# ---- band_decay ----
Figure 1. Logic cells by family (band_decay).
Scale: 3 px per um.
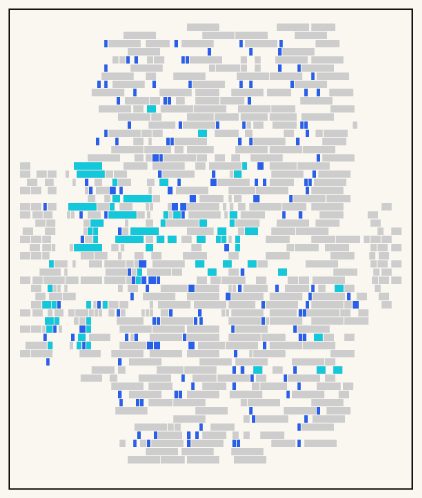

**src/rtl/music_strip_pkg.sv**
```systemverilog
// Shared types and constants for the music-strip spectrum path.
// Holds the band_decay state encoding and the common level width.
package music_strip_pkg;

  localparam int LVL_W = 8;

  typedef enum logic [1:0] {
    BD_IDLE  = 2'd0,
    BD_DECAY = 2'd1,
    BD_EMIT  = 2'd2
  } bd_state_e;

  function automatic logic [LVL_W-1:0] lvl_max(input logic [LVL_W-1:0] a,
                                               input logic [LVL_W-1:0] b);
    return (a > b) ? a : b;
  endfunction

endpackage

```
**src/rtl/band_decay.sv**
```systemverilog
// Peak-hold spectrum store: accepts band levels, decays every band by x0.99 once
// per frame through an external scaler, then streams all bands out in order.
module band_decay
  import music_strip_pkg::*;
#(
  parameter int N_BANDS = 16,
  parameter int BAND_W  = 4
) (
  input  logic              clk,
  input  logic              rst,
  input  logic              frame_tick,
  input  logic              lvl_valid,
  input  logic [BAND_W-1:0] lvl_band,
  input  logic [LVL_W-1:0]  lvl_value,
  output logic              lvl_ready,
  output logic [LVL_W-1:0]  mul_in,
  input  logic [LVL_W-1:0]  mul_out,
  output logic              out_valid,
  output logic [BAND_W-1:0] out_band,
  output logic [LVL_W-1:0]  out_value,
  input  logic              out_ready,
  output logic              overrun
);

  localparam logic [BAND_W-1:0] LAST_IDX = BAND_W'(N_BANDS - 1);

  logic [LVL_W-1:0]  mem [N_BANDS];
  bd_state_e         state, state_n;
  logic [BAND_W-1:0] idx, idx_n;
  logic              pending, pending_n;
  logic              overrun_q, overrun_n;

  logic              mem_we;
  logic [BAND_W-1:0] mem_wa;
  logic [LVL_W-1:0]  mem_wd;

  // NOTE: every signal gets a default before the case so no path leaves it unassigned (no latches).
  always_comb begin
    state_n   = state;
    idx_n     = idx;
    pending_n = pending;
    overrun_n = overrun_q;
    mem_we    = 1'b0;
    mem_wa    = lvl_band;
    mem_wd    = lvl_value;
    lvl_ready = 1'b0;
    mul_in    = '0;
    out_valid = 1'b0;
    out_band  = idx;
    out_value = mem[idx];

    // A tick while busy is remembered once; a second one is lost and flagged.
    if (frame_tick && (state != BD_IDLE)) begin
      if (pending) overrun_n = 1'b1;
      else         pending_n = 1'b1;
    end

    case (state)
      BD_IDLE: begin
        lvl_ready = 1'b1;
        mem_wd    = lvl_max(mem[lvl_band], lvl_value);
        mem_we    = lvl_valid;
        if (frame_tick) begin
          state_n = BD_DECAY;
          idx_n   = '0;
        end
      end

      BD_DECAY: begin
        mul_in = mem[idx];
        mem_we = 1'b1;
        mem_wa = idx;
        mem_wd = mul_out;
        if (idx == LAST_IDX) begin
          state_n = BD_EMIT;
          idx_n   = '0;
        end else begin
          idx_n = idx + BAND_W'(1);
        end
      end

      BD_EMIT: begin
        out_valid = 1'b1;
        if (out_ready) begin
          if (idx == LAST_IDX) begin
            idx_n     = '0;
            // Pending work (or a tick landing right now) chains straight into DECAY.
            state_n   = (pending || frame_tick) ? BD_DECAY : BD_IDLE;
            pending_n = 1'b0;
          end else begin
            idx_n = idx + BAND_W'(1);
          end
        end
      end

      default: begin
        state_n = BD_IDLE;
        idx_n   = '0;
      end
    endcase
  end

  // NOTE: sequential state uses non-blocking assignments so all registers update together.
  always_ff @(posedge clk) begin
    if (rst) begin
      state     <= BD_IDLE;
      idx       <= '0;
      pending   <= 1'b0;
      overrun_q <= 1'b0;
      // NOTE: the level store is a small register array, so it is cleared on reset like any other state.
      for (int i = 0; i < N_BANDS; i++) mem[i] <= '0;
    end else begin
      state     <= state_n;
      idx       <= idx_n;
      pending   <= pending_n;
      overrun_q <= overrun_n;
      if (mem_we) mem[mem_wa] <= mem_wd;
    end
  end

  assign overrun = overrun_q;

endmodule
```
**config.mk**
```make
export PLATFORM = sky130hd
export DESIGN_NAME = band_decay
export DESIGN_NICKNAME = d
export VERILOG_FILES = /design/src/rtl/music_strip_pkg.sv /design/src/rtl/band_decay.sv
export SDC_FILE = /design/constraint.sdc
export NUM_CORES = 1
export LEC_CHECK = 0
export CAP_MARGIN = 20
export CORE_ASPECT_RATIO = 1.2
export CORE_MARGIN = 3
export CORE_UTILIZATION = 40
export CTS_BUF_LIST = sky130_fd_sc_hd__clkbuf_16
export DETAILED_ROUTE_END_ITERATION = 8
export SYNTH_ARGS = -nofsm -noshare
export SYNTH_HDL_FRONTEND = slang
export SYNTH_SLANG_ARGS = --single-unit
```
**constraint.sdc**
```tcl
create_clock -name clk -period 4.81 [get_ports clk]
set_input_delay 0.481 -clock clk [delete_from_list [all_inputs] [get_ports clk]]
set_output_delay 0.481 -clock clk [all_outputs]
set_load 0.05 [all_outputs]
```
# ---- apb_req_arbiter ----
<file path="config.mk">
export PLATFORM = sky130hd
export DESIGN_NAME = apb_req_arbiter
export DESIGN_NICKNAME = d
export VERILOG_FILES = /design/src/rtl/apb_arb_pkg.sv /design/src/rtl/apb_rr_pick.sv /design/src/rtl/apb_req_arbiter.sv
export SDC_FILE = /design/constraint.sdc
export NUM_CORES = 1
export LEC_CHECK = 0
export CORE_MARGIN = 3
export CORE_UTILIZATION = 32
export CTS_CLUSTER_DIAMETER = 200
export DETAILED_ROUTE_END_ITERATION = 8
export HOLD_SLACK_MARGIN = 0.1
export PLACE_DENSITY = 0.76
export SYNTH_ARGS = -nofsm -noshare
export SYNTH_HDL_FRONTEND = slang
export SYNTH_HIERARCHICAL = 1
export SYNTH_SLANG_ARGS = --single-unit
</file>
<file path="constraint.sdc">
create_clock -name pclk -period 2.1 [get_ports pclk]
set_clock_uncertainty 0.2 [all_clocks]
set_input_delay 0.63 -clock pclk [delete_from_list [all_inputs] [get_ports pclk]]
set_output_delay 0.63 -clock pclk [all_outputs]
set_load 0.05 [all_outputs]
</file>
<file path="src/rtl/apb_arb_pkg.sv">
// apb_arb_pkg: shared state encoding and read/write constants for the APB request arbiter
package apb_arb_pkg;
  typedef enum logic [1:0] {IDLE, BUSY, RESP} arb_state_e;
  localparam logic RW_WRITE = 1'b0;
  localparam logic RW_READ  = 1'b1;
endpackage

</file>
<file path="src/rtl/apb_rr_pick.sv">
// apb_rr_pick: combinational round-robin winner select
//   req : request vector, one bit per requester
//   ptr : index of the previous winner; the search starts at ptr+1 and wraps
//   win : index of the selected requester (0 when nothing is requesting)
//   any : at least one request is pending
module apb_rr_pick #(
  parameter int NREQ = 4,
  parameter int PW   = 2
) (
  input  logic [NREQ-1:0] req,
  input  logic [PW-1:0]   ptr,
  output logic [PW-1:0]   win,
  output logic            any
);
  logic [PW:0] j;
  // Walk from the farthest candidate back to ptr+1 so the nearest requester is assigned last.
  always_comb begin
    win = '0;
    j = '0;
    any = |req;
    for (int k = NREQ; k >= 1; k--) begin
      j = {1'b0, ptr} + (PW+1)'(k);
      if (j >= (PW+1)'(NREQ)) j = j - (PW+1)'(NREQ);
      if (req[j[PW-1:0]]) win = j[PW-1:0];
    end
  end
endmodule

</file>
<file path="src/rtl/apb_req_arbiter.sv">
// apb_req_arbiter: round-robin arbiter serialising requester transfers onto an APB bridge port
//   pclk, preset              : clock, synchronous active-high reset
//   req_valid/write/addr/wdata: per-requester requests (addr/wdata packed, requester i at [i*W +: W])
//   req_ready, rsp_valid      : one-hot accept and completion pulses
//   rsp_rdata, rsp_err        : read data and timeout flag, valid with rsp_valid
//   transfer, read_write, apb_write_paddr, apb_write_data, apb_read_paddr : bridge request side
//   apb_read_data_out, xfer_done : bridge read data and completion strobe
//   Optional macro APB_ARB_TIMEOUT_EN adds a TMO_CYC busy-cycle timeout.
module apb_req_arbiter
  import apb_arb_pkg::*;
#(
  parameter int NREQ    = 4,
  parameter int AW      = 9,
  parameter int DW      = 8,
  parameter int TMO_CYC = 16
) (
  input  logic             pclk,
  input  logic             preset,
  input  logic [NREQ-1:0]  req_valid,
  input  logic [NREQ-1:0]  req_write,
  input  logic [NREQ*AW-1:0] req_addr,
  input  logic [NREQ*DW-1:0] req_wdata,
  output logic [NREQ-1:0]  req_ready,
  output logic [NREQ-1:0]  rsp_valid,
  output logic [DW-1:0]    rsp_rdata,
  output logic             rsp_err,
  output logic             transfer,
  output logic             read_write,
  output logic [AW-1:0]    apb_write_paddr,
  output logic [DW-1:0]    apb_write_data,
  output logic [AW-1:0]    apb_read_paddr,
  input  logic [DW-1:0]    apb_read_data_out,
  input  logic             xfer_done
);
  localparam int PW = $clog2(NREQ);
  arb_state_e state, state_n;
  logic [PW-1:0] ptr, win, pick;
  logic pick_any, first, cap_rd, tmo, busy, fin;
  logic [AW-1:0] cap_addr;
  logic [DW-1:0] cap_wdata;
  apb_rr_pick #(.NREQ(NREQ), .PW(PW)) u_pick (
    .req(req_valid),
    .ptr(ptr),
    .win(pick),
    .any(pick_any)
  );
  assign busy = state == BUSY;
  assign fin  = busy && (xfer_done || tmo);
`ifdef APB_ARB_TIMEOUT_EN
  localparam int CW = $clog2(TMO_CYC + 1);
  logic [CW-1:0] cnt;
  // Counter sits at zero outside BUSY, so it is already clear on BUSY entry.
  always_ff @(posedge pclk) begin
    if (preset || !busy) cnt <= '0;
    else if (!xfer_done) cnt <= cnt + 1'b1;
  end
  assign tmo = busy && !xfer_done && cnt == CW'(TMO_CYC - 1);
  always_ff @(posedge pclk) begin
    if (preset) rsp_err <= 1'b0;
    else if (fin) rsp_err <= !xfer_done;
  end
`else
  assign tmo = 1'b0;
  assign rsp_err = 1'b0;
`endif
  always_ff @(posedge pclk) begin
    if (preset) state <= IDLE;
    else state <= state_n;
  end
  always_comb begin
    state_n = (state == IDLE) ? (pick_any ? BUSY : IDLE) :
              (state == BUSY) ? (fin ? RESP : BUSY) : IDLE;
  end
  always_ff @(posedge pclk) begin
    if (preset) begin
      ptr <= PW'(NREQ - 1);
      win <= '0;
      first <= 1'b0;
      cap_rd <= 1'b0;
      cap_addr <= '0;
      cap_wdata <= '0;
      rsp_rdata <= '0;
    end else begin
      first <= state == IDLE && pick_any;
      if (state == IDLE && pick_any) begin
        win <= pick;
        ptr <= pick;
        cap_rd <= ~req_write[pick];
        cap_addr <= req_addr[int'(pick)*AW +: AW];
        cap_wdata <= req_wdata[int'(pick)*DW +: DW];
      end
      // A timeout returns zero data even for a read.
      if (fin) rsp_rdata <= (cap_rd && xfer_done) ? apb_read_data_out : '0;
    end
  end
  always_comb begin
    transfer = busy;
    read_write = (busy && cap_rd) ? RW_READ : RW_WRITE;
    apb_write_paddr = (busy && !cap_rd) ? cap_addr : '0;
    apb_write_data = (busy && !cap_rd) ? cap_wdata : '0;
    apb_read_paddr = (busy && cap_rd) ? cap_addr : '0;
    req_ready = (busy && first) ? NREQ'(1) << win : '0;
    rsp_valid = (state == RESP) ? NREQ'(1) << win : '0;
  end
endmodule

</file>

## Gallery

Cell area per tile.
panel A
Scale: 3 px per um. 8 x 8 tiles, from dark purple (low) to yellow (high), 0 to 100% covered.
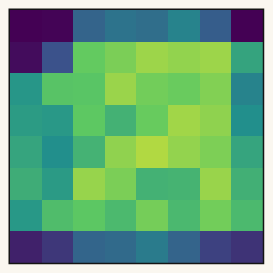
panel B
Scale: 1.5 px per um. 13 x 16 tiles, from dark purple (low) to yellow (high), 0 to 100% covered.
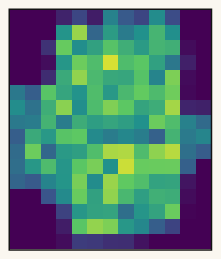
panel B: band_decay
panel A: apb_req_arbiter
Of these, largest die: panel B
Of these, highest utilization: panel A

Figure 2. Where the registers sit (band_decay).
Scale: 2 px per um.
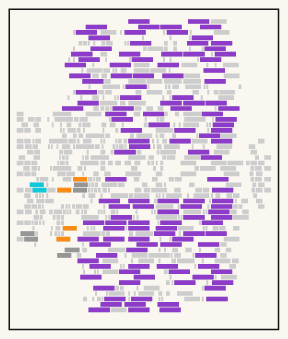
cyan -> state  # flops 2
orange -> out_band  # flops 4
purple -> mem  # flops 128
not colored = 6
power of the sequential group: 1420 uW
post-layout util: 47.98%

About Figure 1:
cyan -> aoi and oai cells  # cells 63
blue -> nor cells  # cells 159
multi-input gate share of the layout cell area: 37.87%
final instance count without filler cells: 917

==> run summary, band_decay <==
Flow results follow.

The TritonCTS clock tree is built. The largest total area in the synthesized netlist belongs to sky130_fd_sc_hd__edfxtp_1. The transition time recorded at the tightest slew-check pin is 945.6 ps. The internal portion of the total power is 2462 uW. For reference, the clock transition at the flip-flops on the worst setup and hold paths is 60 ps. The synthesized netlist has a Yosys-reported chip area of 7848 um2.

The delay of the slowest cell on the worst path is 700 ps. The initial core utilization is 41.17%. 0 antenna diodes ended up in the layout. The hold-critical path depth is 2. The flow ran to the end, and the final reports show no timing, DRC or antenna violations. The fill cell instance count of the final layout is 1685. The final hold violation count recorded for this run is 0. Broken down by cell family, the worst path's largest delay share belongs to AND-OR/OR-AND gates. Across the whole layout, storage elements account for 4085 um2. In this run, the synthesized area fraction spent on AND-OR/OR-AND gates is recorded as 9.279%. The total net switching power is 1013 uW.
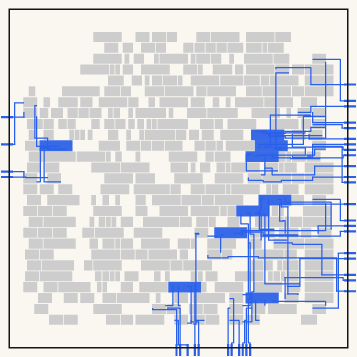
Figure 3: apb_req_arbiter, wires at chosen ports, followed through buffers.
Scale: 4 px per um.
blue -> req_addr  # bits 36, direction input, end cells 9, buffers 36, wire 1120 um
# port buffers: 130
total I/O pin count: 132

==> run summary, apb_req_arbiter <==
Flow results follow.

The run finished, with violations left. The final reports fail on setup timing. The total die size is 7098 um2. After layout, the worst setup slack is -165.3 ps.

The number of cells after detailed placement is 412. Summed over all combinational cells, the power is 1070 uW. The area fraction in and, or, nand and nor cells is 26.12%. The warning total across the stage logs is 29. CTS built an H-tree with a depth of 2.

The filler cells instantiated in the layout total 421. The initial antenna violation count is 0. The register with the most flip-flops in the layout has 9 of them. The count of nets left with antenna violations once routing finished came out at 0.

The combinational cell area excluding buffers and inverters is 1384 um2. The number of antenna diodes is 0. The report shows a maximum critical-path fanout of 7. The total half-perimeter wirelength after legalization and detailed placement is 5080 um. The count of cells in the finished layout, fillers not included, comes to 430.

The switching portion of total power comes to 32.93%. The detailed-route via count is 2183. The minimum period implied by the final worst setup slack is 2265 ps.

The power share of the sequential group is 32.9%. By area the synthesized netlist is led by sky130_fd_sc_hd__dfxtp_1 (34%), sky130_fd_sc_hd__mux4_2 (11%), sky130_fd_sc_hd__mux4_1 (11%). Entering global routing, the biggest net connects 34 pins. In this run the critical path is formed by and2b_2 > buf_6 > buf_12 > and3_4 > buf_12.

The power report attributes to the clock group a share of 20.1%. The final timing report counts setup violations totalling 42.

# ---- arith_unit_seq ----
Figure 4. Logic cells by family (arith_unit_seq).
Scale: 2 px per um.
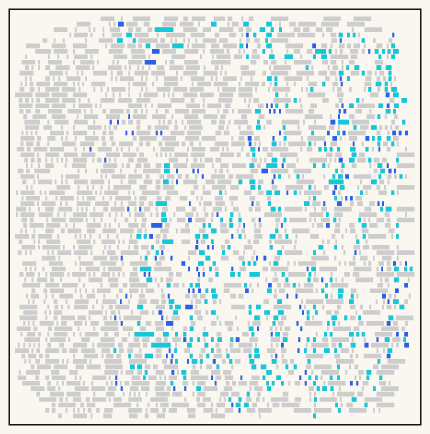

File: src/rtl/arith_unit_seq.sv
// arith_unit_seq: signed arithmetic unit with valid/ready handshakes.
//   add/sub/mul complete in one cycle. Signed divide runs as an iterative
//   restoring divider, one quotient bit per cycle, and returns
//   {remainder, quotient}.
//
// Ports:
//   CLK, RST            clock (rising edge), asynchronous active-low reset
//   Arith_Enable        low aborts any operation and forces idle
//   A, B, ALU_FUN       operands and opcode (00 add, 01 sub, 10 mul, 11 div)
//   In_Valid/In_Ready   input handshake; operands are captured on accept
//   Arith_OUT           registered signed result (OUT_WIDTH = 2*IN_WIDTH)
//   Out_Valid/Out_Ready output handshake; result held under backpressure
//   Div_Zero, Ovf       divide-by-zero and MIN/-1 quotient overflow flags
module arith_unit_seq #(
    parameter int IN_WIDTH = 16,
    localparam int OUT_WIDTH = 2 * IN_WIDTH
) (
    input  logic                 CLK,
    input  logic                 RST,
    input  logic                 Arith_Enable,
    input  logic [IN_WIDTH-1:0]  A,
    input  logic [IN_WIDTH-1:0]  B,
    input  logic [1:0]           ALU_FUN,
    input  logic                 In_Valid,
    output logic                 In_Ready,
    output logic [OUT_WIDTH-1:0] Arith_OUT,
    output logic                 Out_Valid,
    input  logic                 Out_Ready,
    output logic                 Div_Zero,
    output logic                 Ovf
);

    localparam int CNT_W = $clog2(IN_WIDTH);
    localparam logic [IN_WIDTH-1:0] MIN_VAL = {1'b1, {(IN_WIDTH-1){1'b0}}};

    typedef enum logic [1:0] {S_IDLE, S_DIV, S_DONE} state_t;

    state_t state_q, state_d;

    // Divider working registers: quo_q starts as |A| and is shifted out MSB
    // first while quotient bits shift in at the LSB.
    logic [IN_WIDTH-1:0] quo_q;
    logic [IN_WIDTH-1:0] rem_q;
    logic [IN_WIDTH-1:0] dvs_q;
    logic                neg_quo_q;
    logic                neg_rem_q;
    logic                ovf_pend_q;
    logic [CNT_W-1:0]    cnt_q;

    logic                        accept;
    logic                        is_div;
    logic                        last_step;
    logic signed [OUT_WIDTH-1:0] a_x;
    logic signed [OUT_WIDTH-1:0] b_x;
    logic signed [OUT_WIDTH-1:0] alu_res;
    logic [IN_WIDTH:0]           shift_w;
    logic [IN_WIDTH:0]           trial_w;
    logic                        fits;
    logic [IN_WIDTH-1:0]         quo_step;
    logic [IN_WIDTH-1:0]         rem_step;

    // Magnitude as unsigned; |MIN| = 2^(IN_WIDTH-1) is representable.
    function automatic logic [IN_WIDTH-1:0] abs_u(input logic [IN_WIDTH-1:0] v);
        return v[IN_WIDTH-1] ? (~v + IN_WIDTH'(1)) : v;
    endfunction

    // Conditional two's-complement negate; wraps for MIN.
    function automatic logic [IN_WIDTH-1:0] cneg(input logic [IN_WIDTH-1:0] v,
                                                 input logic neg);
        return neg ? (~v + IN_WIDTH'(1)) : v;
    endfunction

    assign In_Ready  = RST & Arith_Enable & (state_q == S_IDLE);
    assign accept    = In_Valid & In_Ready;
    assign is_div    = (ALU_FUN == 2'b11);
    assign last_step = (cnt_q == CNT_W'(IN_WIDTH - 1));
    assign Out_Valid = (state_q == S_DONE);

    assign a_x = {{IN_WIDTH{A[IN_WIDTH-1]}}, A};
    assign b_x = {{IN_WIDTH{B[IN_WIDTH-1]}}, B};

    always_comb begin
        alu_res = '0;
        case (ALU_FUN)
            2'b00:   alu_res = a_x + b_x;
            2'b01:   alu_res = a_x - b_x;
            default: alu_res = a_x * b_x;
        endcase
    end

    // One restoring step: the partial remainder stays below the divisor, so
    // the shifted value fits IN_WIDTH+1 bits and the trial MSB is the borrow.
    always_comb begin
        shift_w  = {rem_q, quo_q[IN_WIDTH-1]};
        trial_w  = shift_w - {1'b0, dvs_q};
        fits     = ~trial_w[IN_WIDTH];
        rem_step = fits ? trial_w[IN_WIDTH-1:0] : shift_w[IN_WIDTH-1:0];
        quo_step = {quo_q[IN_WIDTH-2:0], fits};
    end

    always_comb begin
        state_d = state_q;
        if (!Arith_Enable) begin
            state_d = S_IDLE;
        end else begin
            case (state_q)
                S_IDLE: if (accept) state_d = (is_div && B != '0) ? S_DIV : S_DONE;
                S_DIV:  if (last_step) state_d = S_DONE;
                S_DONE: if (Out_Ready) state_d = S_IDLE;
                default: state_d = S_IDLE;
            endcase
        end
    end

    always_ff @(posedge CLK or negedge RST) begin
        if (!RST) state_q <= S_IDLE;
        else      state_q <= state_d;
    end

    always_ff @(posedge CLK or negedge RST) begin
        if (!RST) begin
            Arith_OUT  <= '0;
            Div_Zero   <= 1'b0;
            Ovf        <= 1'b0;
            quo_q      <= '0;
            rem_q      <= '0;
            dvs_q      <= '0;
            neg_quo_q  <= 1'b0;
            neg_rem_q  <= 1'b0;
            ovf_pend_q <= 1'b0;
            cnt_q      <= '0;
        end else if (!Arith_Enable) begin
            // Abort: discard any in-flight or unconsumed result.
            Arith_OUT <= '0;
            Div_Zero  <= 1'b0;
            Ovf       <= 1'b0;
            cnt_q     <= '0;
        end else begin
            case (state_q)
                S_IDLE: begin
                    if (accept) begin
                        Div_Zero <= 1'b0;
                        Ovf      <= 1'b0;
                        if (!is_div) begin
                            Arith_OUT <= alu_res;
                        end else if (B == '0) begin
                            Arith_OUT <= '0;
                            Div_Zero  <= 1'b1;
                        end else begin
                            quo_q      <= abs_u(A);
                            dvs_q      <= abs_u(B);
                            rem_q      <= '0;
                            neg_quo_q  <= A[IN_WIDTH-1] ^ B[IN_WIDTH-1];
                            neg_rem_q  <= A[IN_WIDTH-1];
                            ovf_pend_q <= (A == MIN_VAL) && (B == '1);
                            cnt_q      <= '0;
                        end
                    end
                end
                S_DIV: begin
                    quo_q <= quo_step;
                    rem_q <= rem_step;
                    cnt_q <= cnt_q + CNT_W'(1);
                    // The last step's result goes straight to the output so
                    // Out_Valid rises IN_WIDTH+1 cycles after accept.
                    if (last_step) begin
                        Arith_OUT <= {cneg(rem_step, neg_rem_q), cneg(quo_step, neg_quo_q)};
                        Ovf       <= ovf_pend_q;
                    end
                end
                S_DONE: begin
                    if (Out_Ready) begin
                        Div_Zero <= 1'b0;
                        Ovf      <= 1'b0;
                    end
                end
                default: ;
            endcase
        end
    end

endmodule

File: config.mk
export PLATFORM = sky130hd
export DESIGN_NAME = arith_unit_seq
export DESIGN_NICKNAME = d
export VERILOG_FILES = /design/src/rtl/arith_unit_seq.sv
export SDC_FILE = /design/constraint.sdc
export NUM_CORES = 1
export LEC_CHECK = 0
export ABC_CLOCK_PERIOD_IN_PS = 7250
export CAP_MARGIN = 0
export CELL_PAD_IN_SITES_DETAIL_PLACEMENT = 1
export CELL_PAD_IN_SITES_GLOBAL_PLACEMENT = 2
export CORE_AREA = 2 2 203 205
export DETAILED_ROUTE_END_ITERATION = 16
export DIE_AREA = 0 0 205 207
export DONT_BUFFER_PORTS = 1
export GPL_TIMING_DRIVEN = 0
export PLACE_DENSITY_LB_ADDON = 0.1
export SETUP_SLACK_MARGIN = 0.15
export SYNTH_ARGS = -nofsm -noshare
export SYNTH_HDL_FRONTEND = slang
export SYNTH_SLANG_ARGS = --single-unit
export TNS_END_PERCENT = 100
File: constraint.sdc
create_clock -name CLK -period 7.25 [get_ports CLK]
set_input_delay 1.45 -clock CLK [delete_from_list [all_inputs] [get_ports CLK]]
set_output_delay 1.45 -clock CLK [all_outputs]
set_load 0.01 [all_outputs]
# ---- event_irq_unit_flat ----
<file path="config.mk">
export PLATFORM = sky130hd
export DESIGN_NAME = event_irq_unit_flat
export DESIGN_NICKNAME = d
export VERILOG_FILES = /design/src/rtl/event_unit_pkg.sv /design/src/rtl/event_irq_unit_if.sv /design/src/rtl/event_edge_detect.sv /design/src/rtl/event_irq_unit.sv /design/src/flat_wrapper.sv
export SDC_FILE = /design/constraint.sdc
export NUM_CORES = 1
export LEC_CHECK = 0
export CORE_MARGIN = 3
export CORE_UTILIZATION = 50
export CTS_CLUSTER_DIAMETER = 150
export DETAILED_ROUTE_END_ITERATION = 8
export PLACE_DENSITY = 0.76
export REMOVE_ABC_BUFFERS = 1
export SYNTH_ARGS = -nofsm -noshare
export SYNTH_HDL_FRONTEND = slang
export SYNTH_HIERARCHICAL = 1
export SYNTH_SLANG_ARGS = --single-unit
</file>
<file path="constraint.sdc">
create_clock -name HCLK -period 2.25 [get_ports HCLK]
set_input_delay 0.45 -clock HCLK [delete_from_list [all_inputs] [get_ports HCLK]]
set_output_delay 0.45 -clock HCLK [all_outputs]
set_load 0.005 [all_outputs]
</file>
<file path="src/rtl/event_unit_pkg.sv">
// Shared constants for the event/interrupt unit: line count, ID width and
// APB register word indices.
package event_unit_pkg;

  localparam int unsigned NUM_EVENTS = 32;
  localparam int unsigned IRQ_ID_W   = 5;
  localparam int unsigned DATA_W     = 32;
  localparam int unsigned REG_IDX_W  = 3;

  localparam logic [REG_IDX_W-1:0] REG_IRQ_MASK    = 3'd0;
  localparam logic [REG_IDX_W-1:0] REG_EVT_MASK    = 3'd1;
  localparam logic [REG_IDX_W-1:0] REG_PENDING     = 3'd2;
  localparam logic [REG_IDX_W-1:0] REG_PENDING_SET = 3'd3;
  localparam logic [REG_IDX_W-1:0] REG_PENDING_CLR = 3'd4;
  localparam logic [REG_IDX_W-1:0] REG_IRQ_ID      = 3'd5;

  // One-hot decode of an interrupt ID, used for the acknowledge clear.
  function automatic logic [NUM_EVENTS-1:0] id_onehot(input logic [IRQ_ID_W-1:0] id);
    return NUM_EVENTS'(1) << id;
  endfunction

endpackage

</file>
<file path="src/rtl/event_irq_unit_if.sv">
// APB slave bus bundle for the event/interrupt unit.
interface event_irq_unit_if
  import event_unit_pkg::*;
#(
  parameter int unsigned APB_ADDR_WIDTH = 12
);
  logic [APB_ADDR_WIDTH-1:0] PADDR;
  logic [DATA_W-1:0]         PWDATA;
  logic                      PWRITE;
  logic                      PSEL;
  logic                      PENABLE;
  logic [DATA_W-1:0]         PRDATA;
  logic                      PREADY;
  logic                      PSLVERR;

  modport master (output PADDR, PWDATA, PWRITE, PSEL, PENABLE,
                  input  PRDATA, PREADY, PSLVERR);
  modport slave  (input  PADDR, PWDATA, PWRITE, PSEL, PENABLE,
                  output PRDATA, PREADY, PSLVERR);
endinterface

</file>
<file path="src/rtl/event_edge_detect.sv">
// Per-line input sampling and rising-edge detection.
// EVENT_UNIT_SYNC_EN adds a two-flop synchroniser ahead of the sample stage.
module event_edge_detect
  import event_unit_pkg::*;
(
  input  logic                  clk,
  input  logic                  rst_n,
  input  logic [NUM_EVENTS-1:0] lines,
  output logic [NUM_EVENTS-1:0] edge_c
);

  logic [NUM_EVENTS-1:0] samp_q;
  logic [NUM_EVENTS-1:0] prev_q;

`ifdef EVENT_UNIT_SYNC_EN
  logic [NUM_EVENTS-1:0] sync1_q;
  logic [NUM_EVENTS-1:0] sync2_q;

  always_ff @(posedge clk or negedge rst_n) begin
    if (!rst_n) begin
      sync1_q <= '0;
      sync2_q <= '0;
      samp_q  <= '0;
      prev_q  <= '0;
    end else begin
      sync1_q <= lines;
      sync2_q <= sync1_q;
      samp_q  <= sync2_q;
      prev_q  <= samp_q;
    end
  end
`else
  always_ff @(posedge clk or negedge rst_n) begin
    if (!rst_n) begin
      samp_q <= '0;
      prev_q <= '0;
    end else begin
      samp_q <= lines;
      prev_q <= samp_q;
    end
  end
`endif

  // prev_q resets low, so a line already high at reset release edges once.
  assign edge_c = samp_q & ~prev_q;

endmodule

</file>
<file path="src/rtl/event_irq_unit.sv">
// Event/interrupt collector: pending latch, IRQ/event masks, APB registers and
// lowest-index priority encoder. Optional synchroniser via EVENT_UNIT_SYNC_EN.
module event_irq_unit
  import event_unit_pkg::*;
(
  input  logic                  HCLK,
  input  logic                  HRESETn,
  event_irq_unit_if.slave       apb,
  input  logic [NUM_EVENTS-1:0] events_i,
  input  logic                  irq_ack_i,
  input  logic [IRQ_ID_W-1:0]   irq_ack_id_i,
  output logic                  irq_o,
  output logic [IRQ_ID_W-1:0]   irq_id_o,
  output logic                  event_o
);

  logic [NUM_EVENTS-1:0] irq_mask_q;
  logic [NUM_EVENTS-1:0] evt_mask_q;
  logic [NUM_EVENTS-1:0] pending_q;
  logic [NUM_EVENTS-1:0] pending_n;
  logic [NUM_EVENTS-1:0] edge_c;
  logic [NUM_EVENTS-1:0] set_c;
  logic [NUM_EVENTS-1:0] clr_c;
  logic [NUM_EVENTS-1:0] irq_active_c;
  logic [REG_IDX_W-1:0]  reg_idx;
  logic                  wr_en;
  logic                  rd_en;
  logic                  unused_c;

  event_edge_detect u_edge (
    .clk    (HCLK),
    .rst_n  (HRESETn),
    .lines  (events_i),
    .edge_c (edge_c)
  );

  assign reg_idx  = apb.PADDR[4:2];
  assign wr_en    = apb.PSEL && apb.PENABLE && apb.PWRITE;
  assign rd_en    = apb.PSEL && apb.PENABLE && !apb.PWRITE;
  assign unused_c = ^apb.PADDR;

  assign apb.PREADY  = 1'b1;
  assign apb.PSLVERR = 1'b0;

  // Set has priority over clear so an edge coinciding with an ack is kept.
  always_comb begin
    set_c = edge_c;
    clr_c = '0;
    if (wr_en && (reg_idx == REG_PENDING_SET)) set_c = set_c | apb.PWDATA;
    if (wr_en && (reg_idx == REG_PENDING_CLR)) clr_c = apb.PWDATA;
    if (irq_ack_i) clr_c = clr_c | id_onehot(irq_ack_id_i);
    pending_n = (pending_q & ~clr_c) | set_c;
  end

  always_ff @(posedge HCLK or negedge HRESETn) begin
    if (!HRESETn) begin
      irq_mask_q <= '0;
      evt_mask_q <= '0;
      pending_q  <= '0;
    end else begin
      pending_q <= pending_n;
      if (wr_en && (reg_idx == REG_IRQ_MASK)) irq_mask_q <= apb.PWDATA;
      if (wr_en && (reg_idx == REG_EVT_MASK)) evt_mask_q <= apb.PWDATA;
    end
  end

  assign irq_active_c = pending_q & irq_mask_q;
  assign irq_o        = |irq_active_c;
  assign event_o      = |(pending_q & (irq_mask_q | evt_mask_q));

  // Scan downwards so the lowest active index is the last one written.
  always_comb begin
    irq_id_o = '0;
    for (int i = NUM_EVENTS - 1; i >= 0; i--) begin
      if (irq_active_c[i]) irq_id_o = IRQ_ID_W'(i);
    end
  end

  always_comb begin
    apb.PRDATA = '0;
    if (rd_en) begin
      case (reg_idx)
        REG_IRQ_MASK: apb.PRDATA = irq_mask_q;
        REG_EVT_MASK: apb.PRDATA = evt_mask_q;
        REG_PENDING:  apb.PRDATA = pending_q;
        REG_IRQ_ID:   apb.PRDATA = {irq_o, (DATA_W - 1 - IRQ_ID_W)'(0), irq_id_o};
        default:      apb.PRDATA = '0;
      endcase
    end
  end

endmodule

</file>
<file path="src/flat_wrapper.sv">
// flat-port wrapper written by rule: the top's interface ports become plain ports
module event_irq_unit_flat import event_unit_pkg::*;
  (HCLK, HRESETn, events_i, irq_ack_i, irq_ack_id_i, irq_o, irq_id_o, event_o, apb_PADDR, apb_PWDATA, apb_PWRITE, apb_PSEL, apb_PENABLE, apb_PRDATA, apb_PREADY, apb_PSLVERR);
  event_irq_unit_if #(.APB_ADDR_WIDTH(12)) apb_i ();
  input  logic HCLK;
  input  logic HRESETn;
  input  logic [NUM_EVENTS-1:0] events_i;
  input  logic irq_ack_i;
  input  logic [IRQ_ID_W-1:0] irq_ack_id_i;
  output logic irq_o;
  output logic [IRQ_ID_W-1:0] irq_id_o;
  output logic event_o;
  input wire logic [$bits(apb_i.PADDR)-1:0] apb_PADDR;
  input wire logic [$bits(apb_i.PWDATA)-1:0] apb_PWDATA;
  input wire logic [$bits(apb_i.PWRITE)-1:0] apb_PWRITE;
  input wire logic [$bits(apb_i.PSEL)-1:0] apb_PSEL;
  input wire logic [$bits(apb_i.PENABLE)-1:0] apb_PENABLE;
  output wire logic [$bits(apb_i.PRDATA)-1:0] apb_PRDATA;
  output wire logic [$bits(apb_i.PREADY)-1:0] apb_PREADY;
  output wire logic [$bits(apb_i.PSLVERR)-1:0] apb_PSLVERR;
  assign apb_i.PADDR = apb_PADDR;
  assign apb_i.PWDATA = apb_PWDATA;
  assign apb_i.PWRITE = apb_PWRITE;
  assign apb_i.PSEL = apb_PSEL;
  assign apb_i.PENABLE = apb_PENABLE;
  assign apb_PRDATA = apb_i.PRDATA;
  assign apb_PREADY = apb_i.PREADY;
  assign apb_PSLVERR = apb_i.PSLVERR;
  event_irq_unit u_core (.HCLK(HCLK), .HRESETn(HRESETn), .apb(apb_i), .events_i(events_i), .irq_ack_i(irq_ack_i), .irq_ack_id_i(irq_ack_id_i), .irq_o(irq_o), .irq_id_o(irq_id_o), .event_o(event_o));
endmodule
</file>
# ---- dcache_ctrl ----
$ cat src/rtl/dcache_pkg.sv
// Shared geometry and FSM state for the data cache.
// 8 lines x 4 words x 16 bits, direct-mapped, write-back.
package dcache_pkg;

  localparam int LINE_WORDS = 4;
  localparam int NUM_LINES  = 8;
  localparam int TAG_W      = 11;
  localparam int IDX_W      = 3;
  localparam int OFF_W      = 2;
  localparam int WORD_W     = 16;
  localparam int LINE_W     = LINE_WORDS * WORD_W;
  localparam int ADDR_W     = TAG_W + IDX_W + OFF_W;

  typedef enum logic [1:0] {
    IDLE,
    WBACK,
    FILL
  } state_t;

endpackage

$ cat src/rtl/dcache_array.sv
// Tag/valid/dirty/data storage: one combinational read port,
// one synchronous write port (whole line on fill, one word on store).
module dcache_array
  import dcache_pkg::*;
(
  input  logic              clk,
  input  logic              rst_n,
  input  logic [IDX_W-1:0]  rd_idx,
  output logic [TAG_W-1:0]  rd_tag,
  output logic              rd_valid,
  output logic              rd_dirty,
  output logic [LINE_W-1:0] rd_line,
  input  logic              line_we,
  input  logic              word_we,
  input  logic [IDX_W-1:0]  wr_idx,
  input  logic [OFF_W-1:0]  wr_off,
  input  logic [TAG_W-1:0]  wr_tag,
  input  logic [LINE_W-1:0] wr_line,
  input  logic [WORD_W-1:0] wr_word
);

  logic [NUM_LINES-1:0] valid;
  logic [NUM_LINES-1:0] dirty;
  logic [TAG_W-1:0]     tags [NUM_LINES];
  logic [LINE_W-1:0]    data [NUM_LINES];

  assign rd_tag   = tags[rd_idx];
  assign rd_valid = valid[rd_idx];
  assign rd_dirty = dirty[rd_idx];
  assign rd_line  = data[rd_idx];

  always_ff @(posedge clk) begin
    if (!rst_n) begin
      valid <= '0;
      dirty <= '0;
    end else if (line_we) begin
      valid[wr_idx] <= 1'b1;
      dirty[wr_idx] <= 1'b0;
    end else if (word_we) begin
      dirty[wr_idx] <= 1'b1;
    end
  end

  // Payload is left unreset; validity alone decides hits.
  always_ff @(posedge clk) begin
    if (line_we) begin
      tags[wr_idx] <= wr_tag;
      data[wr_idx] <= wr_line;
    end else if (word_we) begin
      data[wr_idx][int'(wr_off)*WORD_W +: WORD_W] <= wr_word;
    end
  end

endmodule

$ cat src/rtl/dcache_ctrl.sv
// Direct-mapped write-back data cache controller.
// Zero-wait hits in IDLE; misses walk WBACK (if dirty) then FILL.
module dcache_ctrl
  import dcache_pkg::*;
(
  input  logic                    clk,
  input  logic                    rst_n,
  input  logic [ADDR_W-1:0]       addr,
  input  logic                    re,
  input  logic                    we,
  input  logic [WORD_W-1:0]       wrt_data,
  output logic [WORD_W-1:0]       rd_data,
  output logic                    d_rdy,
  output logic [TAG_W+IDX_W-1:0]  m_addr,
  output logic                    m_re,
  output logic                    m_we,
  output logic [LINE_W-1:0]       m_wr_data,
  input  logic [LINE_W-1:0]       m_rd_data,
  input  logic                    m_rdy
);

  state_t state;
  state_t nxt;

  logic [OFF_W-1:0]  off;
  logic [IDX_W-1:0]  idx;
  logic [TAG_W-1:0]  tag;
  logic [IDX_W-1:0]  rd_idx;
  logic [IDX_W-1:0]  wr_idx;
  logic [TAG_W-1:0]  miss_tag;
  logic [IDX_W-1:0]  miss_idx;
  logic [TAG_W-1:0]  st_tag;
  logic              st_valid;
  logic              st_dirty;
  logic [LINE_W-1:0] st_line;
  logic              req;
  logic              hit;
  logic              latch;
  logic              line_we;
  logic              word_we;

  assign off = addr[OFF_W-1:0];
  assign idx = addr[OFF_W+IDX_W-1:OFF_W];
  assign tag = addr[ADDR_W-1:OFF_W+IDX_W];
  assign req = re | we;

  // Outside IDLE the array must look at the latched line, not addr.
  assign rd_idx = (state == IDLE) ? idx : miss_idx;
  assign wr_idx = line_we ? miss_idx : idx;

  assign hit       = req & st_valid & (st_tag == tag);
  assign rd_data   = st_line[int'(off)*WORD_W +: WORD_W];
  assign m_wr_data = st_line;
  assign word_we   = d_rdy & we;

  dcache_array u_array (
    .clk      (clk),
    .rst_n    (rst_n),
    .rd_idx   (rd_idx),
    .rd_tag   (st_tag),
    .rd_valid (st_valid),
    .rd_dirty (st_dirty),
    .rd_line  (st_line),
    .line_we  (line_we),
    .word_we  (word_we),
    .wr_idx   (wr_idx),
    .wr_off   (off),
    .wr_tag   (miss_tag),
    .wr_line  (m_rd_data),
    .wr_word  (wrt_data)
  );

  always_ff @(posedge clk) begin
    if (!rst_n) begin
      state <= IDLE;
    end else begin
      state <= nxt;
    end
  end

  always_ff @(posedge clk) begin
    if (latch) begin
      miss_tag <= tag;
      miss_idx <= idx;
    end
  end

  always_comb begin
    nxt     = state;
    d_rdy   = 1'b0;
    m_re    = 1'b0;
    m_we    = 1'b0;
    m_addr  = {miss_tag, miss_idx};
    latch   = 1'b0;
    line_we = 1'b0;
    unique case (state)
      IDLE: begin
        if (hit) begin
          d_rdy = rst_n;
        end else if (req) begin
          latch = rst_n;
          nxt   = (st_valid && st_dirty) ? WBACK : FILL;
        end
      end
      WBACK: begin
        m_we   = rst_n;
        m_addr = {st_tag, miss_idx};
        if (m_rdy) nxt = FILL;
      end
      FILL: begin
        m_re = rst_n;
        if (m_rdy) begin
          line_we = rst_n;
          nxt     = IDLE;
        end
      end
      default: nxt = IDLE;
    endcase
  end

endmodule

$ cat config.mk
export PLATFORM = sky130hd
export DESIGN_NAME = dcache_ctrl
export DESIGN_NICKNAME = d
export VERILOG_FILES = /design/src/rtl/dcache_pkg.sv /design/src/rtl/dcache_array.sv /design/src/rtl/dcache_ctrl.sv
export SDC_FILE = /design/constraint.sdc
export NUM_CORES = 1
export LEC_CHECK = 0
export CORE_ASPECT_RATIO = 1.25
export CORE_MARGIN = 2
export CORE_UTILIZATION = 58
export DETAILED_ROUTE_END_ITERATION = 6
export GPL_ROUTABILITY_DRIVEN = 0
export PLACE_DENSITY = 0.85
export REMOVE_ABC_BUFFERS = 1
export SLEW_MARGIN = 20
export SYNTH_ARGS = -nofsm -noshare
export SYNTH_HDL_FRONTEND = slang
export SYNTH_SLANG_ARGS = --single-unit
$ cat constraint.sdc
create_clock -name clk -period 6.3 [get_ports clk]
set_clock_uncertainty 0.1 [all_clocks]
set_input_delay 0.945 -clock clk [delete_from_list [all_inputs] [get_ports clk]]
set_output_delay 0.945 -clock clk [all_outputs]
set_load 0.005 [all_outputs]
# ---- pwr_off_ctl ----
<file path="src/rtl/pwr_off_ctl.sv">
// Power-down sequencer for the USB display panel.
// Drops the backlight, sends DISPOFF/SLPIN to the command serializer, forces
// panel reset, then removes VCI and IOVCC with timed gaps. The *_allow outputs
// are masks that the top level ANDs with the power-on controller's enables.
module pwr_off_ctl #(
  parameter int CLK_FREQ       = 12000000,
  parameter int DLY_RAIL_MS    = 10,
  parameter int DLY_DISPOFF_MS = 20,
  parameter int DLY_SLPIN_MS   = 120
) (
  input  logic       clk,
  input  logic       reset,
  input  logic       off_req,
  input  logic       pwr_on_done,
  input  logic       cmd_ready,
  output logic       cmd_valid,
  output logic [7:0] cmd_data,
  output logic       cmd_dc,
  output logic       bl_allow,
  output logic       panel_rst_allow,
  output logic       vci_allow,
  output logic       iovcc_allow,
  output logic       busy,
  output logic       off_done
);

  localparam int MS_CYC      = CLK_FREQ / 1000;
  localparam int RAIL_CYC    = DLY_RAIL_MS * MS_CYC;
  localparam int DISPOFF_CYC = DLY_DISPOFF_MS * MS_CYC;
  localparam int SLPIN_CYC   = DLY_SLPIN_MS * MS_CYC;
  localparam int MAX_CYC_A   = (RAIL_CYC > DISPOFF_CYC) ? RAIL_CYC : DISPOFF_CYC;
  localparam int MAX_CYC     = (MAX_CYC_A > SLPIN_CYC) ? MAX_CYC_A : SLPIN_CYC;
  localparam int CNT_W       = $clog2(MAX_CYC + 1);

  // Terminal counts: a wait of N cycles leaves the state when the counter,
  // cleared on entry, has reached N-1 at the leaving edge.
  localparam logic [CNT_W-1:0] RAIL_END    = CNT_W'(RAIL_CYC - 1);
  localparam logic [CNT_W-1:0] DISPOFF_END = CNT_W'(DISPOFF_CYC - 1);
  localparam logic [CNT_W-1:0] SLPIN_END   = CNT_W'(SLPIN_CYC - 1);

  localparam logic [7:0] CMD_DISPOFF_B = 8'h28;
  localparam logic [7:0] CMD_SLPIN_B   = 8'h10;

  typedef enum logic [3:0] {
    S_IDLE, S_BL_OFF, S_CMD_DISPOFF, S_WAIT_DISPOFF, S_CMD_SLPIN,
    S_WAIT_SLPIN, S_RST_ON, S_VCI_OFF, S_IOVCC_OFF, S_DONE
  } state_t;

  state_t           r_state;
  state_t           w_state_nxt;
  logic [CNT_W-1:0] r_cnt;
  logic [CNT_W-1:0] w_cnt_end;
  logic             w_is_wait;
  logic             w_cnt_hit;
  logic             w_xfer;

  logic             r_cmd_valid;
  logic [7:0]       r_cmd_data;
  logic             r_bl_allow;
  logic             r_panel_rst_allow;
  logic             r_vci_allow;
  logic             r_iovcc_allow;
  logic             r_busy;
  logic             r_off_done;

  logic             w_cmd_valid_nxt;
  logic [7:0]       w_cmd_data_nxt;
  logic             w_bl_allow_nxt;
  logic             w_panel_rst_allow_nxt;
  logic             w_vci_allow_nxt;
  logic             w_iovcc_allow_nxt;
  logic             w_busy_nxt;
  logic             w_off_done_nxt;

  assign w_xfer    = r_cmd_valid & cmd_ready;
  assign w_cnt_hit = (r_cnt == w_cnt_end);

  // Select the terminal count for the timed states.
  always_comb begin
    w_is_wait = 1'b1;
    w_cnt_end = RAIL_END;
    case (r_state)
      S_BL_OFF, S_RST_ON, S_VCI_OFF, S_IOVCC_OFF: w_cnt_end = RAIL_END;
      S_WAIT_DISPOFF:                             w_cnt_end = DISPOFF_END;
      S_WAIT_SLPIN:                               w_cnt_end = SLPIN_END;
      default:                                    w_is_wait = 1'b0;
    endcase
  end

  // State register.
  always_ff @(posedge clk or negedge reset) begin
    if (!reset) r_state <= S_IDLE;
    else        r_state <= w_state_nxt;
  end

  // Next-state logic; an uninitialised panel skips straight to reset assertion.
  always_comb begin
    w_state_nxt = r_state;
    case (r_state)
      S_IDLE:         if (off_req) w_state_nxt = pwr_on_done ? S_BL_OFF : S_RST_ON;
      S_BL_OFF:       if (w_cnt_hit) w_state_nxt = S_CMD_DISPOFF;
      S_CMD_DISPOFF:  if (w_xfer) w_state_nxt = S_WAIT_DISPOFF;
      S_WAIT_DISPOFF: if (w_cnt_hit) w_state_nxt = S_CMD_SLPIN;
      S_CMD_SLPIN:    if (w_xfer) w_state_nxt = S_WAIT_SLPIN;
      S_WAIT_SLPIN:   if (w_cnt_hit) w_state_nxt = S_RST_ON;
      S_RST_ON:       if (w_cnt_hit) w_state_nxt = S_VCI_OFF;
      S_VCI_OFF:      if (w_cnt_hit) w_state_nxt = S_IOVCC_OFF;
      S_IOVCC_OFF:    if (w_cnt_hit) w_state_nxt = S_DONE;
      S_DONE:         w_state_nxt = S_DONE;
      default:        w_state_nxt = S_IDLE;
    endcase
  end

  // Delay counter: cleared on every state change, counts only in timed states.
  always_ff @(posedge clk or negedge reset) begin
    if (!reset)                     r_cnt <= '0;
    else if (w_state_nxt != r_state) r_cnt <= '0;
    else if (w_is_wait)             r_cnt <= r_cnt + 1'b1;
    else                            r_cnt <= '0;
  end

  // Output decode from the current state; masks only ever fall as the
  // sequence advances. cmd_valid drops on the accepting edge so each byte
  // is offered exactly once.
  always_comb begin
    w_bl_allow_nxt        = (r_state == S_IDLE);
    w_panel_rst_allow_nxt = (r_state == S_IDLE) || (r_state == S_BL_OFF) ||
                            (r_state == S_CMD_DISPOFF) || (r_state == S_WAIT_DISPOFF) ||
                            (r_state == S_CMD_SLPIN) || (r_state == S_WAIT_SLPIN);
    w_vci_allow_nxt       = w_panel_rst_allow_nxt || (r_state == S_RST_ON);
    w_iovcc_allow_nxt     = w_vci_allow_nxt || (r_state == S_VCI_OFF);
    w_busy_nxt            = (r_state != S_IDLE) && (r_state != S_DONE);
    w_off_done_nxt        = (r_state == S_DONE);
    w_cmd_valid_nxt       = ((r_state == S_CMD_DISPOFF) || (r_state == S_CMD_SLPIN)) && !w_xfer;
    w_cmd_data_nxt        = 8'h00;
    if (w_cmd_valid_nxt)
      w_cmd_data_nxt = (r_state == S_CMD_DISPOFF) ? CMD_DISPOFF_B : CMD_SLPIN_B;
  end

  // Registered outputs; reset restores all masks to permissive.
  always_ff @(posedge clk or negedge reset) begin
    if (!reset) begin
      r_cmd_valid       <= 1'b0;
      r_cmd_data        <= 8'h00;
      r_bl_allow        <= 1'b1;
      r_panel_rst_allow <= 1'b1;
      r_vci_allow       <= 1'b1;
      r_iovcc_allow     <= 1'b1;
      r_busy            <= 1'b0;
      r_off_done        <= 1'b0;
    end else begin
      r_cmd_valid       <= w_cmd_valid_nxt;
      r_cmd_data        <= w_cmd_data_nxt;
      r_bl_allow        <= w_bl_allow_nxt;
      r_panel_rst_allow <= w_panel_rst_allow_nxt;
      r_vci_allow       <= w_vci_allow_nxt;
      r_iovcc_allow     <= w_iovcc_allow_nxt;
      r_busy            <= w_busy_nxt;
      r_off_done        <= w_off_done_nxt;
    end
  end

  assign cmd_valid       = r_cmd_valid;
  assign cmd_data        = r_cmd_data;
  assign cmd_dc          = 1'b0;
  assign bl_allow        = r_bl_allow;
  assign panel_rst_allow = r_panel_rst_allow;
  assign vci_allow       = r_vci_allow;
  assign iovcc_allow     = r_iovcc_allow;
  assign busy            = r_busy;
  assign off_done        = r_off_done;

endmodule

</file>
<file path="config.mk">
export PLATFORM = sky130hd
export DESIGN_NAME = pwr_off_ctl
export DESIGN_NICKNAME = d
export VERILOG_FILES = /design/src/rtl/pwr_off_ctl.sv
export SDC_FILE = /design/constraint.sdc
export NUM_CORES = 1
export LEC_CHECK = 0
export ABC_AREA = 1
export CORE_MARGIN = 5
export CORE_UTILIZATION = 28
export CTS_BUF_LIST = sky130_fd_sc_hd__clkbuf_4 sky130_fd_sc_hd__clkbuf_8 sky130_fd_sc_hd__clkbuf_16
export DETAILED_ROUTE_END_ITERATION = 8
export HOLD_SLACK_MARGIN = 0.03
export SYNTH_ARGS = -nofsm -noshare
export SYNTH_HDL_FRONTEND = slang
export SYNTH_SLANG_ARGS = --single-unit
</file>
<file path="constraint.sdc">
create_clock -name clk -period 2.55 [get_ports clk]
set_input_delay 0.51 -clock clk [delete_from_list [all_inputs] [get_ports clk]]
set_output_delay 0.51 -clock clk [all_outputs]
set_load 0.005 [all_outputs]
</file>
Figure 5. Wires at chosen ports, followed through buffers (arith_unit_seq).
Scale: 2 px per um.
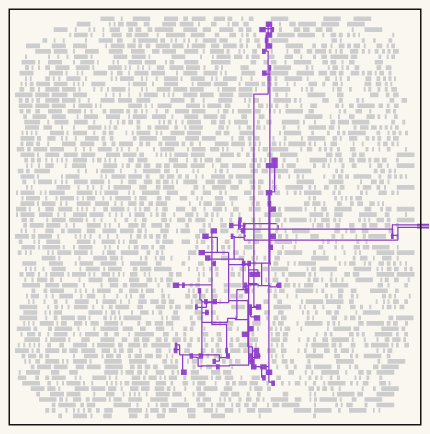
purple -> ALU_FUN  # bits 2, direction input, end cells 65, buffers 7, wire 1200 um
# port buffers: 0
total I/O pin count: 75

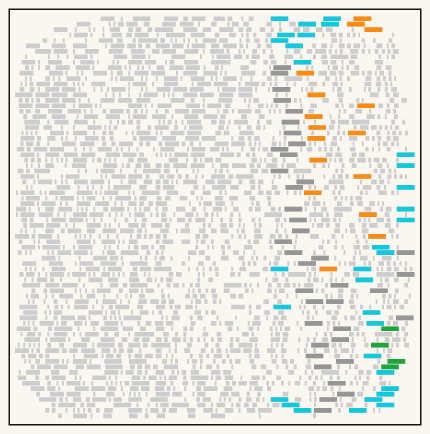
Figure 6: arith_unit_seq, where the registers sit.
Scale: 2 px per um.
green -> cnt_q  # flops 4, where bottom right
orange -> rem_q  # flops 16
cyan -> Arith_OUT  # flops 32
register fraction of the total cell area: 11.10%
sequential cell area: 2277 um2

About Figure 4:
blue -> nor cells  # cells 168, where all over the die
cyan -> aoi and oai cells  # cells 348
most used logic cell in the final layout: sky130_fd_sc_hd__inv_1
final instance count without filler cells: 2711
multi-input gate share of the layout cell area: 69.72%

==> run summary, arith_unit_seq <==
Flow results follow.

The area fraction in and, or, nand and nor cells is 16.14%. The report gives the cell count of the worst hold path as 2. The count of pins over their slew limit is 0. Dividing the detail-routed via count by the number of cells gives 5.655. The detailed placer reported the number of placed instances as 2652. Detailed placement finished with a half-perimeter wire length of 53410 um. The class occupying the most area after layout is reported as multi-input combinational cells.

The count of endpoints failing setup in the final report is 5. STA classifies the critical path endpoint as a flip-flop. The row count is 74.

The share of flip-flops with an asynchronous set or reset is 100.0%. Counting both buffers and inverters, the worst setup path holds a total of 7. The routed design could run at a clock period as short as 7609 ps. The detailed-route via count is 15330. The final critical-path setup slack is -358.9 ps. The first global-routing pass estimated 101500 um of wire. The run finished, with violations left.

The amount of wire on met3 after detailed routing is 2541 um. In this run the worst setup path begins at A[5]. Yosys stat counts 2120 cells in the synthesized netlist. The largest single stage delay on the critical path is 550 ps. The TritonCTS clock tree is built. The slack of the worst reg-to-reg path is 1520 ps.

The checks that failed: setup timing. Per the detail_route log, the uppermost layer with routed signals is met4.
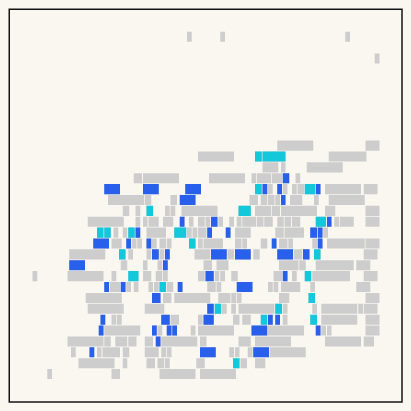
Figure 7: pwr_off_ctl, logic cells by family.
Scale: 4 px per um.
blue -> nor cells  # cells 53
cyan -> aoi and oai cells  # cells 23
most used logic cell in the final layout: sky130_fd_sc_hd__nand2_1
multi-input gate share of the layout cell area: 44.20%
final instance count without filler cells: 382

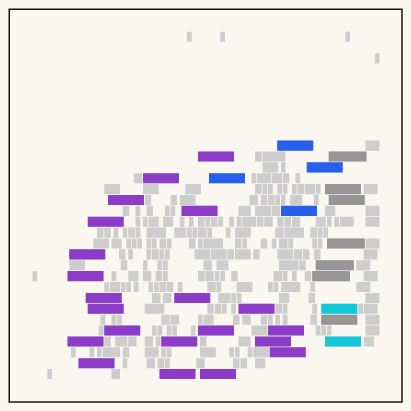
Figure 8: pwr_off_ctl, where the registers sit.
Scale: 4 px per um.
purple -> r_cnt  # flops 21
blue -> r_state  # flops 4, where right middle
cyan -> cmd_data  # flops 2
not colored = 7
sequential cell area: 855.8 um2
post-layout util: 31.92%

==> run summary, pwr_off_ctl <==
Flow results follow.

The portion of the layout cell area used by non-clock buffers is 6.388%. The root buffer cell chosen for the clock tree is sky130_fd_sc_hd__clkbuf_8. The number of multi-input logic gates is 190. The count of endpoints failing setup in the final report is 0. The synthesis run shows multiplexers occupying 0% of the cell area.

In the final report, the number of hold violations comes to 0. The final-layout clock-cell area share is 3.916%. The number of DRC markers in iteration 0 is 59. The share of synthesized area in the top cell type comes to 34.76%. Looking at the cell usage after synthesis, the top flip-flop cell is sky130_fd_sc_hd__dfrtp_1. The design received a total of 102 well taps at floorplan.

Summing over every cut layer, the via total after detailed routing is 1716. The post-placement cell area is 2333 um2. The flow ran to the end, and the final reports show no timing, DRC or antenna violations.

The peak fanout along the critical path is 17.
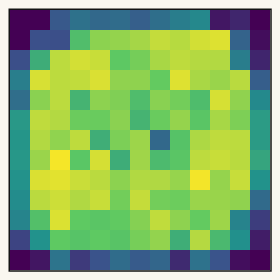
Figure 9: event_irq_unit_flat, cell area per tile.
Scale: 2 px per um. 13 x 13 tiles, from dark purple (low) to yellow (high), 0 to 100% covered.
tiles over 75% full = 54%
nearly empty tiles = 3.6%
fullest tile = 99%
mean over tiles = 66%
post-layout util: 76.38%
Core Area: 14810 um2

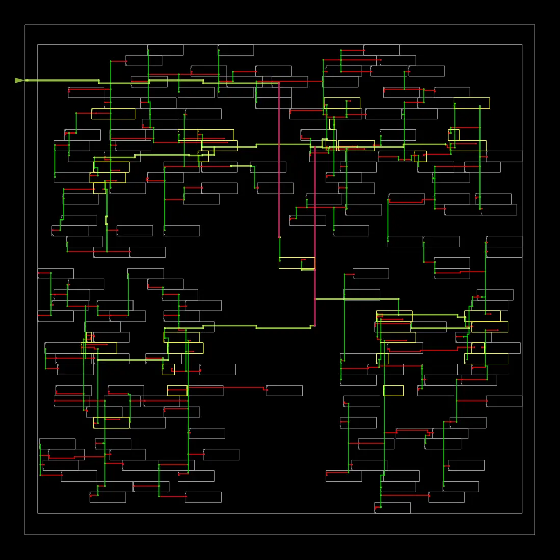
Figure 10: event_irq_unit_flat, clock nets.
Late-Pin Clk Latency: 430 ps
Sinks on Clock Net: 160
sequential cell count: 160

==> run summary, event_irq_unit_flat <==
Flow results follow.

For the worst setup path, the data required time is 1800 ps. Per the detail_route report, DRC violations left total 0. Looking at the gate-level netlist, the highest instance count belongs to sky130_fd_sc_hd__dfrtp_1.

In the final timing run, aggregate negative setup slack is -5537 ps. Summing the areas of all xor and xnor instances in the mapped netlist gives 0% of the synthesized area. The number of ordinary and repair buffers in the finished layout is 290. The count of H-tree levels built during CTS is 4.

The share of flip-flops with an asynchronous set or reset is 100.0%. The flow ran to the end, but the final reports show violations. The register cell area after layout is 4005 um2. Across all setup checks in the final design, the least slack found is -737.6 ps. The checks that failed: setup timing. TritonCTS created 17 clock buffers.

The source of the worst register-to-register timing path is u_core/pending_q[25]. After clock tree synthesis, the repair step resized 191 gates. The worst reg2reg path endpoint is u_core/pending_q[25]. After detailed routing, the number of vias per cell comes to 6.035. STA shows the worst reg2reg path with a cell count of 6. Setup violations remaining at the end of the flow were counted as 13.

In the synthesized netlist, the number of instances is 666. Static timing analysis puts the maximum clock frequency at 334.7 MHz.
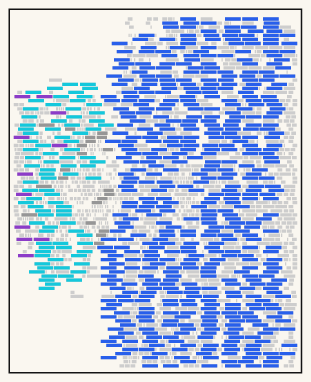
Figure 11: dcache_ctrl, where the registers sit.
Scale: 1.5 px per um.
purple -> miss_tag  # flops 11
cyan -> u_array.tags  # flops 88
blue -> u_array.data  # flops 512
not colored = 21
post-layout util: 69.58%
sequential cell area: 18800 um2

==> run summary, dcache_ctrl <==
Flow results follow.

The endpoint identified for the worst register-to-register timing path is u_array.data[0][12]. The cell class with the largest area share is registers. Broken down by cell family, the worst path's largest delay share belongs to buffers and inverters. The final wirelength is 69870 um. The mean post-synth cell area is 18.26 um2. Hold is met by 365.6 ps. The count of endpoints failing setup in the final report is 0. The total negative setup slack is 0 ps. The total of cells resized after clock tree synthesis is 0.

The buffers inserted during post-CTS setup optimization is 0. The largest registers in the layout are u_array.data: 512 flops, u_array.tags: 88 flops, miss_tag: 11 flops. Setup repair after global routing left no endpoint under its margin. After layout the signal buffers, clock cells excluded, come to 8.266% of cell area. The category of the worst setup path capture point is an output pin. The synthesized area is 26130 um2.

The run finished with clean final reports. With fillers left out, the area of the finished cells amounts to 30850 um2. The area taken by multi-input combinational cells is reported as 6813 um2.

The iteration count of the initial detailed-routing pass is 6. The count of H-tree levels built during CTS is 2.

# ---- npc_seq_ctrl ----
$ cat src/rtl/npc_pkg.sv
// Shared definitions for the NPC sequencing controller: FSM state encodings,
// trap cause codes and the memory-fault cause helper.
package npc_pkg;

    typedef enum logic [2:0] {
        ST_RESET  = 3'd0,
        ST_FETCH  = 3'd1,
        ST_DECODE = 3'd2,
        ST_EXEC   = 3'd3,
        ST_MEM    = 3'd4,
        ST_WB     = 3'd5,
        ST_TRAP   = 3'd6,
        ST_HALT   = 3'd7
    } npc_state_e;

    localparam logic [3:0] CAUSE_NONE        = 4'd0;
    localparam logic [3:0] CAUSE_FETCH_FAULT = 4'd1;
    localparam logic [3:0] CAUSE_ILLEGAL     = 4'd2;
    localparam logic [3:0] CAUSE_LOAD_FAULT  = 4'd5;
    localparam logic [3:0] CAUSE_STORE_FAULT = 4'd7;
    localparam logic [3:0] CAUSE_ECALL       = 4'd11;

    function automatic logic [3:0] mem_fault_cause(input logic is_store);
        return is_store ? CAUSE_STORE_FAULT : CAUSE_LOAD_FAULT;
    endfunction

endpackage

$ cat src/rtl/npc_wait_timer.sv
// Memory wait timer: counts consecutive cycles spent waiting on a handshake
// and flags expiry on the LIMIT-th waiting cycle.
module npc_wait_timer #(
    parameter int unsigned LIMIT = 255
) (
    input  logic clk,
    input  logic rst_n,
    input  logic active,
    output logic expired
);

    localparam int unsigned CW = (LIMIT > 1) ? $clog2(LIMIT) : 1;

    logic [CW-1:0] count_r;

    assign expired = active && (count_r == CW'(LIMIT - 1));

    // Wait-cycle counter, cleared whenever no request is outstanding.
    always_ff @(posedge clk or negedge rst_n) begin
        if (!rst_n) begin
            count_r <= '0;
        end else if (!active || expired) begin
            count_r <= '0;
        end else begin
            count_r <= count_r + CW'(1);
        end
    end

endmodule

$ cat src/rtl/npc_seq_ctrl.sv
// Multi-cycle instruction sequencer for the NPC core (fetch/decode/exec/mem/wb).
// Optional memory wait timeout is enabled with the NPC_SEQ_TIMEOUT_EN macro.
module npc_seq_ctrl
    import npc_pkg::*;
#(
    parameter int unsigned TIMEOUT_CYCLES = 255
) (
    input  logic        clk,
    input  logic        rst,
    output logic        imem_req,
    input  logic        imem_ready,
    output logic        dmem_req,
    output logic        dmem_we,
    input  logic        dmem_ready,
    input  logic        dec_reg_wen,
    input  logic        dec_mem_ren,
    input  logic        dec_mem_wen,
    input  logic        dec_csr_wen,
    input  logic        dec_illegal,
    input  logic        dec_ecall,
    input  logic        dec_ebreak,
    output logic        ir_wen,
    output logic        pc_wen,
    output logic        rf_wen,
    output logic        csr_wen,
    output logic        exr_wen,
    output logic        trap_wen,
    output logic        pc_sel,
    output logic [3:0]  trap_cause,
    output logic        halt,
    output logic [31:0] instret,
    output logic [2:0]  state
);

    npc_state_e  state_r;
    npc_state_e  next_state_s;
    logic [3:0]  next_cause_s;
    logic        wait_expired_s;
    logic        retire_s;
    logic        unused_s;

    logic        dec_reg_wen_r;
    logic        dec_mem_ren_r;
    logic        dec_mem_wen_r;
    logic        dec_csr_wen_r;
    logic        dec_illegal_r;
    logic        dec_ecall_r;
    logic        dec_ebreak_r;

    logic        imem_req_r;
    logic        dmem_req_r;
    logic        dmem_we_r;
    logic        pc_wen_r;
    logic        rf_wen_r;
    logic        csr_wen_r;
    logic        exr_wen_r;
    logic        trap_wen_r;
    logic        pc_sel_r;
    logic [3:0]  trap_cause_r;
    logic        halt_r;
    logic [31:0] instret_r;

`ifdef NPC_SEQ_TIMEOUT_EN
    npc_wait_timer #(
        .LIMIT   (TIMEOUT_CYCLES)
    ) u_wait_timer (
        .clk     (clk),
        .rst_n   (rst),
        .active  ((state_r == ST_FETCH) || (state_r == ST_MEM)),
        .expired (wait_expired_s)
    );
    assign unused_s = ^{dec_illegal_r, dec_ecall_r, dec_ebreak_r};
`else
    assign wait_expired_s = 1'b0;
    assign unused_s = ^{dec_illegal_r, dec_ecall_r, dec_ebreak_r, (TIMEOUT_CYCLES == 32'd0)};
`endif

    // Next-state and trap-cause selection.
    always_comb begin
        next_state_s = state_r;
        next_cause_s = CAUSE_NONE;
        case (state_r)
            ST_RESET:  next_state_s = ST_FETCH;
            ST_FETCH: begin
                if (imem_ready) begin
                    next_state_s = ST_DECODE;
                end else if (wait_expired_s) begin
                    next_state_s = ST_TRAP;
                    next_cause_s = CAUSE_FETCH_FAULT;
                end else begin
                    next_state_s = ST_FETCH;
                end
            end
            ST_DECODE: begin
                if (dec_illegal) begin
                    next_state_s = ST_TRAP;
                    next_cause_s = CAUSE_ILLEGAL;
                end else if (dec_ebreak) begin
                    next_state_s = ST_HALT;
                end else if (dec_ecall) begin
                    next_state_s = ST_TRAP;
                    next_cause_s = CAUSE_ECALL;
                end else begin
                    next_state_s = ST_EXEC;
                end
            end
            ST_EXEC: begin
                if (dec_mem_ren_r || dec_mem_wen_r) begin
                    next_state_s = ST_MEM;
                end else begin
                    next_state_s = ST_WB;
                end
            end
            ST_MEM: begin
                if (dmem_ready) begin
                    next_state_s = ST_WB;
                end else if (wait_expired_s) begin
                    next_state_s = ST_TRAP;
                    next_cause_s = mem_fault_cause(dec_mem_wen_r);
                end else begin
                    next_state_s = ST_MEM;
                end
            end
            ST_WB:     next_state_s = ST_FETCH;
            ST_TRAP:   next_state_s = ST_FETCH;
            ST_HALT:   next_state_s = ST_HALT;
            default:   next_state_s = ST_RESET;
        endcase
    end

    // An instruction retires on entry to WB, or on entry to HALT (ebreak).
    assign retire_s = (next_state_s == ST_WB) ||
                      ((next_state_s == ST_HALT) && (state_r != ST_HALT));

    // State register, latched decode flags and outputs registered from the next state.
    always_ff @(posedge clk or negedge rst) begin
        if (!rst) begin
            state_r       <= ST_RESET;
            dec_reg_wen_r <= 1'b0;
            dec_mem_ren_r <= 1'b0;
            dec_mem_wen_r <= 1'b0;
            dec_csr_wen_r <= 1'b0;
            dec_illegal_r <= 1'b0;
            dec_ecall_r   <= 1'b0;
            dec_ebreak_r  <= 1'b0;
            imem_req_r    <= 1'b0;
            dmem_req_r    <= 1'b0;
            dmem_we_r     <= 1'b0;
            pc_wen_r      <= 1'b0;
            rf_wen_r      <= 1'b0;
            csr_wen_r     <= 1'b0;
            exr_wen_r     <= 1'b0;
            trap_wen_r    <= 1'b0;
            pc_sel_r      <= 1'b0;
            trap_cause_r  <= CAUSE_NONE;
            halt_r        <= 1'b0;
            instret_r     <= 32'd0;
        end else begin
            state_r <= next_state_s;
            if (state_r == ST_DECODE) begin
                dec_reg_wen_r <= dec_reg_wen;
                dec_mem_ren_r <= dec_mem_ren;
                dec_mem_wen_r <= dec_mem_wen;
                dec_csr_wen_r <= dec_csr_wen;
                dec_illegal_r <= dec_illegal;
                dec_ecall_r   <= dec_ecall;
                dec_ebreak_r  <= dec_ebreak;
            end
            imem_req_r   <= (next_state_s == ST_FETCH);
            dmem_req_r   <= (next_state_s == ST_MEM);
            dmem_we_r    <= (next_state_s == ST_MEM) && dec_mem_wen_r;
            exr_wen_r    <= (next_state_s == ST_EXEC);
            pc_wen_r     <= (next_state_s == ST_WB) || (next_state_s == ST_TRAP);
            pc_sel_r     <= (next_state_s == ST_TRAP);
            rf_wen_r     <= (next_state_s == ST_WB) && dec_reg_wen_r;
            csr_wen_r    <= (next_state_s == ST_WB) && dec_csr_wen_r;
            trap_wen_r   <= (next_state_s == ST_TRAP);
            trap_cause_r <= next_cause_s;
            halt_r       <= (next_state_s == ST_HALT);
            if (retire_s) begin
                instret_r <= instret_r + 32'd1;
            end
        end
    end

    // The IR must capture fetch data on the same edge that samples imem_ready,
    // so this strobe is the one output decoded directly from the handshake.
    assign ir_wen     = (state_r == ST_FETCH) && imem_ready;

    assign imem_req   = imem_req_r;
    assign dmem_req   = dmem_req_r;
    assign dmem_we    = dmem_we_r;
    assign pc_wen     = pc_wen_r;
    assign rf_wen     = rf_wen_r;
    assign csr_wen    = csr_wen_r;
    assign exr_wen    = exr_wen_r;
    assign trap_wen   = trap_wen_r;
    assign pc_sel     = pc_sel_r;
    assign trap_cause = trap_cause_r;
    assign halt       = halt_r;
    assign instret    = instret_r;
    assign state      = state_r;

endmodule

$ cat config.mk
export PLATFORM = sky130hd
export DESIGN_NAME = npc_seq_ctrl
export DESIGN_NICKNAME = d
export VERILOG_FILES = /design/src/rtl/npc_pkg.sv /design/src/rtl/npc_wait_timer.sv /design/src/rtl/npc_seq_ctrl.sv
export SDC_FILE = /design/constraint.sdc
export NUM_CORES = 1
export LEC_CHECK = 0
export ABC_AREA = 1
export CAP_MARGIN = 20
export CORE_MARGIN = 2
export CORE_UTILIZATION = 50
export CTS_CLUSTER_DIAMETER = 50
export DETAILED_ROUTE_END_ITERATION = 12
export MAX_ROUTING_LAYER = met4
export PLACE_DENSITY = 0.79
export SYNTH_ARGS = -nofsm -noshare
export SYNTH_HDL_FRONTEND = slang
export SYNTH_SLANG_ARGS = --single-unit
$ cat constraint.sdc
create_clock -name clk -period 4.6 [get_ports clk]
set_clock_uncertainty 0.1 [all_clocks]
set_input_delay 0.46 -clock clk [delete_from_list [all_inputs] [get_ports clk]]
set_output_delay 0.46 -clock clk [all_outputs]
set_load 0.02 [all_outputs]
# ---- tristate_conduit_mem_ctrl ----
### src/rtl/tristate_conduit_mem_ctrl_pkg.sv
`default_nettype none
// ============================================================================
// Module   : tcm_ctrl_pkg
// Purpose  : Shared types and helpers for the tristate conduit memory
//            controller: FSM state encoding and phase-counter sizing.
// Revision : 1.0 - initial release
// ============================================================================
package tcm_ctrl_pkg;

  // Bus-cycle phases of one external memory access
  typedef enum logic [2:0] {
    IDLE   = 3'd0,
    REQ    = 3'd1,
    SETUP  = 3'd2,
    STROBE = 3'd3,
    HOLD   = 3'd4,
    TURN   = 3'd5
  } state_t;

  // Bits needed to hold values 0..max_val; at least one bit
  function automatic int cnt_w(input int max_val);
    return (max_val < 1) ? 1 : $clog2(max_val + 1);
  endfunction

endpackage
`default_nettype wire

### src/rtl/tristate_conduit_mem_ctrl.sv
`default_nettype none
// ============================================================================
// Module   : tristate_conduit_mem_ctrl
// Purpose  : Avalon-MM slave to tristate-conduit master for a shared 16-bit
//            asynchronous memory. Requests the shared pins, then sequences
//            chip-select, strobes and bus direction through programmable
//            setup / strobe / hold / turnaround phases.
// Revision : 1.0 - initial release
// ============================================================================
module tristate_conduit_mem_ctrl
  import tcm_ctrl_pkg::*;
#(
  parameter int ADDR_W    = 22,
  parameter int DATA_W    = 16,
  parameter int SETUP_CYC = 1,
  parameter int WAIT_CYC  = 3,
  parameter int HOLD_CYC  = 1,
  parameter int TURN_CYC  = 1
) (
  input  logic              clk,
  input  logic              reset_n,
  input  logic [ADDR_W-1:0] avs_address,
  input  logic              avs_read,
  input  logic              avs_write,
  input  logic [DATA_W-1:0] avs_writedata,
  output logic              avs_waitrequest,
  output logic [DATA_W-1:0] avs_readdata,
  output logic              avs_readdatavalid,
  output logic              tcm_request,
  input  logic              tcm_grant,
  output logic [ADDR_W-1:0] tcm_address_out,
  output logic              tcm_read_n_out,
  output logic              tcm_write_n_out,
  output logic              tcm_chipselect_n_out,
  output logic [DATA_W-1:0] tcm_data_out,
  output logic              tcm_data_outen,
  input  logic [DATA_W-1:0] tcm_data_in
);

  localparam int MAX_SW    = (SETUP_CYC > WAIT_CYC) ? SETUP_CYC : WAIT_CYC;
  localparam int MAX_HT    = (HOLD_CYC > TURN_CYC) ? HOLD_CYC : TURN_CYC;
  localparam int MAX_PHASE = (MAX_SW > MAX_HT) ? MAX_SW : MAX_HT;
  localparam int CNT_W     = cnt_w(MAX_PHASE);

  typedef logic [CNT_W-1:0] cnt_t;

  state_t              r_state;
  state_t              w_next;
  cnt_t                r_cnt;
  cnt_t                w_cnt_next;
  logic                w_done;
  logic                w_accept;
  logic                w_active;
  logic                w_strobe;
  logic                r_is_write;
  logic [ADDR_W-1:0]   r_addr;
  logic [DATA_W-1:0]   r_wdata;

  // Remaining cycles of the current phase reach zero on its last cycle
  assign w_done          = (r_cnt == '0);
  assign w_accept        = (r_state == IDLE) && (avs_read || avs_write);
  assign avs_waitrequest = (r_state != IDLE);

  // Outputs are registered from the next state so pins line up with the phase
  assign w_active = (w_next == SETUP) || (w_next == STROBE) || (w_next == HOLD);
  assign w_strobe = (w_next == STROBE);

  // Phase sequencing; zero-length phases are skipped at the transition
  always_comb begin
    w_next = r_state;
    case (r_state)
      IDLE:    if (w_accept) w_next = REQ;
      REQ:     if (tcm_grant) w_next = (SETUP_CYC > 0) ? SETUP : STROBE;
      SETUP:   if (w_done) w_next = STROBE;
      STROBE:  if (w_done) w_next = (HOLD_CYC > 0) ? HOLD :
                                    (TURN_CYC > 0) ? TURN : IDLE;
      HOLD:    if (w_done) w_next = (TURN_CYC > 0) ? TURN : IDLE;
      TURN:    if (w_done) w_next = IDLE;
      default: w_next = IDLE;
    endcase
  end

  // Phase down-counter: reload on every phase entry, saturate at zero
  always_comb begin
    w_cnt_next = r_cnt;
    if (w_next != r_state) begin
      case (w_next)
        SETUP:   w_cnt_next = cnt_t'(SETUP_CYC - 1);
        STROBE:  w_cnt_next = cnt_t'(WAIT_CYC - 1);
        HOLD:    w_cnt_next = cnt_t'(HOLD_CYC - 1);
        TURN:    w_cnt_next = cnt_t'(TURN_CYC - 1);
        default: w_cnt_next = '0;
      endcase
    end else if (r_cnt != '0) begin
      w_cnt_next = r_cnt - 1'b1;
    end
  end

  // State and phase-counter registers
  always_ff @(posedge clk) begin
    if (!reset_n) begin
      r_state <= IDLE;
      r_cnt   <= '0;
    end else begin
      r_state <= w_next;
      r_cnt   <= w_cnt_next;
    end
  end

  // Command capture, registered conduit outputs and read-data return
  always_ff @(posedge clk) begin
    if (!reset_n) begin
      r_is_write           <= 1'b0;
      r_addr               <= '0;
      r_wdata              <= '0;
      tcm_request          <= 1'b0;
      tcm_chipselect_n_out <= 1'b1;
      tcm_read_n_out       <= 1'b1;
      tcm_write_n_out      <= 1'b1;
      tcm_data_outen       <= 1'b0;
      tcm_address_out      <= '0;
      tcm_data_out         <= '0;
      avs_readdata         <= '0;
      avs_readdatavalid    <= 1'b0;
    end else begin
      // A simultaneous read and write is served as a write
      if (w_accept) begin
        r_is_write <= avs_write;
        r_addr     <= avs_address;
        r_wdata    <= avs_writedata;
      end
      tcm_request          <= (w_next == REQ) || w_active;
      tcm_chipselect_n_out <= !w_active;
      tcm_read_n_out       <= !(w_strobe && !r_is_write);
      tcm_write_n_out      <= !(w_strobe && r_is_write);
      tcm_data_outen       <= w_active && r_is_write;
      if (w_active) begin
        tcm_address_out <= r_addr;
        if (r_is_write) tcm_data_out <= r_wdata;
      end
      // Sample the pad on the edge that ends the final strobe cycle
      if ((r_state == STROBE) && w_done && !r_is_write) begin
        avs_readdata      <= tcm_data_in;
        avs_readdatavalid <= 1'b1;
      end else begin
        avs_readdatavalid <= 1'b0;
      end
    end
  end

  // Never drive the pad while the memory is driving it
  a_no_contention: assert property (@(posedge clk) disable iff (!reset_n)
    !(tcm_data_outen && !tcm_read_n_out));

endmodule
`default_nettype wire

### config.mk
export PLATFORM = sky130hd
export DESIGN_NAME = tristate_conduit_mem_ctrl
export DESIGN_NICKNAME = d
export VERILOG_FILES = /design/src/rtl/tristate_conduit_mem_ctrl_pkg.sv /design/src/rtl/tristate_conduit_mem_ctrl.sv
export SDC_FILE = /design/constraint.sdc
export NUM_CORES = 1
export LEC_CHECK = 0
export ABC_AREA = 1
export CORE_MARGIN = 5
export CORE_UTILIZATION = 46
export CTS_CLUSTER_SIZE = 16
export DETAILED_ROUTE_END_ITERATION = 8
export GPL_ROUTABILITY_DRIVEN = 0
export PLACE_DENSITY = 0.79
export SLEW_MARGIN = 0
export SYNTH_ARGS = -nofsm -noshare
export SYNTH_HDL_FRONTEND = slang
export SYNTH_SLANG_ARGS = --single-unit
### constraint.sdc
create_clock -name clk -period 2.05 [get_ports clk]
set_input_delay 0.41 -clock clk [delete_from_list [all_inputs] [get_ports clk]]
set_output_delay 0.41 -clock clk [all_outputs]
set_load 0.01 [all_outputs]
# ---- cache_fill_fsm ----
$ cat config.mk
export PLATFORM = sky130hd
export DESIGN_NAME = cache_fill_fsm
export DESIGN_NICKNAME = d
export VERILOG_FILES = /design/src/rtl/cache_pkg.sv /design/src/rtl/cache_fill_fsm_fill_counter.sv /design/src/rtl/cache_fill_fsm.sv
export SDC_FILE = /design/constraint.sdc
export NUM_CORES = 1
export LEC_CHECK = 0
export CORE_MARGIN = 2
export CORE_UTILIZATION = 36
export DETAILED_ROUTE_END_ITERATION = 6
export GPL_TIMING_DRIVEN = 1
export PLACE_DENSITY_LB_ADDON = 0.2
export SLEW_MARGIN = 20
export SYNTH_ARGS = -nofsm -noshare
export SYNTH_HDL_FRONTEND = slang
export SYNTH_SLANG_ARGS = --single-unit
$ cat constraint.sdc
create_clock -name clk -period 1.2 [get_ports clk]
set_input_delay 0.36 -clock clk [delete_from_list [all_inputs] [get_ports clk]]
set_output_delay 0.36 -clock clk [all_outputs]
set_load 0.01 [all_outputs]
$ cat src/rtl/cache_pkg.sv
// Shared cache constants and fill-FSM state encoding.
package cache_pkg;

   localparam int unsigned ADDR_W          = 16;
   localparam int unsigned WORDS_PER_BLOCK = 8;
   localparam int unsigned OFFSET_W        = 4;
   localparam int unsigned WORD_IDX_W      = 3;
   localparam int unsigned CNT_W           = 4;

   typedef enum logic {IDLE, FILL} fill_state_t;

endpackage

$ cat src/rtl/cache_fill_fsm_fill_counter.sv
// Word counter for block fills: clears on request, counts when enabled, holds at WORDS_PER_BLOCK.
module fill_counter
   import cache_pkg::*;
(
   input  logic             clk,
   input  logic             rst_n,
   input  logic             clr,
   input  logic             en,
   output logic [CNT_W-1:0] cnt_q
);

   logic [CNT_W-1:0] cnt_d;

   always_comb begin
      cnt_d = cnt_q;
      if (clr) begin
         cnt_d = '0;
      end else if (en && (cnt_q < CNT_W'(WORDS_PER_BLOCK))) begin
         cnt_d = cnt_q + CNT_W'(1);
      end
   end

   always_ff @(posedge clk or negedge rst_n) begin
      if (!rst_n) begin
         cnt_q <= '0;
      end else begin
         cnt_q <= cnt_d;
      end
   end

endmodule

$ cat src/rtl/cache_fill_fsm.sv
// Cache miss handler: stalls the requestor, streams eight word reads from main memory
// into the data array, and writes the tag with the last returned word.
module cache_fill_fsm
   import cache_pkg::*;
(
   input  logic                  clk,
   input  logic                  rst_n,
   input  logic                  miss_detected,
   input  logic [ADDR_W-1:0]     miss_address,
   input  logic                  memory_data_valid,
   output logic                  fsm_busy,
   output logic                  mem_en,
   output logic [ADDR_W-1:0]     memory_address,
   output logic                  write_data_array,
   output logic [WORD_IDX_W-1:0] fill_word,
   output logic                  write_tag_array
);

   localparam logic [ADDR_W-1:0] BLOCK_MASK = ~ADDR_W'((2 ** OFFSET_W) - 1);

   fill_state_t       state_q, state_d;
   logic [ADDR_W-1:0] base_addr_q, base_addr_d;
   logic [CNT_W-1:0]  issue_cnt_q, rcv_cnt_q;
   logic              cnt_clr;

   fill_counter u_issue_cnt (
      .clk   (clk),
      .rst_n (rst_n),
      .clr   (cnt_clr),
      .en    (mem_en),
      .cnt_q (issue_cnt_q)
   );

   fill_counter u_rcv_cnt (
      .clk   (clk),
      .rst_n (rst_n),
      .clr   (cnt_clr),
      .en    (write_data_array),
      .cnt_q (rcv_cnt_q)
   );

   // Address and word index come straight from registers, so they are never X after reset.
   assign memory_address = base_addr_q + ADDR_W'({issue_cnt_q[WORD_IDX_W-1:0], 1'b0});
   assign fill_word      = rcv_cnt_q[WORD_IDX_W-1:0];

   always_comb begin
      state_d          = state_q;
      base_addr_d      = base_addr_q;
      cnt_clr          = 1'b0;
      fsm_busy         = 1'b0;
      mem_en           = 1'b0;
      write_data_array = 1'b0;
      write_tag_array  = 1'b0;

      unique case (state_q)
         IDLE: begin
            // Busy follows the miss combinationally so the pipeline stalls in the miss cycle.
            fsm_busy = miss_detected;
            if (miss_detected) begin
               base_addr_d = miss_address & BLOCK_MASK;
               cnt_clr     = 1'b1;
               state_d     = FILL;
            end
         end
         FILL: begin
            fsm_busy         = 1'b1;
            mem_en           = (issue_cnt_q < CNT_W'(WORDS_PER_BLOCK));
            write_data_array = memory_data_valid && (rcv_cnt_q < CNT_W'(WORDS_PER_BLOCK));
            write_tag_array  = write_data_array && (rcv_cnt_q == CNT_W'(WORDS_PER_BLOCK - 1));
            if (write_tag_array) begin
               state_d = IDLE;
            end
         end
         default: begin
            state_d = IDLE;
         end
      endcase
   end

   always_ff @(posedge clk or negedge rst_n) begin
      if (!rst_n) begin
         state_q     <= IDLE;
         base_addr_q <= '0;
      end else begin
         state_q     <= state_d;
         base_addr_q <= base_addr_d;
      end
   end

endmodule


## Gallery

Where the registers sit.
picture 1
Scale: 4 px per um.
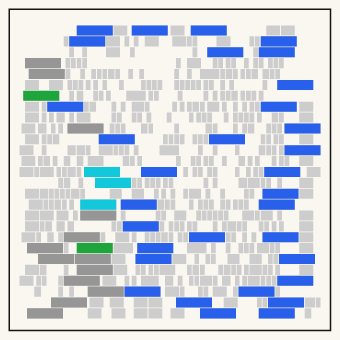
picture 2
Scale: 4 px per um.
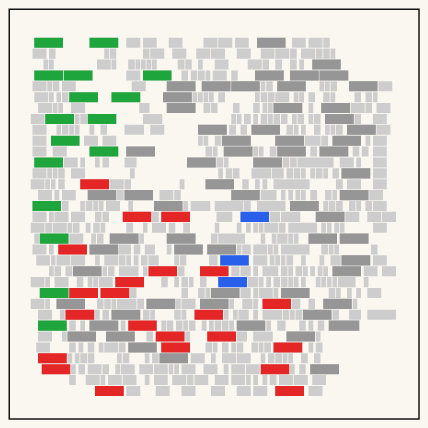
picture 3
Scale: 6 px per um.
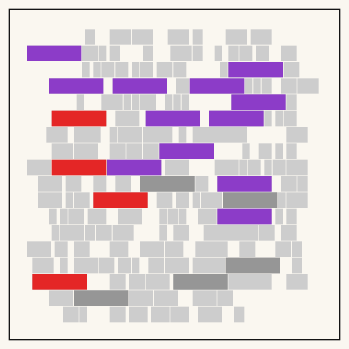
Picture 3 is cache_fill_fsm.
Picture 1 is npc_seq_ctrl.
Picture 2 is tristate_conduit_mem_ctrl.

Key to picture 1:
blue -> instret  # flops 32
cyan -> state  # flops 3
green -> trap_cause  # flops 2
not colored = 13

Figure 12. Logic cells by family (npc_seq_ctrl).
Scale: 6 px per um.
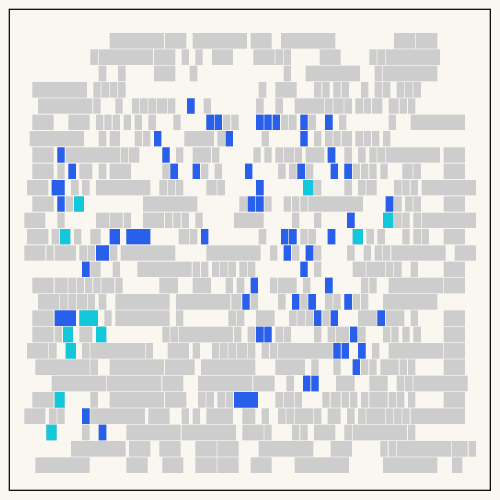
blue -> nor cells  # cells 61
cyan -> aoi and oai cells  # cells 11
multi-input gate share of the layout cell area: 38.76%
most used logic cell in the final layout: sky130_fd_sc_hd__nand2_1

==> run summary, npc_seq_ctrl <==
Flow results follow.

The flow ran to the end, and the final reports show no timing, DRC or antenna violations. Per the synthesis report, the AND-OR/OR-AND share of the synthesized area is 2.040%. The number of multi-input logic gates is 328. The share of the final layout cell area in sequential cells is 34.79%. The H-tree was split into 2 levels. The internal power consumption is 808.5 uW. The global-route track usage on met2 is 39.83%. The number of antenna diodes is 0. The area growth from synthesis to layout is 24.74%.

For the worst reg-to-reg path, the startpoint reported by OpenROAD is state[0]. The power consumed by the clock network is 274 uW. The most prevalent standard cell on the critical path is sky130_fd_sc_hd__clkdlybuf4s50_1.

The analysis attributes to net switching a power of 583.9 uW. The final power report lists total power as 1392 uW. By area, the combinational part of the netlist is dominated by simple AND/OR/NAND/NOR gates. The power per cell area is 387.2 nW/um2.
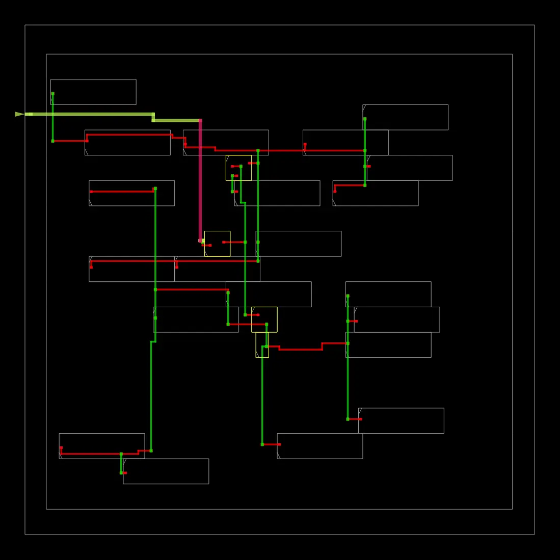
Figure 13: cache_fill_fsm, clock nets.
sequential cell count: 21
number of clock buffers inserted by TritonCTS: 3
clock buffer count: 4
Late-Pin Clk Latency: 300 ps

==> run summary, cache_fill_fsm <==
Flow results follow.

The flow ran to the end, but the final reports show violations. The checks that failed: setup timing. The library cell occupying the most area in the post-synthesis netlist is sky130_fd_sc_hd__dfrtp_1. From the final report, the count of setup violators was given as 22. Data on the critical path arrives at its endpoint at 1290 ps.

OpenROAD emitted warnings numbering 33. The tapcell count is 30. The detailed-route via count is 905. For this run, global-route usage on met3 was measured as 2.732%. The cell with the most instances after synthesis is sky130_fd_sc_hd__nand2_1.

In the post-route analysis, the smallest setup slack over all paths is -450.3 ps. The count of H-tree levels built during CTS is 1. The total negative setup slack is -2640 ps. The iteration count of the initial detailed-routing pass is 4.

For this run, the number of standard cells in the final layout without fillers is 198. The row count is 18. The synthesized area is 929.6 um2.

The path category of the worst min-delay check is input port to asynchronous set/reset pin. The final layout report lists a filler cell count of 187. The overall power consumption is 3781 uW. For reference, the mux area share after synthesis is 3.365%.

The power report shows net switching accounting for 35.20% of the total. The setup path with the least slack is of type flip-flop to output pin.
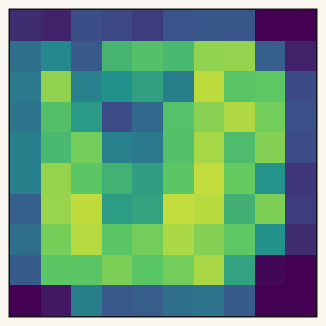
Figure 14: tristate_conduit_mem_ctrl, cell area per tile.
Scale: 3 px per um. 10 x 10 tiles, from dark purple (low) to yellow (high), 0 to 100% covered.
nearly empty tiles = 7.0%
tiles over 75% full = 26%
mean over tiles = 51%
fullest tile = 91%
emptiest ninth of the die = bottom right
Core Area: 8217 um2
post-layout util: 66.79%
fp util: 47.42%

==> run summary, tristate_conduit_mem_ctrl <==
Flow results follow.

The global route total overflow is 0. Of the total synthesized cell area, the portion taken by full adders, half adders and majority gates is 0.3211%. The final-layout clock-cell area share is 3.283%. The cell sequence reported for the critical path is nor2_2 > nand2_1 > clkdlybuf4s50_1. The synthesized design contains 0 enable-type register cells. The count of H-tree levels built during CTS is 3. The wire length recorded after detailed routing is 10800 um. The post-route met1 wirelength is 4473 um. The script extracted a total leakage power of 0.002251 uW. The worst hold path passes through 2 cells. The buffers inserted during post-CTS setup optimization is 0. The layout report lists the multi-input gate area as 1516 um2.

The worst setup path category is flip-flop to output pin. The power consumed by the clock network is 1180 uW. The power share of the sequential group is 46.0%. The post-place setup slack is 49.64 ps.

The tree is rooted in a sky130_fd_sc_hd__clkbuf_8. The cell type group with the largest total delay on the critical path is buffers and inverters. Checking hold timing, the worst path is listed with class input port to flip-flop. The fill cell instance count of the final layout is 694. The area fraction in and, or, nand and nor cells is 20.07%. The script extracted a net switching power of 1771 uW.

The run finished with clean final reports. The via count of the first global-routing pass is 3715.

# ---- alu_pipe_flat ----
`src/rtl/alu_pkg.sv`:
```
// alu_pkg: opcodes, payload type and the shared ALU compute function (operands up to 32 bits).
package alu_pkg;

    localparam int ALU_OP_W = 3;
    localparam int ALU_MAXW = 32;

    typedef enum logic [ALU_OP_W-1:0] {
        OP_ADD   = 3'b000,
        OP_SUB   = 3'b001,
        OP_AND   = 3'b010,
        OP_OR    = 3'b011,
        OP_XOR   = 3'b100,
        OP_PASSA = 3'b101,
        OP_RSV6  = 3'b110,
        OP_RSV7  = 3'b111
    } op_e;

    typedef logic signed [ALU_MAXW:0] alu_word_t;

    typedef struct packed {
        alu_word_t result;
        logic      ovf;
        logic      illegal;
    } alu_payload_t;

    // Operands arrive already sign-extended to the full word; dataw is the live operand width.
    // The result is zero above bit dataw, so callers keep only result[dataw:0].
    function automatic alu_payload_t alu_compute(input alu_word_t a, input alu_word_t b,
                                                 input op_e op, input int unsigned dataw,
                                                 input logic sat);
        alu_word_t one, hi, lo, narrow, wide, r;
        alu_payload_t p;
        one    = alu_word_t'(1);
        hi     = (one <<< (dataw - 1)) - one;
        lo     = -(one <<< (dataw - 1));
        narrow = (one <<< dataw) - one;
        wide   = (one <<< (dataw + 1)) - one;
        r      = '0;
        p      = '0;
        case (op)
            OP_ADD, OP_SUB: begin
                r     = (op == OP_ADD) ? a + b : a - b;
                p.ovf = (r > hi) || (r < lo);
                if (sat && p.ovf)
                    r = (r > hi) ? hi : lo;
                p.result = r & wide;
            end
            OP_AND:   p.result = a & b & narrow;
            OP_OR:    p.result = (a | b) & narrow;
            OP_XOR:   p.result = (a ^ b) & narrow;
            OP_PASSA: p.result = a & narrow;
            default:  p.illegal = 1'b1;
        endcase
        return p;
    endfunction

endpackage

```
`src/rtl/alu_pipe_if.sv`:
```
// alu_pipe_if: operand/result valid-ready bus of the pipelined ALU.
interface alu_pipe_if
    import alu_pkg::*;
#(
    parameter int DATAW = 8
);
    logic                i_valid;
    logic                o_ready;
    logic [DATAW-1:0]    i_dataa;
    logic [DATAW-1:0]    i_datab;
    logic [ALU_OP_W-1:0] i_op;
    logic                o_valid;
    logic                i_ready;
    logic [DATAW:0]      o_result;
    logic                o_ovf;
    logic                o_illegal;

    modport master (
        output i_valid, i_dataa, i_datab, i_op, i_ready,
        input  o_ready, o_valid, o_result, o_ovf, o_illegal
    );

    modport slave (
        input  i_valid, i_dataa, i_datab, i_op, i_ready,
        output o_ready, o_valid, o_result, o_ovf, o_illegal
    );
endinterface

```
`src/rtl/alu_pipe_stage.sv`:
```
// alu_pipe_stage: one valid/payload register slice of the ALU pipeline with its advance term.
module alu_pipe_stage #(
    parameter int W = 8
) (
    input  logic         i_clk,
    input  logic         i_rst_n,
    input  logic         i_vld,
    input  logic [W-1:0] i_data,
    input  logic         i_adv_next,
    output logic         o_adv,
    output logic         o_vld,
    output logic [W-1:0] o_data
);
    logic         vld_q, vld_d;
    logic [W-1:0] data_q, data_d;

    // Load from upstream when empty or when the held item moves on; otherwise hold exactly.
    always_comb begin
        o_adv  = !vld_q || i_adv_next;
        vld_d  = o_adv ? i_vld : vld_q;
        data_d = o_adv ? i_data : data_q;
    end

    // Slice register; reset empties the slot and clears its payload.
    always_ff @(posedge i_clk) begin
        if (!i_rst_n) begin
            vld_q  <= 1'b0;
            data_q <= '0;
        end else begin
            vld_q  <= vld_d;
            data_q <= data_d;
        end
    end

    assign o_vld  = vld_q;
    assign o_data = data_q;
endmodule

```
`src/rtl/alu_pipe.sv`:
```
// alu_pipe: pipelined signed ALU with valid/ready backpressure; ALU_SAT_EN enables ADD/SUB saturation.
module alu_pipe
    import alu_pkg::*;
#(
    parameter int DATAW       = 8,
    parameter int PIPE_STAGES = 2
) (
    input logic       i_clk,
    input logic       i_rst_n,
    alu_pipe_if.slave bus
);
    localparam int PW = DATAW + 3;

`ifdef ALU_SAT_EN
    localparam logic SAT_EN = 1'b1;
`else
    localparam logic SAT_EN = 1'b0;
`endif

    logic          vld  [PIPE_STAGES+1];
    logic [PW-1:0] data [PIPE_STAGES+1];
    logic          adv  [PIPE_STAGES+1];
    alu_word_t     a_x, b_x;

    function automatic logic [PW-1:0] pack(input alu_payload_t p);
        return {p.ovf, p.illegal, p.result[DATAW:0]};
    endfunction

    assign a_x     = {{(ALU_MAXW + 1 - DATAW){bus.i_dataa[DATAW-1]}}, bus.i_dataa};
    assign b_x     = {{(ALU_MAXW + 1 - DATAW){bus.i_datab[DATAW-1]}}, bus.i_datab};
    assign vld[0]  = bus.i_valid;
    assign data[0] = pack(alu_compute(a_x, b_x, op_e'(bus.i_op), DATAW, SAT_EN));
    assign adv[PIPE_STAGES] = bus.i_ready;

    for (genvar k = 0; k < PIPE_STAGES; k++) begin : g_stage
        alu_pipe_stage #(.W(PW)) u_stage (
            .i_clk      (i_clk),
            .i_rst_n    (i_rst_n),
            .i_vld      (vld[k]),
            .i_data     (data[k]),
            .i_adv_next (adv[k+1]),
            .o_adv      (adv[k]),
            .o_vld      (vld[k+1]),
            .o_data     (data[k+1])
        );
    end

    // Ready is forced high while reset is held; anything accepted then is discarded by reset.
    assign bus.o_ready   = adv[0] || !i_rst_n;
    assign bus.o_valid   = vld[PIPE_STAGES];
    assign bus.o_result  = data[PIPE_STAGES][DATAW:0];
    assign bus.o_illegal = data[PIPE_STAGES][PW-2];
    assign bus.o_ovf     = data[PIPE_STAGES][PW-1];
endmodule
```
`src/flat_wrapper.sv`:
```
// flat-port wrapper written by rule: the top's interface ports become plain ports
module alu_pipe_flat import alu_pkg::*;
#(
    parameter int DATAW       = 8,
    parameter int PIPE_STAGES = 2
)
  (i_clk, i_rst_n, bus_i_valid, bus_i_dataa, bus_i_datab, bus_i_op, bus_i_ready, bus_o_ready, bus_o_valid, bus_o_result, bus_o_ovf, bus_o_illegal);
  alu_pipe_if #(.DATAW(DATAW)) bus_i ();
  input logic i_clk;
  input logic i_rst_n;
  input wire logic [$bits(bus_i.i_valid)-1:0] bus_i_valid;
  input wire logic [$bits(bus_i.i_dataa)-1:0] bus_i_dataa;
  input wire logic [$bits(bus_i.i_datab)-1:0] bus_i_datab;
  input wire logic [$bits(bus_i.i_op)-1:0] bus_i_op;
  input wire logic [$bits(bus_i.i_ready)-1:0] bus_i_ready;
  output wire logic [$bits(bus_i.o_ready)-1:0] bus_o_ready;
  output wire logic [$bits(bus_i.o_valid)-1:0] bus_o_valid;
  output wire logic [$bits(bus_i.o_result)-1:0] bus_o_result;
  output wire logic [$bits(bus_i.o_ovf)-1:0] bus_o_ovf;
  output wire logic [$bits(bus_i.o_illegal)-1:0] bus_o_illegal;
  assign bus_i.i_valid = bus_i_valid;
  assign bus_i.i_dataa = bus_i_dataa;
  assign bus_i.i_datab = bus_i_datab;
  assign bus_i.i_op = bus_i_op;
  assign bus_i.i_ready = bus_i_ready;
  assign bus_o_ready = bus_i.o_ready;
  assign bus_o_valid = bus_i.o_valid;
  assign bus_o_result = bus_i.o_result;
  assign bus_o_ovf = bus_i.o_ovf;
  assign bus_o_illegal = bus_i.o_illegal;
  alu_pipe #(.DATAW(DATAW), .PIPE_STAGES(PIPE_STAGES)) u_core (.i_clk(i_clk), .i_rst_n(i_rst_n), .bus(bus_i));
endmodule
```
`config.mk`:
```
export PLATFORM = sky130hd
export DESIGN_NAME = alu_pipe_flat
export DESIGN_NICKNAME = d
export VERILOG_FILES = /design/src/rtl/alu_pkg.sv /design/src/rtl/alu_pipe_if.sv /design/src/rtl/alu_pipe_stage.sv /design/src/rtl/alu_pipe.sv /design/src/flat_wrapper.sv
export SDC_FILE = /design/constraint.sdc
export NUM_CORES = 1
export LEC_CHECK = 0
export ABC_AREA = 0
export ABC_CLOCK_PERIOD_IN_PS = 3500
export CORE_ASPECT_RATIO = 1.2
export CORE_UTILIZATION = 53
export DETAILED_ROUTE_END_ITERATION = 10
export HOLD_SLACK_MARGIN = 0.15
export PLACE_DENSITY = 0.8
export SETUP_SLACK_MARGIN = 0.02
export SLEW_MARGIN = 20
export SYNTH_ARGS = -nofsm -noshare
export SYNTH_HDL_FRONTEND = slang
export SYNTH_SLANG_ARGS = --single-unit
```
`constraint.sdc`:
```
create_clock -name i_clk -period 3.5 [get_ports i_clk]
set_input_delay 0.525 -clock i_clk [delete_from_list [all_inputs] [get_ports i_clk]]
set_output_delay 0.525 -clock i_clk [all_outputs]
set_load 0.01 [all_outputs]
```
# ---- control_pipeline ----
<file path="src/rtl/control_pipeline.sv">
// Carries decoded control bundles through ID/EX, EX/MEM and MEM/WB, detecting
// load-use stalls, resolving taken branches in MEM and counting retirements.
module control_pipeline #(
  parameter int COUNT_WIDTH = 32
) (
  input  logic                   clock,
  input  logic                   reset_n,
  input  logic                   idValid,
  input  logic [3:0]             exControlIn,
  input  logic [2:0]             memControlIn,
  input  logic [1:0]             wbControlIn,
  input  logic [4:0]             idRs,
  input  logic [4:0]             idRt,
  input  logic [4:0]             idRd,
  input  logic                   aluZeroMem,
  output logic [3:0]             exControl,
  output logic [2:0]             memControl,
  output logic [1:0]             wbControl,
  output logic [4:0]             wbDest,
  output logic                   stall,
  output logic                   pcSrc,
  output logic [COUNT_WIDTH-1:0] retiredCount
);

  localparam logic [COUNT_WIDTH-1:0] COUNT_ONE = {{(COUNT_WIDTH-1){1'b0}}, 1'b1};

  // Upstream contract: stall=1 means hold PC and IF/ID this cycle (ID/EX takes
  // a bubble); pcSrc=1 means load the branch target (ID/EX and EX/MEM squashed).
  // Both are combinational and settle before the next rising edge.

  // ID/EX
  logic [3:0] idex_ex;
  logic [2:0] idex_mem;
  logic [1:0] idex_wb;
  logic [4:0] idex_rt;
  logic [4:0] idex_rd;
  logic       idex_valid;

  // EX/MEM
  logic [2:0] exmem_mem;
  logic [1:0] exmem_wb;
  logic [4:0] exmem_dest;
  logic       exmem_valid;

  // MEM/WB
  logic [1:0] memwb_wb;
  logic [4:0] memwb_dest;
  logic       memwb_valid;

  logic [COUNT_WIDTH-1:0] retired_q;

  logic       branch_taken;
  logic       load_use;
  logic       rt_match;
  logic [4:0] ex_dest;

  always_comb begin
    branch_taken = exmem_valid & exmem_mem[2] & aluZeroMem;
    rt_match     = (idex_rt == idRs) | (idex_rt == idRt);
    // A flush removes the instruction in ID, so there is nothing left to stall.
    load_use     = idValid & idex_valid & idex_mem[1] & (idex_rt != 5'd0) &
                   rt_match & ~branch_taken;
    ex_dest      = idex_ex[3] ? idex_rd : idex_rt;
  end

  // ID/EX: bubble on either stall or flush.
  always_ff @(posedge clock or negedge reset_n) begin
    if (!reset_n) begin
      idex_ex    <= 4'd0;
      idex_mem   <= 3'd0;
      idex_wb    <= 2'd0;
      idex_rt    <= 5'd0;
      idex_rd    <= 5'd0;
      idex_valid <= 1'b0;
    end else if (branch_taken || load_use) begin
      idex_ex    <= 4'd0;
      idex_mem   <= 3'd0;
      idex_wb    <= 2'd0;
      idex_rt    <= 5'd0;
      idex_rd    <= 5'd0;
      idex_valid <= 1'b0;
    end else begin
      idex_ex    <= exControlIn;
      idex_mem   <= memControlIn;
      idex_wb    <= wbControlIn;
      idex_rt    <= idRt;
      idex_rd    <= idRd;
      idex_valid <= idValid;
    end
  end

  // EX/MEM: bubble only on flush; a stalled lw still moves on.
  always_ff @(posedge clock or negedge reset_n) begin
    if (!reset_n) begin
      exmem_mem   <= 3'd0;
      exmem_wb    <= 2'd0;
      exmem_dest  <= 5'd0;
      exmem_valid <= 1'b0;
    end else if (branch_taken) begin
      exmem_mem   <= 3'd0;
      exmem_wb    <= 2'd0;
      exmem_dest  <= 5'd0;
      exmem_valid <= 1'b0;
    end else begin
      exmem_mem   <= idex_mem;
      exmem_wb    <= idex_wb;
      exmem_dest  <= ex_dest;
      exmem_valid <= idex_valid;
    end
  end

  // MEM/WB always advances, so a taken branch still retires.
  always_ff @(posedge clock or negedge reset_n) begin
    if (!reset_n) begin
      memwb_wb    <= 2'd0;
      memwb_dest  <= 5'd0;
      memwb_valid <= 1'b0;
    end else begin
      memwb_wb    <= exmem_wb;
      memwb_dest  <= exmem_dest;
      memwb_valid <= exmem_valid;
    end
  end

  always_ff @(posedge clock or negedge reset_n) begin
    if (!reset_n) begin
      retired_q <= '0;
    end else if (memwb_valid) begin
      retired_q <= retired_q + COUNT_ONE;
    end
  end

  assign exControl    = idex_ex;
  assign memControl   = exmem_mem;
  assign wbControl    = memwb_wb;
  assign wbDest       = memwb_dest;
  assign stall        = load_use;
  assign pcSrc        = branch_taken;
  assign retiredCount = retired_q;

endmodule

</file>
<file path="config.mk">
export PLATFORM = sky130hd
export DESIGN_NAME = control_pipeline
export DESIGN_NICKNAME = d
export VERILOG_FILES = /design/src/rtl/control_pipeline.sv
export SDC_FILE = /design/constraint.sdc
export NUM_CORES = 1
export LEC_CHECK = 0
export CAP_MARGIN = 20
export CORE_MARGIN = 5
export CORE_UTILIZATION = 50
export CTS_CLUSTER_SIZE = 14
export DETAILED_ROUTE_END_ITERATION = 10
export PLACE_DENSITY = 0.87
export SYNTH_ARGS = -nofsm -noshare
export SYNTH_HDL_FRONTEND = slang
export SYNTH_SLANG_ARGS = --single-unit
</file>
<file path="constraint.sdc">
create_clock -name clock -period 5.4 [get_ports clock]
set_clock_uncertainty 0.05 [all_clocks]
set_input_delay 1.08 -clock clock [delete_from_list [all_inputs] [get_ports clock]]
set_output_delay 1.08 -clock clock [all_outputs]
set_load 0.1 [all_outputs]
</file>
# ---- mac ----
==> config.mk <==
export PLATFORM = sky130hd
export DESIGN_NAME = mac
export DESIGN_NICKNAME = d
export VERILOG_FILES = /design/src/rtl/mac_pkg.sv /design/src/rtl/mac_adder_stage.sv /design/src/rtl/mac.sv
export SDC_FILE = /design/constraint.sdc
export NUM_CORES = 2
export LEC_CHECK = 0
export ABC_AREA = 1
export CAP_MARGIN = 20
export CORE_MARGIN = 2
export CORE_UTILIZATION = 45
export CTS_CLUSTER_DIAMETER = 60
export DETAILED_ROUTE_END_ITERATION = 16
export DONT_BUFFER_PORTS = 1
export GPL_TIMING_DRIVEN = 0
export PLACE_DENSITY = 0.69
export SLEW_MARGIN = 20
export SYNTH_ARGS = -nofsm -noshare
export SYNTH_HDL_FRONTEND = slang
export SYNTH_HIERARCHICAL = 1
export SYNTH_SLANG_ARGS = --single-unit
==> constraint.sdc <==
create_clock -name clk -period 2 [get_ports clk]
set_clock_uncertainty 0.15 [all_clocks]
set_input_delay 0.3 -clock clk [delete_from_list [all_inputs] [get_ports clk]]
set_output_delay 0.3 -clock clk [all_outputs]
set_load 0.01 [all_outputs]
==> src/rtl/mac_pkg.sv <==
// Shared sizing helpers for the pipelined dot-product unit.
package mac_pkg;

  // Full-precision width of the tree sum: one product plus log2(vlen) carry bits.
  function automatic int sumw(input int aw, input int bw, input int vlen);
    return aw + bw + $clog2(vlen);
  endfunction

  // Number of registered adder levels; a single-lane unit still gets one stage.
  function automatic int levels(input int vlen);
    return (vlen <= 1) ? 1 : $clog2(vlen);
  endfunction

  // Number of live values after lvl pairwise reductions (odd counts pad a zero).
  function automatic int stage_count(input int vlen, input int lvl);
    int c;
    c = vlen;
    for (int i = 0; i < lvl; i++) begin
      c = (c + 1) / 2;
    end
    return c;
  endfunction

endpackage

==> src/rtl/mac_adder_stage.sv <==
// One registered level of the adder tree: N inputs reduce to ceil(N/2) sums.
// An odd trailing input is paired with zero. Registers hold while i_en is low.
module mac_adder_stage
  import mac_pkg::*;
#(
  parameter int N_IN = 4,
  parameter int W    = 34
) (
  input  logic                         clk,
  input  logic                         arst_n_in,
  input  logic                         i_en,
  input  logic [N_IN*W-1:0]            i_data,
  output logic [((N_IN+1)/2)*W-1:0]    o_data
);

  localparam int N_OUT = (N_IN + 1) / 2;

  genvar gi;
  generate
    for (gi = 0; gi < N_OUT; gi++) begin : g_pair
      logic [W-1:0] w_lhs;
      logic [W-1:0] w_rhs;
      logic [W-1:0] r_sum;

      assign w_lhs = i_data[2*gi*W +: W];

      if (2*gi + 1 < N_IN) begin : g_full
        assign w_rhs = i_data[(2*gi+1)*W +: W];
      end else begin : g_pad
        assign w_rhs = '0;
      end

      // Pairwise sum, loaded only when the valid bit entering this level is set.
      always_ff @(posedge clk or negedge arst_n_in) begin
        if (!arst_n_in) begin
          r_sum <= '0;
        end else if (i_en) begin
          r_sum <= w_lhs + w_rhs;
        end
      end

      assign o_data[gi*W +: W] = r_sum;
    end
  endgenerate

endmodule

==> src/rtl/mac.sv <==
// Pipelined signed dot product: out = (sum a[i]*b[i]) >>> OUTPUT_SCALE,
// wrapped to OUTPUT_WIDTH. Products are combinational, the binary adder tree
// has LEVELS registered stages, and the last stage register is out itself
// (shift and truncation are pure wiring on that register).
module mac
  import mac_pkg::*;
#(
  parameter int A_WIDTH      = 16,
  parameter int B_WIDTH      = 16,
  parameter int OUTPUT_WIDTH = 34,
  parameter int OUTPUT_SCALE = 0,
  parameter int VLEN         = 4
) (
  input  logic                    clk,
  input  logic                    arst_n_in,
  input  logic                    input_valid,
  input  logic [A_WIDTH-1:0]      a [0:VLEN-1],
  input  logic [B_WIDTH-1:0]      b [0:VLEN-1],
  output logic [OUTPUT_WIDTH-1:0] out
);

  localparam int SUMW   = sumw(A_WIDTH, B_WIDTH, VLEN);
  localparam int LEVELS = levels(VLEN);
  localparam int PW     = A_WIDTH + B_WIDTH;
  localparam int EXTW   = (OUTPUT_WIDTH > SUMW) ? OUTPUT_WIDTH : SUMW;

  logic [VLEN*SUMW-1:0] w_prod_flat;

  genvar gi;
  generate
    // Signed products, sign-extended to the full tree width.
    for (gi = 0; gi < VLEN; gi++) begin : g_mul
      logic signed [PW-1:0] w_a_ext;
      logic signed [PW-1:0] w_b_ext;
      logic signed [PW-1:0] w_prod;

      assign w_a_ext = PW'($signed(a[gi]));
      assign w_b_ext = PW'($signed(b[gi]));
      assign w_prod  = w_a_ext * w_b_ext;
      assign w_prod_flat[gi*SUMW +: SUMW] = SUMW'(w_prod);
    end

    // Adder tree levels; each level forwards a valid bit to gate the next.
    for (gi = 0; gi < LEVELS; gi++) begin : g_lvl
      localparam int N_IN  = stage_count(VLEN, gi);
      localparam int N_OUT = stage_count(VLEN, gi + 1);

      logic [N_IN*SUMW-1:0]  w_in;
      logic                  w_in_vld;
      logic [N_OUT*SUMW-1:0] w_out;

      if (gi == 0) begin : g_first
        assign w_in     = w_prod_flat;
        assign w_in_vld = input_valid;
      end else begin : g_next
        assign w_in     = g_lvl[gi-1].w_out;
        assign w_in_vld = g_lvl[gi-1].g_vld.r_vld;
      end

      // The last level has no successor, so its valid bit is not kept.
      if (gi < LEVELS - 1) begin : g_vld
        logic r_vld;

        // Valid shift register stage travelling alongside the data.
        always_ff @(posedge clk or negedge arst_n_in) begin
          if (!arst_n_in) begin
            r_vld <= 1'b0;
          end else begin
            r_vld <= w_in_vld;
          end
        end
      end

      mac_adder_stage #(
        .N_IN (N_IN),
        .W    (SUMW)
      ) u_stage (
        .clk       (clk),
        .arst_n_in (arst_n_in),
        .i_en      (w_in_vld),
        .i_data    (w_in),
        .o_data    (w_out)
      );
    end
  endgenerate

  logic [SUMW-1:0]        w_final;
  logic signed [EXTW-1:0] w_ext;
  logic signed [EXTW-1:0] w_scaled;

  assign w_final  = g_lvl[LEVELS-1].w_out;
  assign w_ext    = EXTW'($signed(w_final));
  assign w_scaled = w_ext >>> OUTPUT_SCALE;
  assign out      = w_scaled[OUTPUT_WIDTH-1:0];

endmodule

Figure 15. Logic cells by family (control_pipeline).
Scale: 6 px per um.
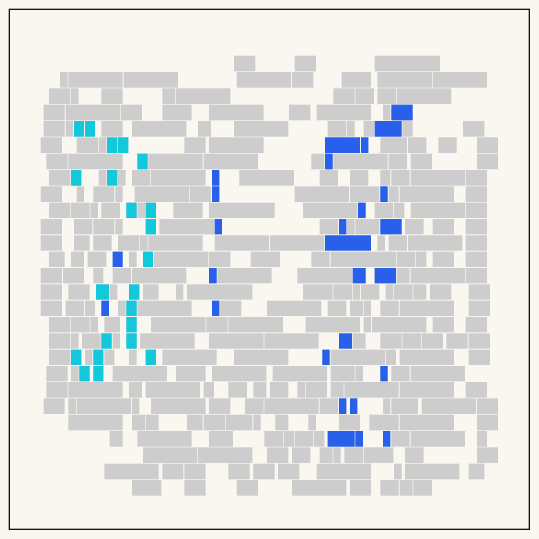
blue -> nor cells  # cells 27
cyan -> aoi and oai cells  # cells 22, where left middle
most used logic cell in the final layout: sky130_fd_sc_hd__clkdlybuf4s50_1
final instance count without filler cells: 410

==> run summary, control_pipeline <==
Flow results follow.

Setup repair after global routing left no endpoint under its margin. The flip-flop cell with the highest count after synthesis is sky130_fd_sc_hd__dfrtp_1. Post-CTS timing repair inserted 0 buffers for setup. The maximum number of pins on one net before global-route repair is 72.

Sequential cells make up 44.25% of the cell area. The run finished with clean final reports. The number of synthesized register bits is 71. The initial antenna violation count was 0. The logic share of the area is 27.02%. The via count of the first global-routing pass is 2127. The buffering stage count on the worst path with inverters included is 2. The worst hold path begins at exmem_dest[2]. After synthesis, the cell types taking the most area are sky130_fd_sc_hd__dfrtp_1 (61%), sky130_fd_sc_hd__xnor2_1 (8.4%), sky130_fd_sc_hd__nand2_1 (4.1%). The all-layer global routing usage is 17.42%. The floorplan core area is 5608 um2. The final-layout clock-cell area share is 6.731%. The OpenROAD report gives the critical path a required time of 4270 ps. The number of nets handed over by synthesis was 280. The most common cell in the synthesized netlist is sky130_fd_sc_hd__dfrtp_1. The post-place setup slack is 1804 ps.

The minimum period implied by the final worst setup slack is 3614 ps. The instance area at placement is 3745 um2.
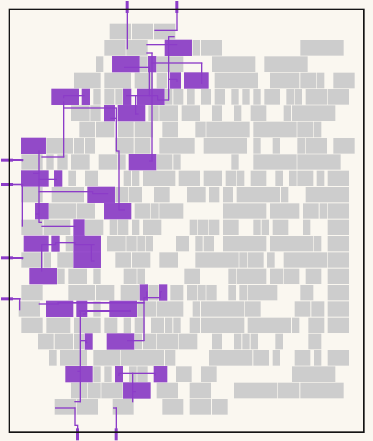
Figure 16: alu_pipe_flat, wires at chosen ports, followed through buffers.
Scale: 6 px per um.
purple -> bus_i_dataa  # bits 8, direction input, end cells 35, buffers 8, wire 277 um
# port buffers: 35
total I/O pin count: 36

==> run summary, alu_pipe_flat <==
Flow results follow.

The largest clock skew in the final design is 0.6083 ps. The cell type group with the largest total delay on the critical path is AND-OR/OR-AND gates. The synthesized netlist occupies a cell area of 2056 um2. Signal routing reaches up to met4. The via count of the first global-routing pass is 1705.

The worst-case hold slack is 451.4 ps. The flow ran to the end, and the final reports show no timing, DRC or antenna violations. The first-pass GRT wire length is 7169 um. The vertical die dimension is 70.23 um. The largest buffer count on any clock path is 2.

Per the post-synthesis stats, the area per cell is 7.968 um2. The register cell area after layout is 480.5 um2. The TritonCTS clock tree is built. Registers represent a cell area share of 19.44%. After Yosys synthesis, full adders, half adders and majority gates account for 16.80% of the synthesized area.

After synthesis, the cell types taking the most area are sky130_fd_sc_hd__dfxtp_1 (23%), sky130_fd_sc_hd__ha_1 (16%), sky130_fd_sc_hd__nand2_1 (7.1%). The number of DRC markers in iteration 0 is 90. The worst setup path category is input port to flip-flop. After technology mapping, the gate count stands at 258. The number of cells after detailed placement is 336. The endpoint required time on the critical path is 3650 ps. In the finished layout, the clock tree contains a buffer count of 4. The report lists the number of cells resized after CTS as 0. The busiest layer in global routing is met2.
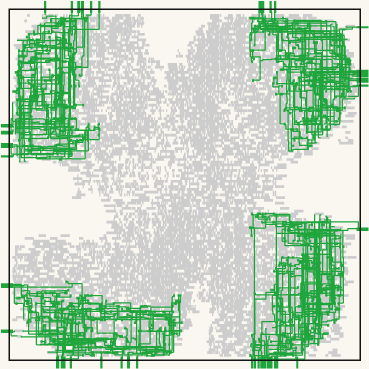
Figure 17: mac, wires at chosen ports, followed through buffers.
Scale: 1 px per um.
green -> a  # bits 64, direction input, end cells 1024, buffers 161, wire 24.6 mm
total I/O pin count: 165
# port buffers: 0

==> run summary, mac <==
Flow results follow.

Once iteration 0 of detailed routing completed, the report listed 3775 DRC markers. The multiplexer share of the synthesized area is 0%. The worst-case hold slack is -525.5 ps. The run finished, with violations left. The number of clock buffers inserted by TritonCTS is 9. The checks that failed: hold timing, setup timing. Nets still carrying antenna violations after routing amount to 0. The most prevalent standard cell on the critical path is sky130_fd_sc_hd__nand2_2.

The layout report lists the combined flip-flop and latch area as 2577 um2. The final-report hold violation count is 103. The combinational family with the most area after synthesis is adder cells.

The flip-flop count of the largest register, all copies and words added is 68. The count of endpoints failing setup in the final report is 82. The final critical-path setup slack is -4454 ps. For the finished layout, the period the worst path requires is 6454 ps.

The detailed-route via count is 48850. Averaged over all synthesized cells, the footprint is 7.098 um2. Per the repair_timing log after CTS, setup buffers inserted total 277. The synthesized netlist devotes 2.006% of its cell area to XOR and XNOR gates.

The largest buffer count on any clock path is 2. The chip occupies 122100 um2. The startpoint type of the worst setup path is an input port. Setup repair after global routing could not meet its margin everywhere.

## Gallery

Clock nets.
Plate I
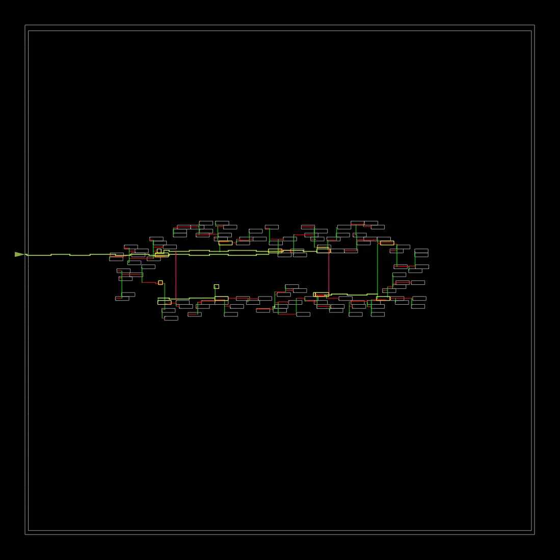
Plate II
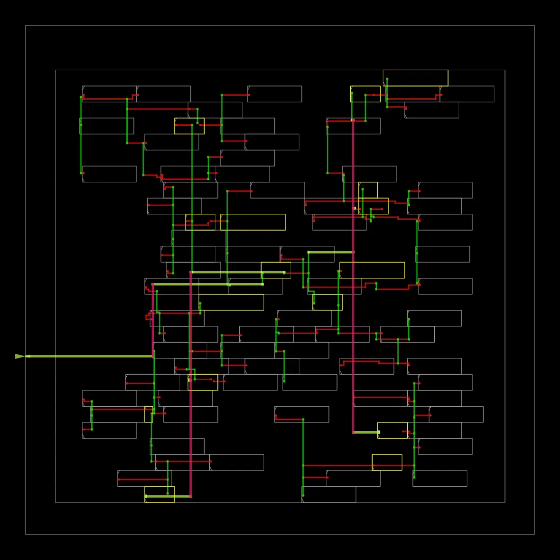
Plate III
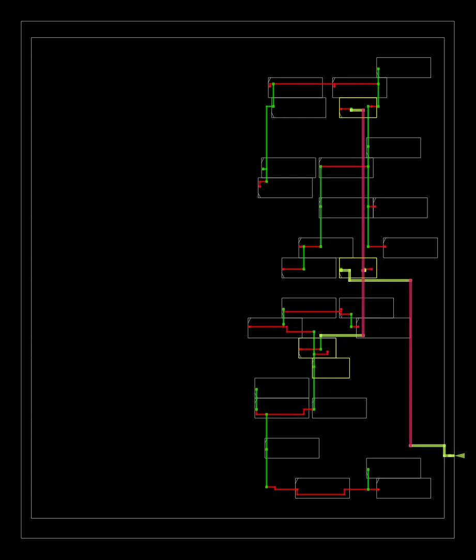
| picture | from |
|---|---|
| Plate II | control_pipeline |
| Plate I | mac |
| Plate III | alu_pipe_flat |



==> gallery <==
Wires at chosen ports, followed through buffers.
image #1
Scale: 4 px per um.
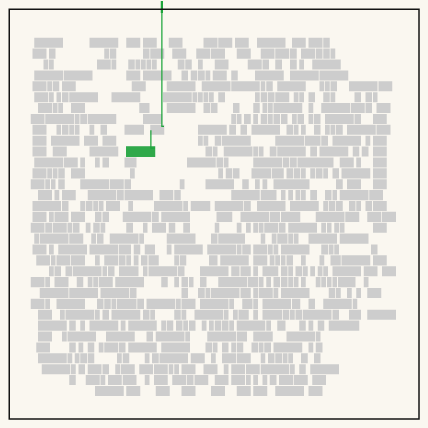
image #2
Scale: 1.5 px per um.
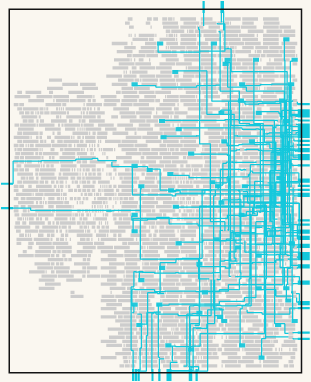
image #3
Scale: 2 px per um.
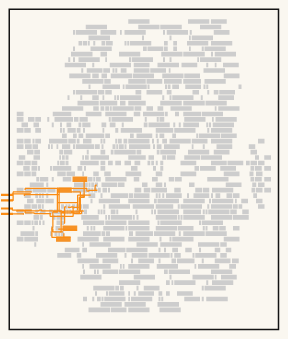
image #4
Scale: 4 px per um.
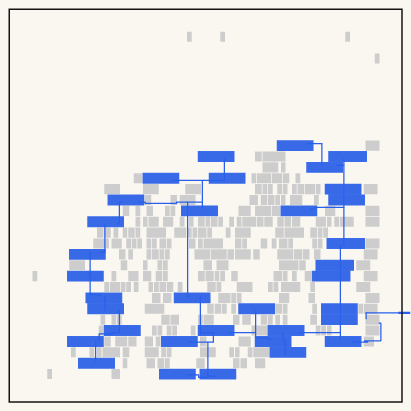
image #5
Scale: 4 px per um.
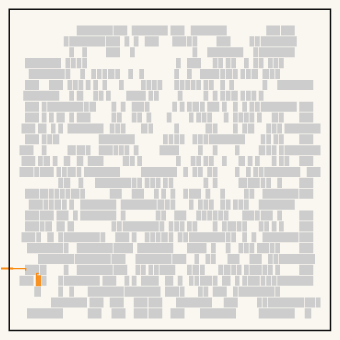
image #6
Scale: 6 px per um.
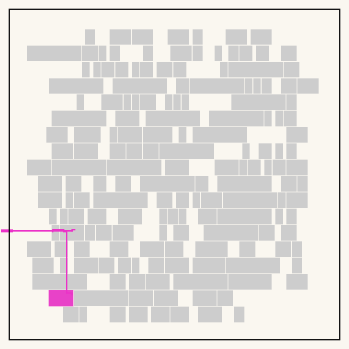
For dcache_ctrl, see image #2.
For band_decay, see image #3.
For cache_fill_fsm, see image #6.
For pwr_off_ctl, see image #4.
For tristate_conduit_mem_ctrl, see image #1.
For npc_seq_ctrl, see image #5.
Of these, fewest cells: image #6


## Gallery

Cell area per tile.
shot_01.png
Scale: 4 px per um. 6 x 7 tiles, from dark purple (low) to yellow (high), 0 to 100% covered.
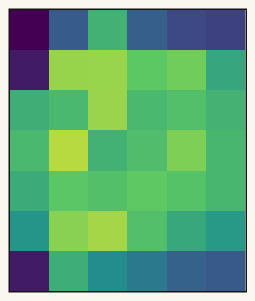
shot_02.png
Scale: 3 px per um. 9 x 9 tiles, from dark purple (low) to yellow (high), 0 to 100% covered.
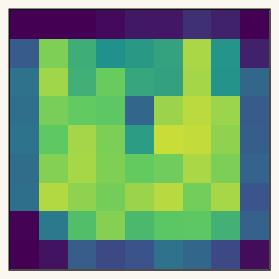
shot_03.png
Scale: 1.5 px per um. 20 x 21 tiles, from dark purple (low) to yellow (high), 0 to 100% covered.
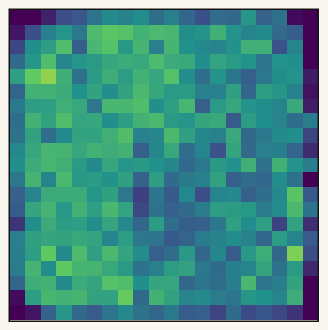
shot_04.png
Scale: 3 px per um. 10 x 10 tiles, from dark purple (low) to yellow (high), 0 to 100% covered.
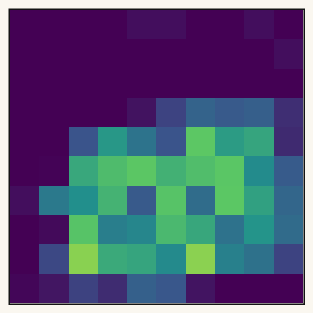
shot_05.png
Scale: 1 px per um. 19 x 24 tiles, from dark purple (low) to yellow (high), 0 to 100% covered.
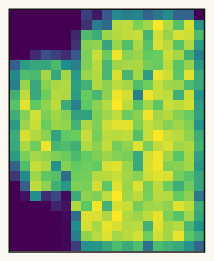
shot_06.png
Scale: 4 px per um. 11 x 11 tiles, from dark purple (low) to yellow (high), 0 to 100% covered.
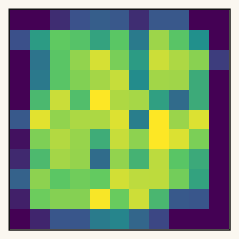
Of these, smallest die: shot_06.png
Of these, lowest utilization: shot_04.png
shot_02.png: control_pipeline
shot_03.png: arith_unit_seq
shot_01.png: alu_pipe_flat
shot_06.png: cache_fill_fsm
shot_04.png: pwr_off_ctl
shot_05.png: dcache_ctrl

Key to shot_05.png:
mean over tiles = 64%
tiles over 75% full = 54%
nearly empty tiles = 13%
fullest tile = 100%
emptiest ninth of the die = bottom left

Power and IR drop assume default switching activity.
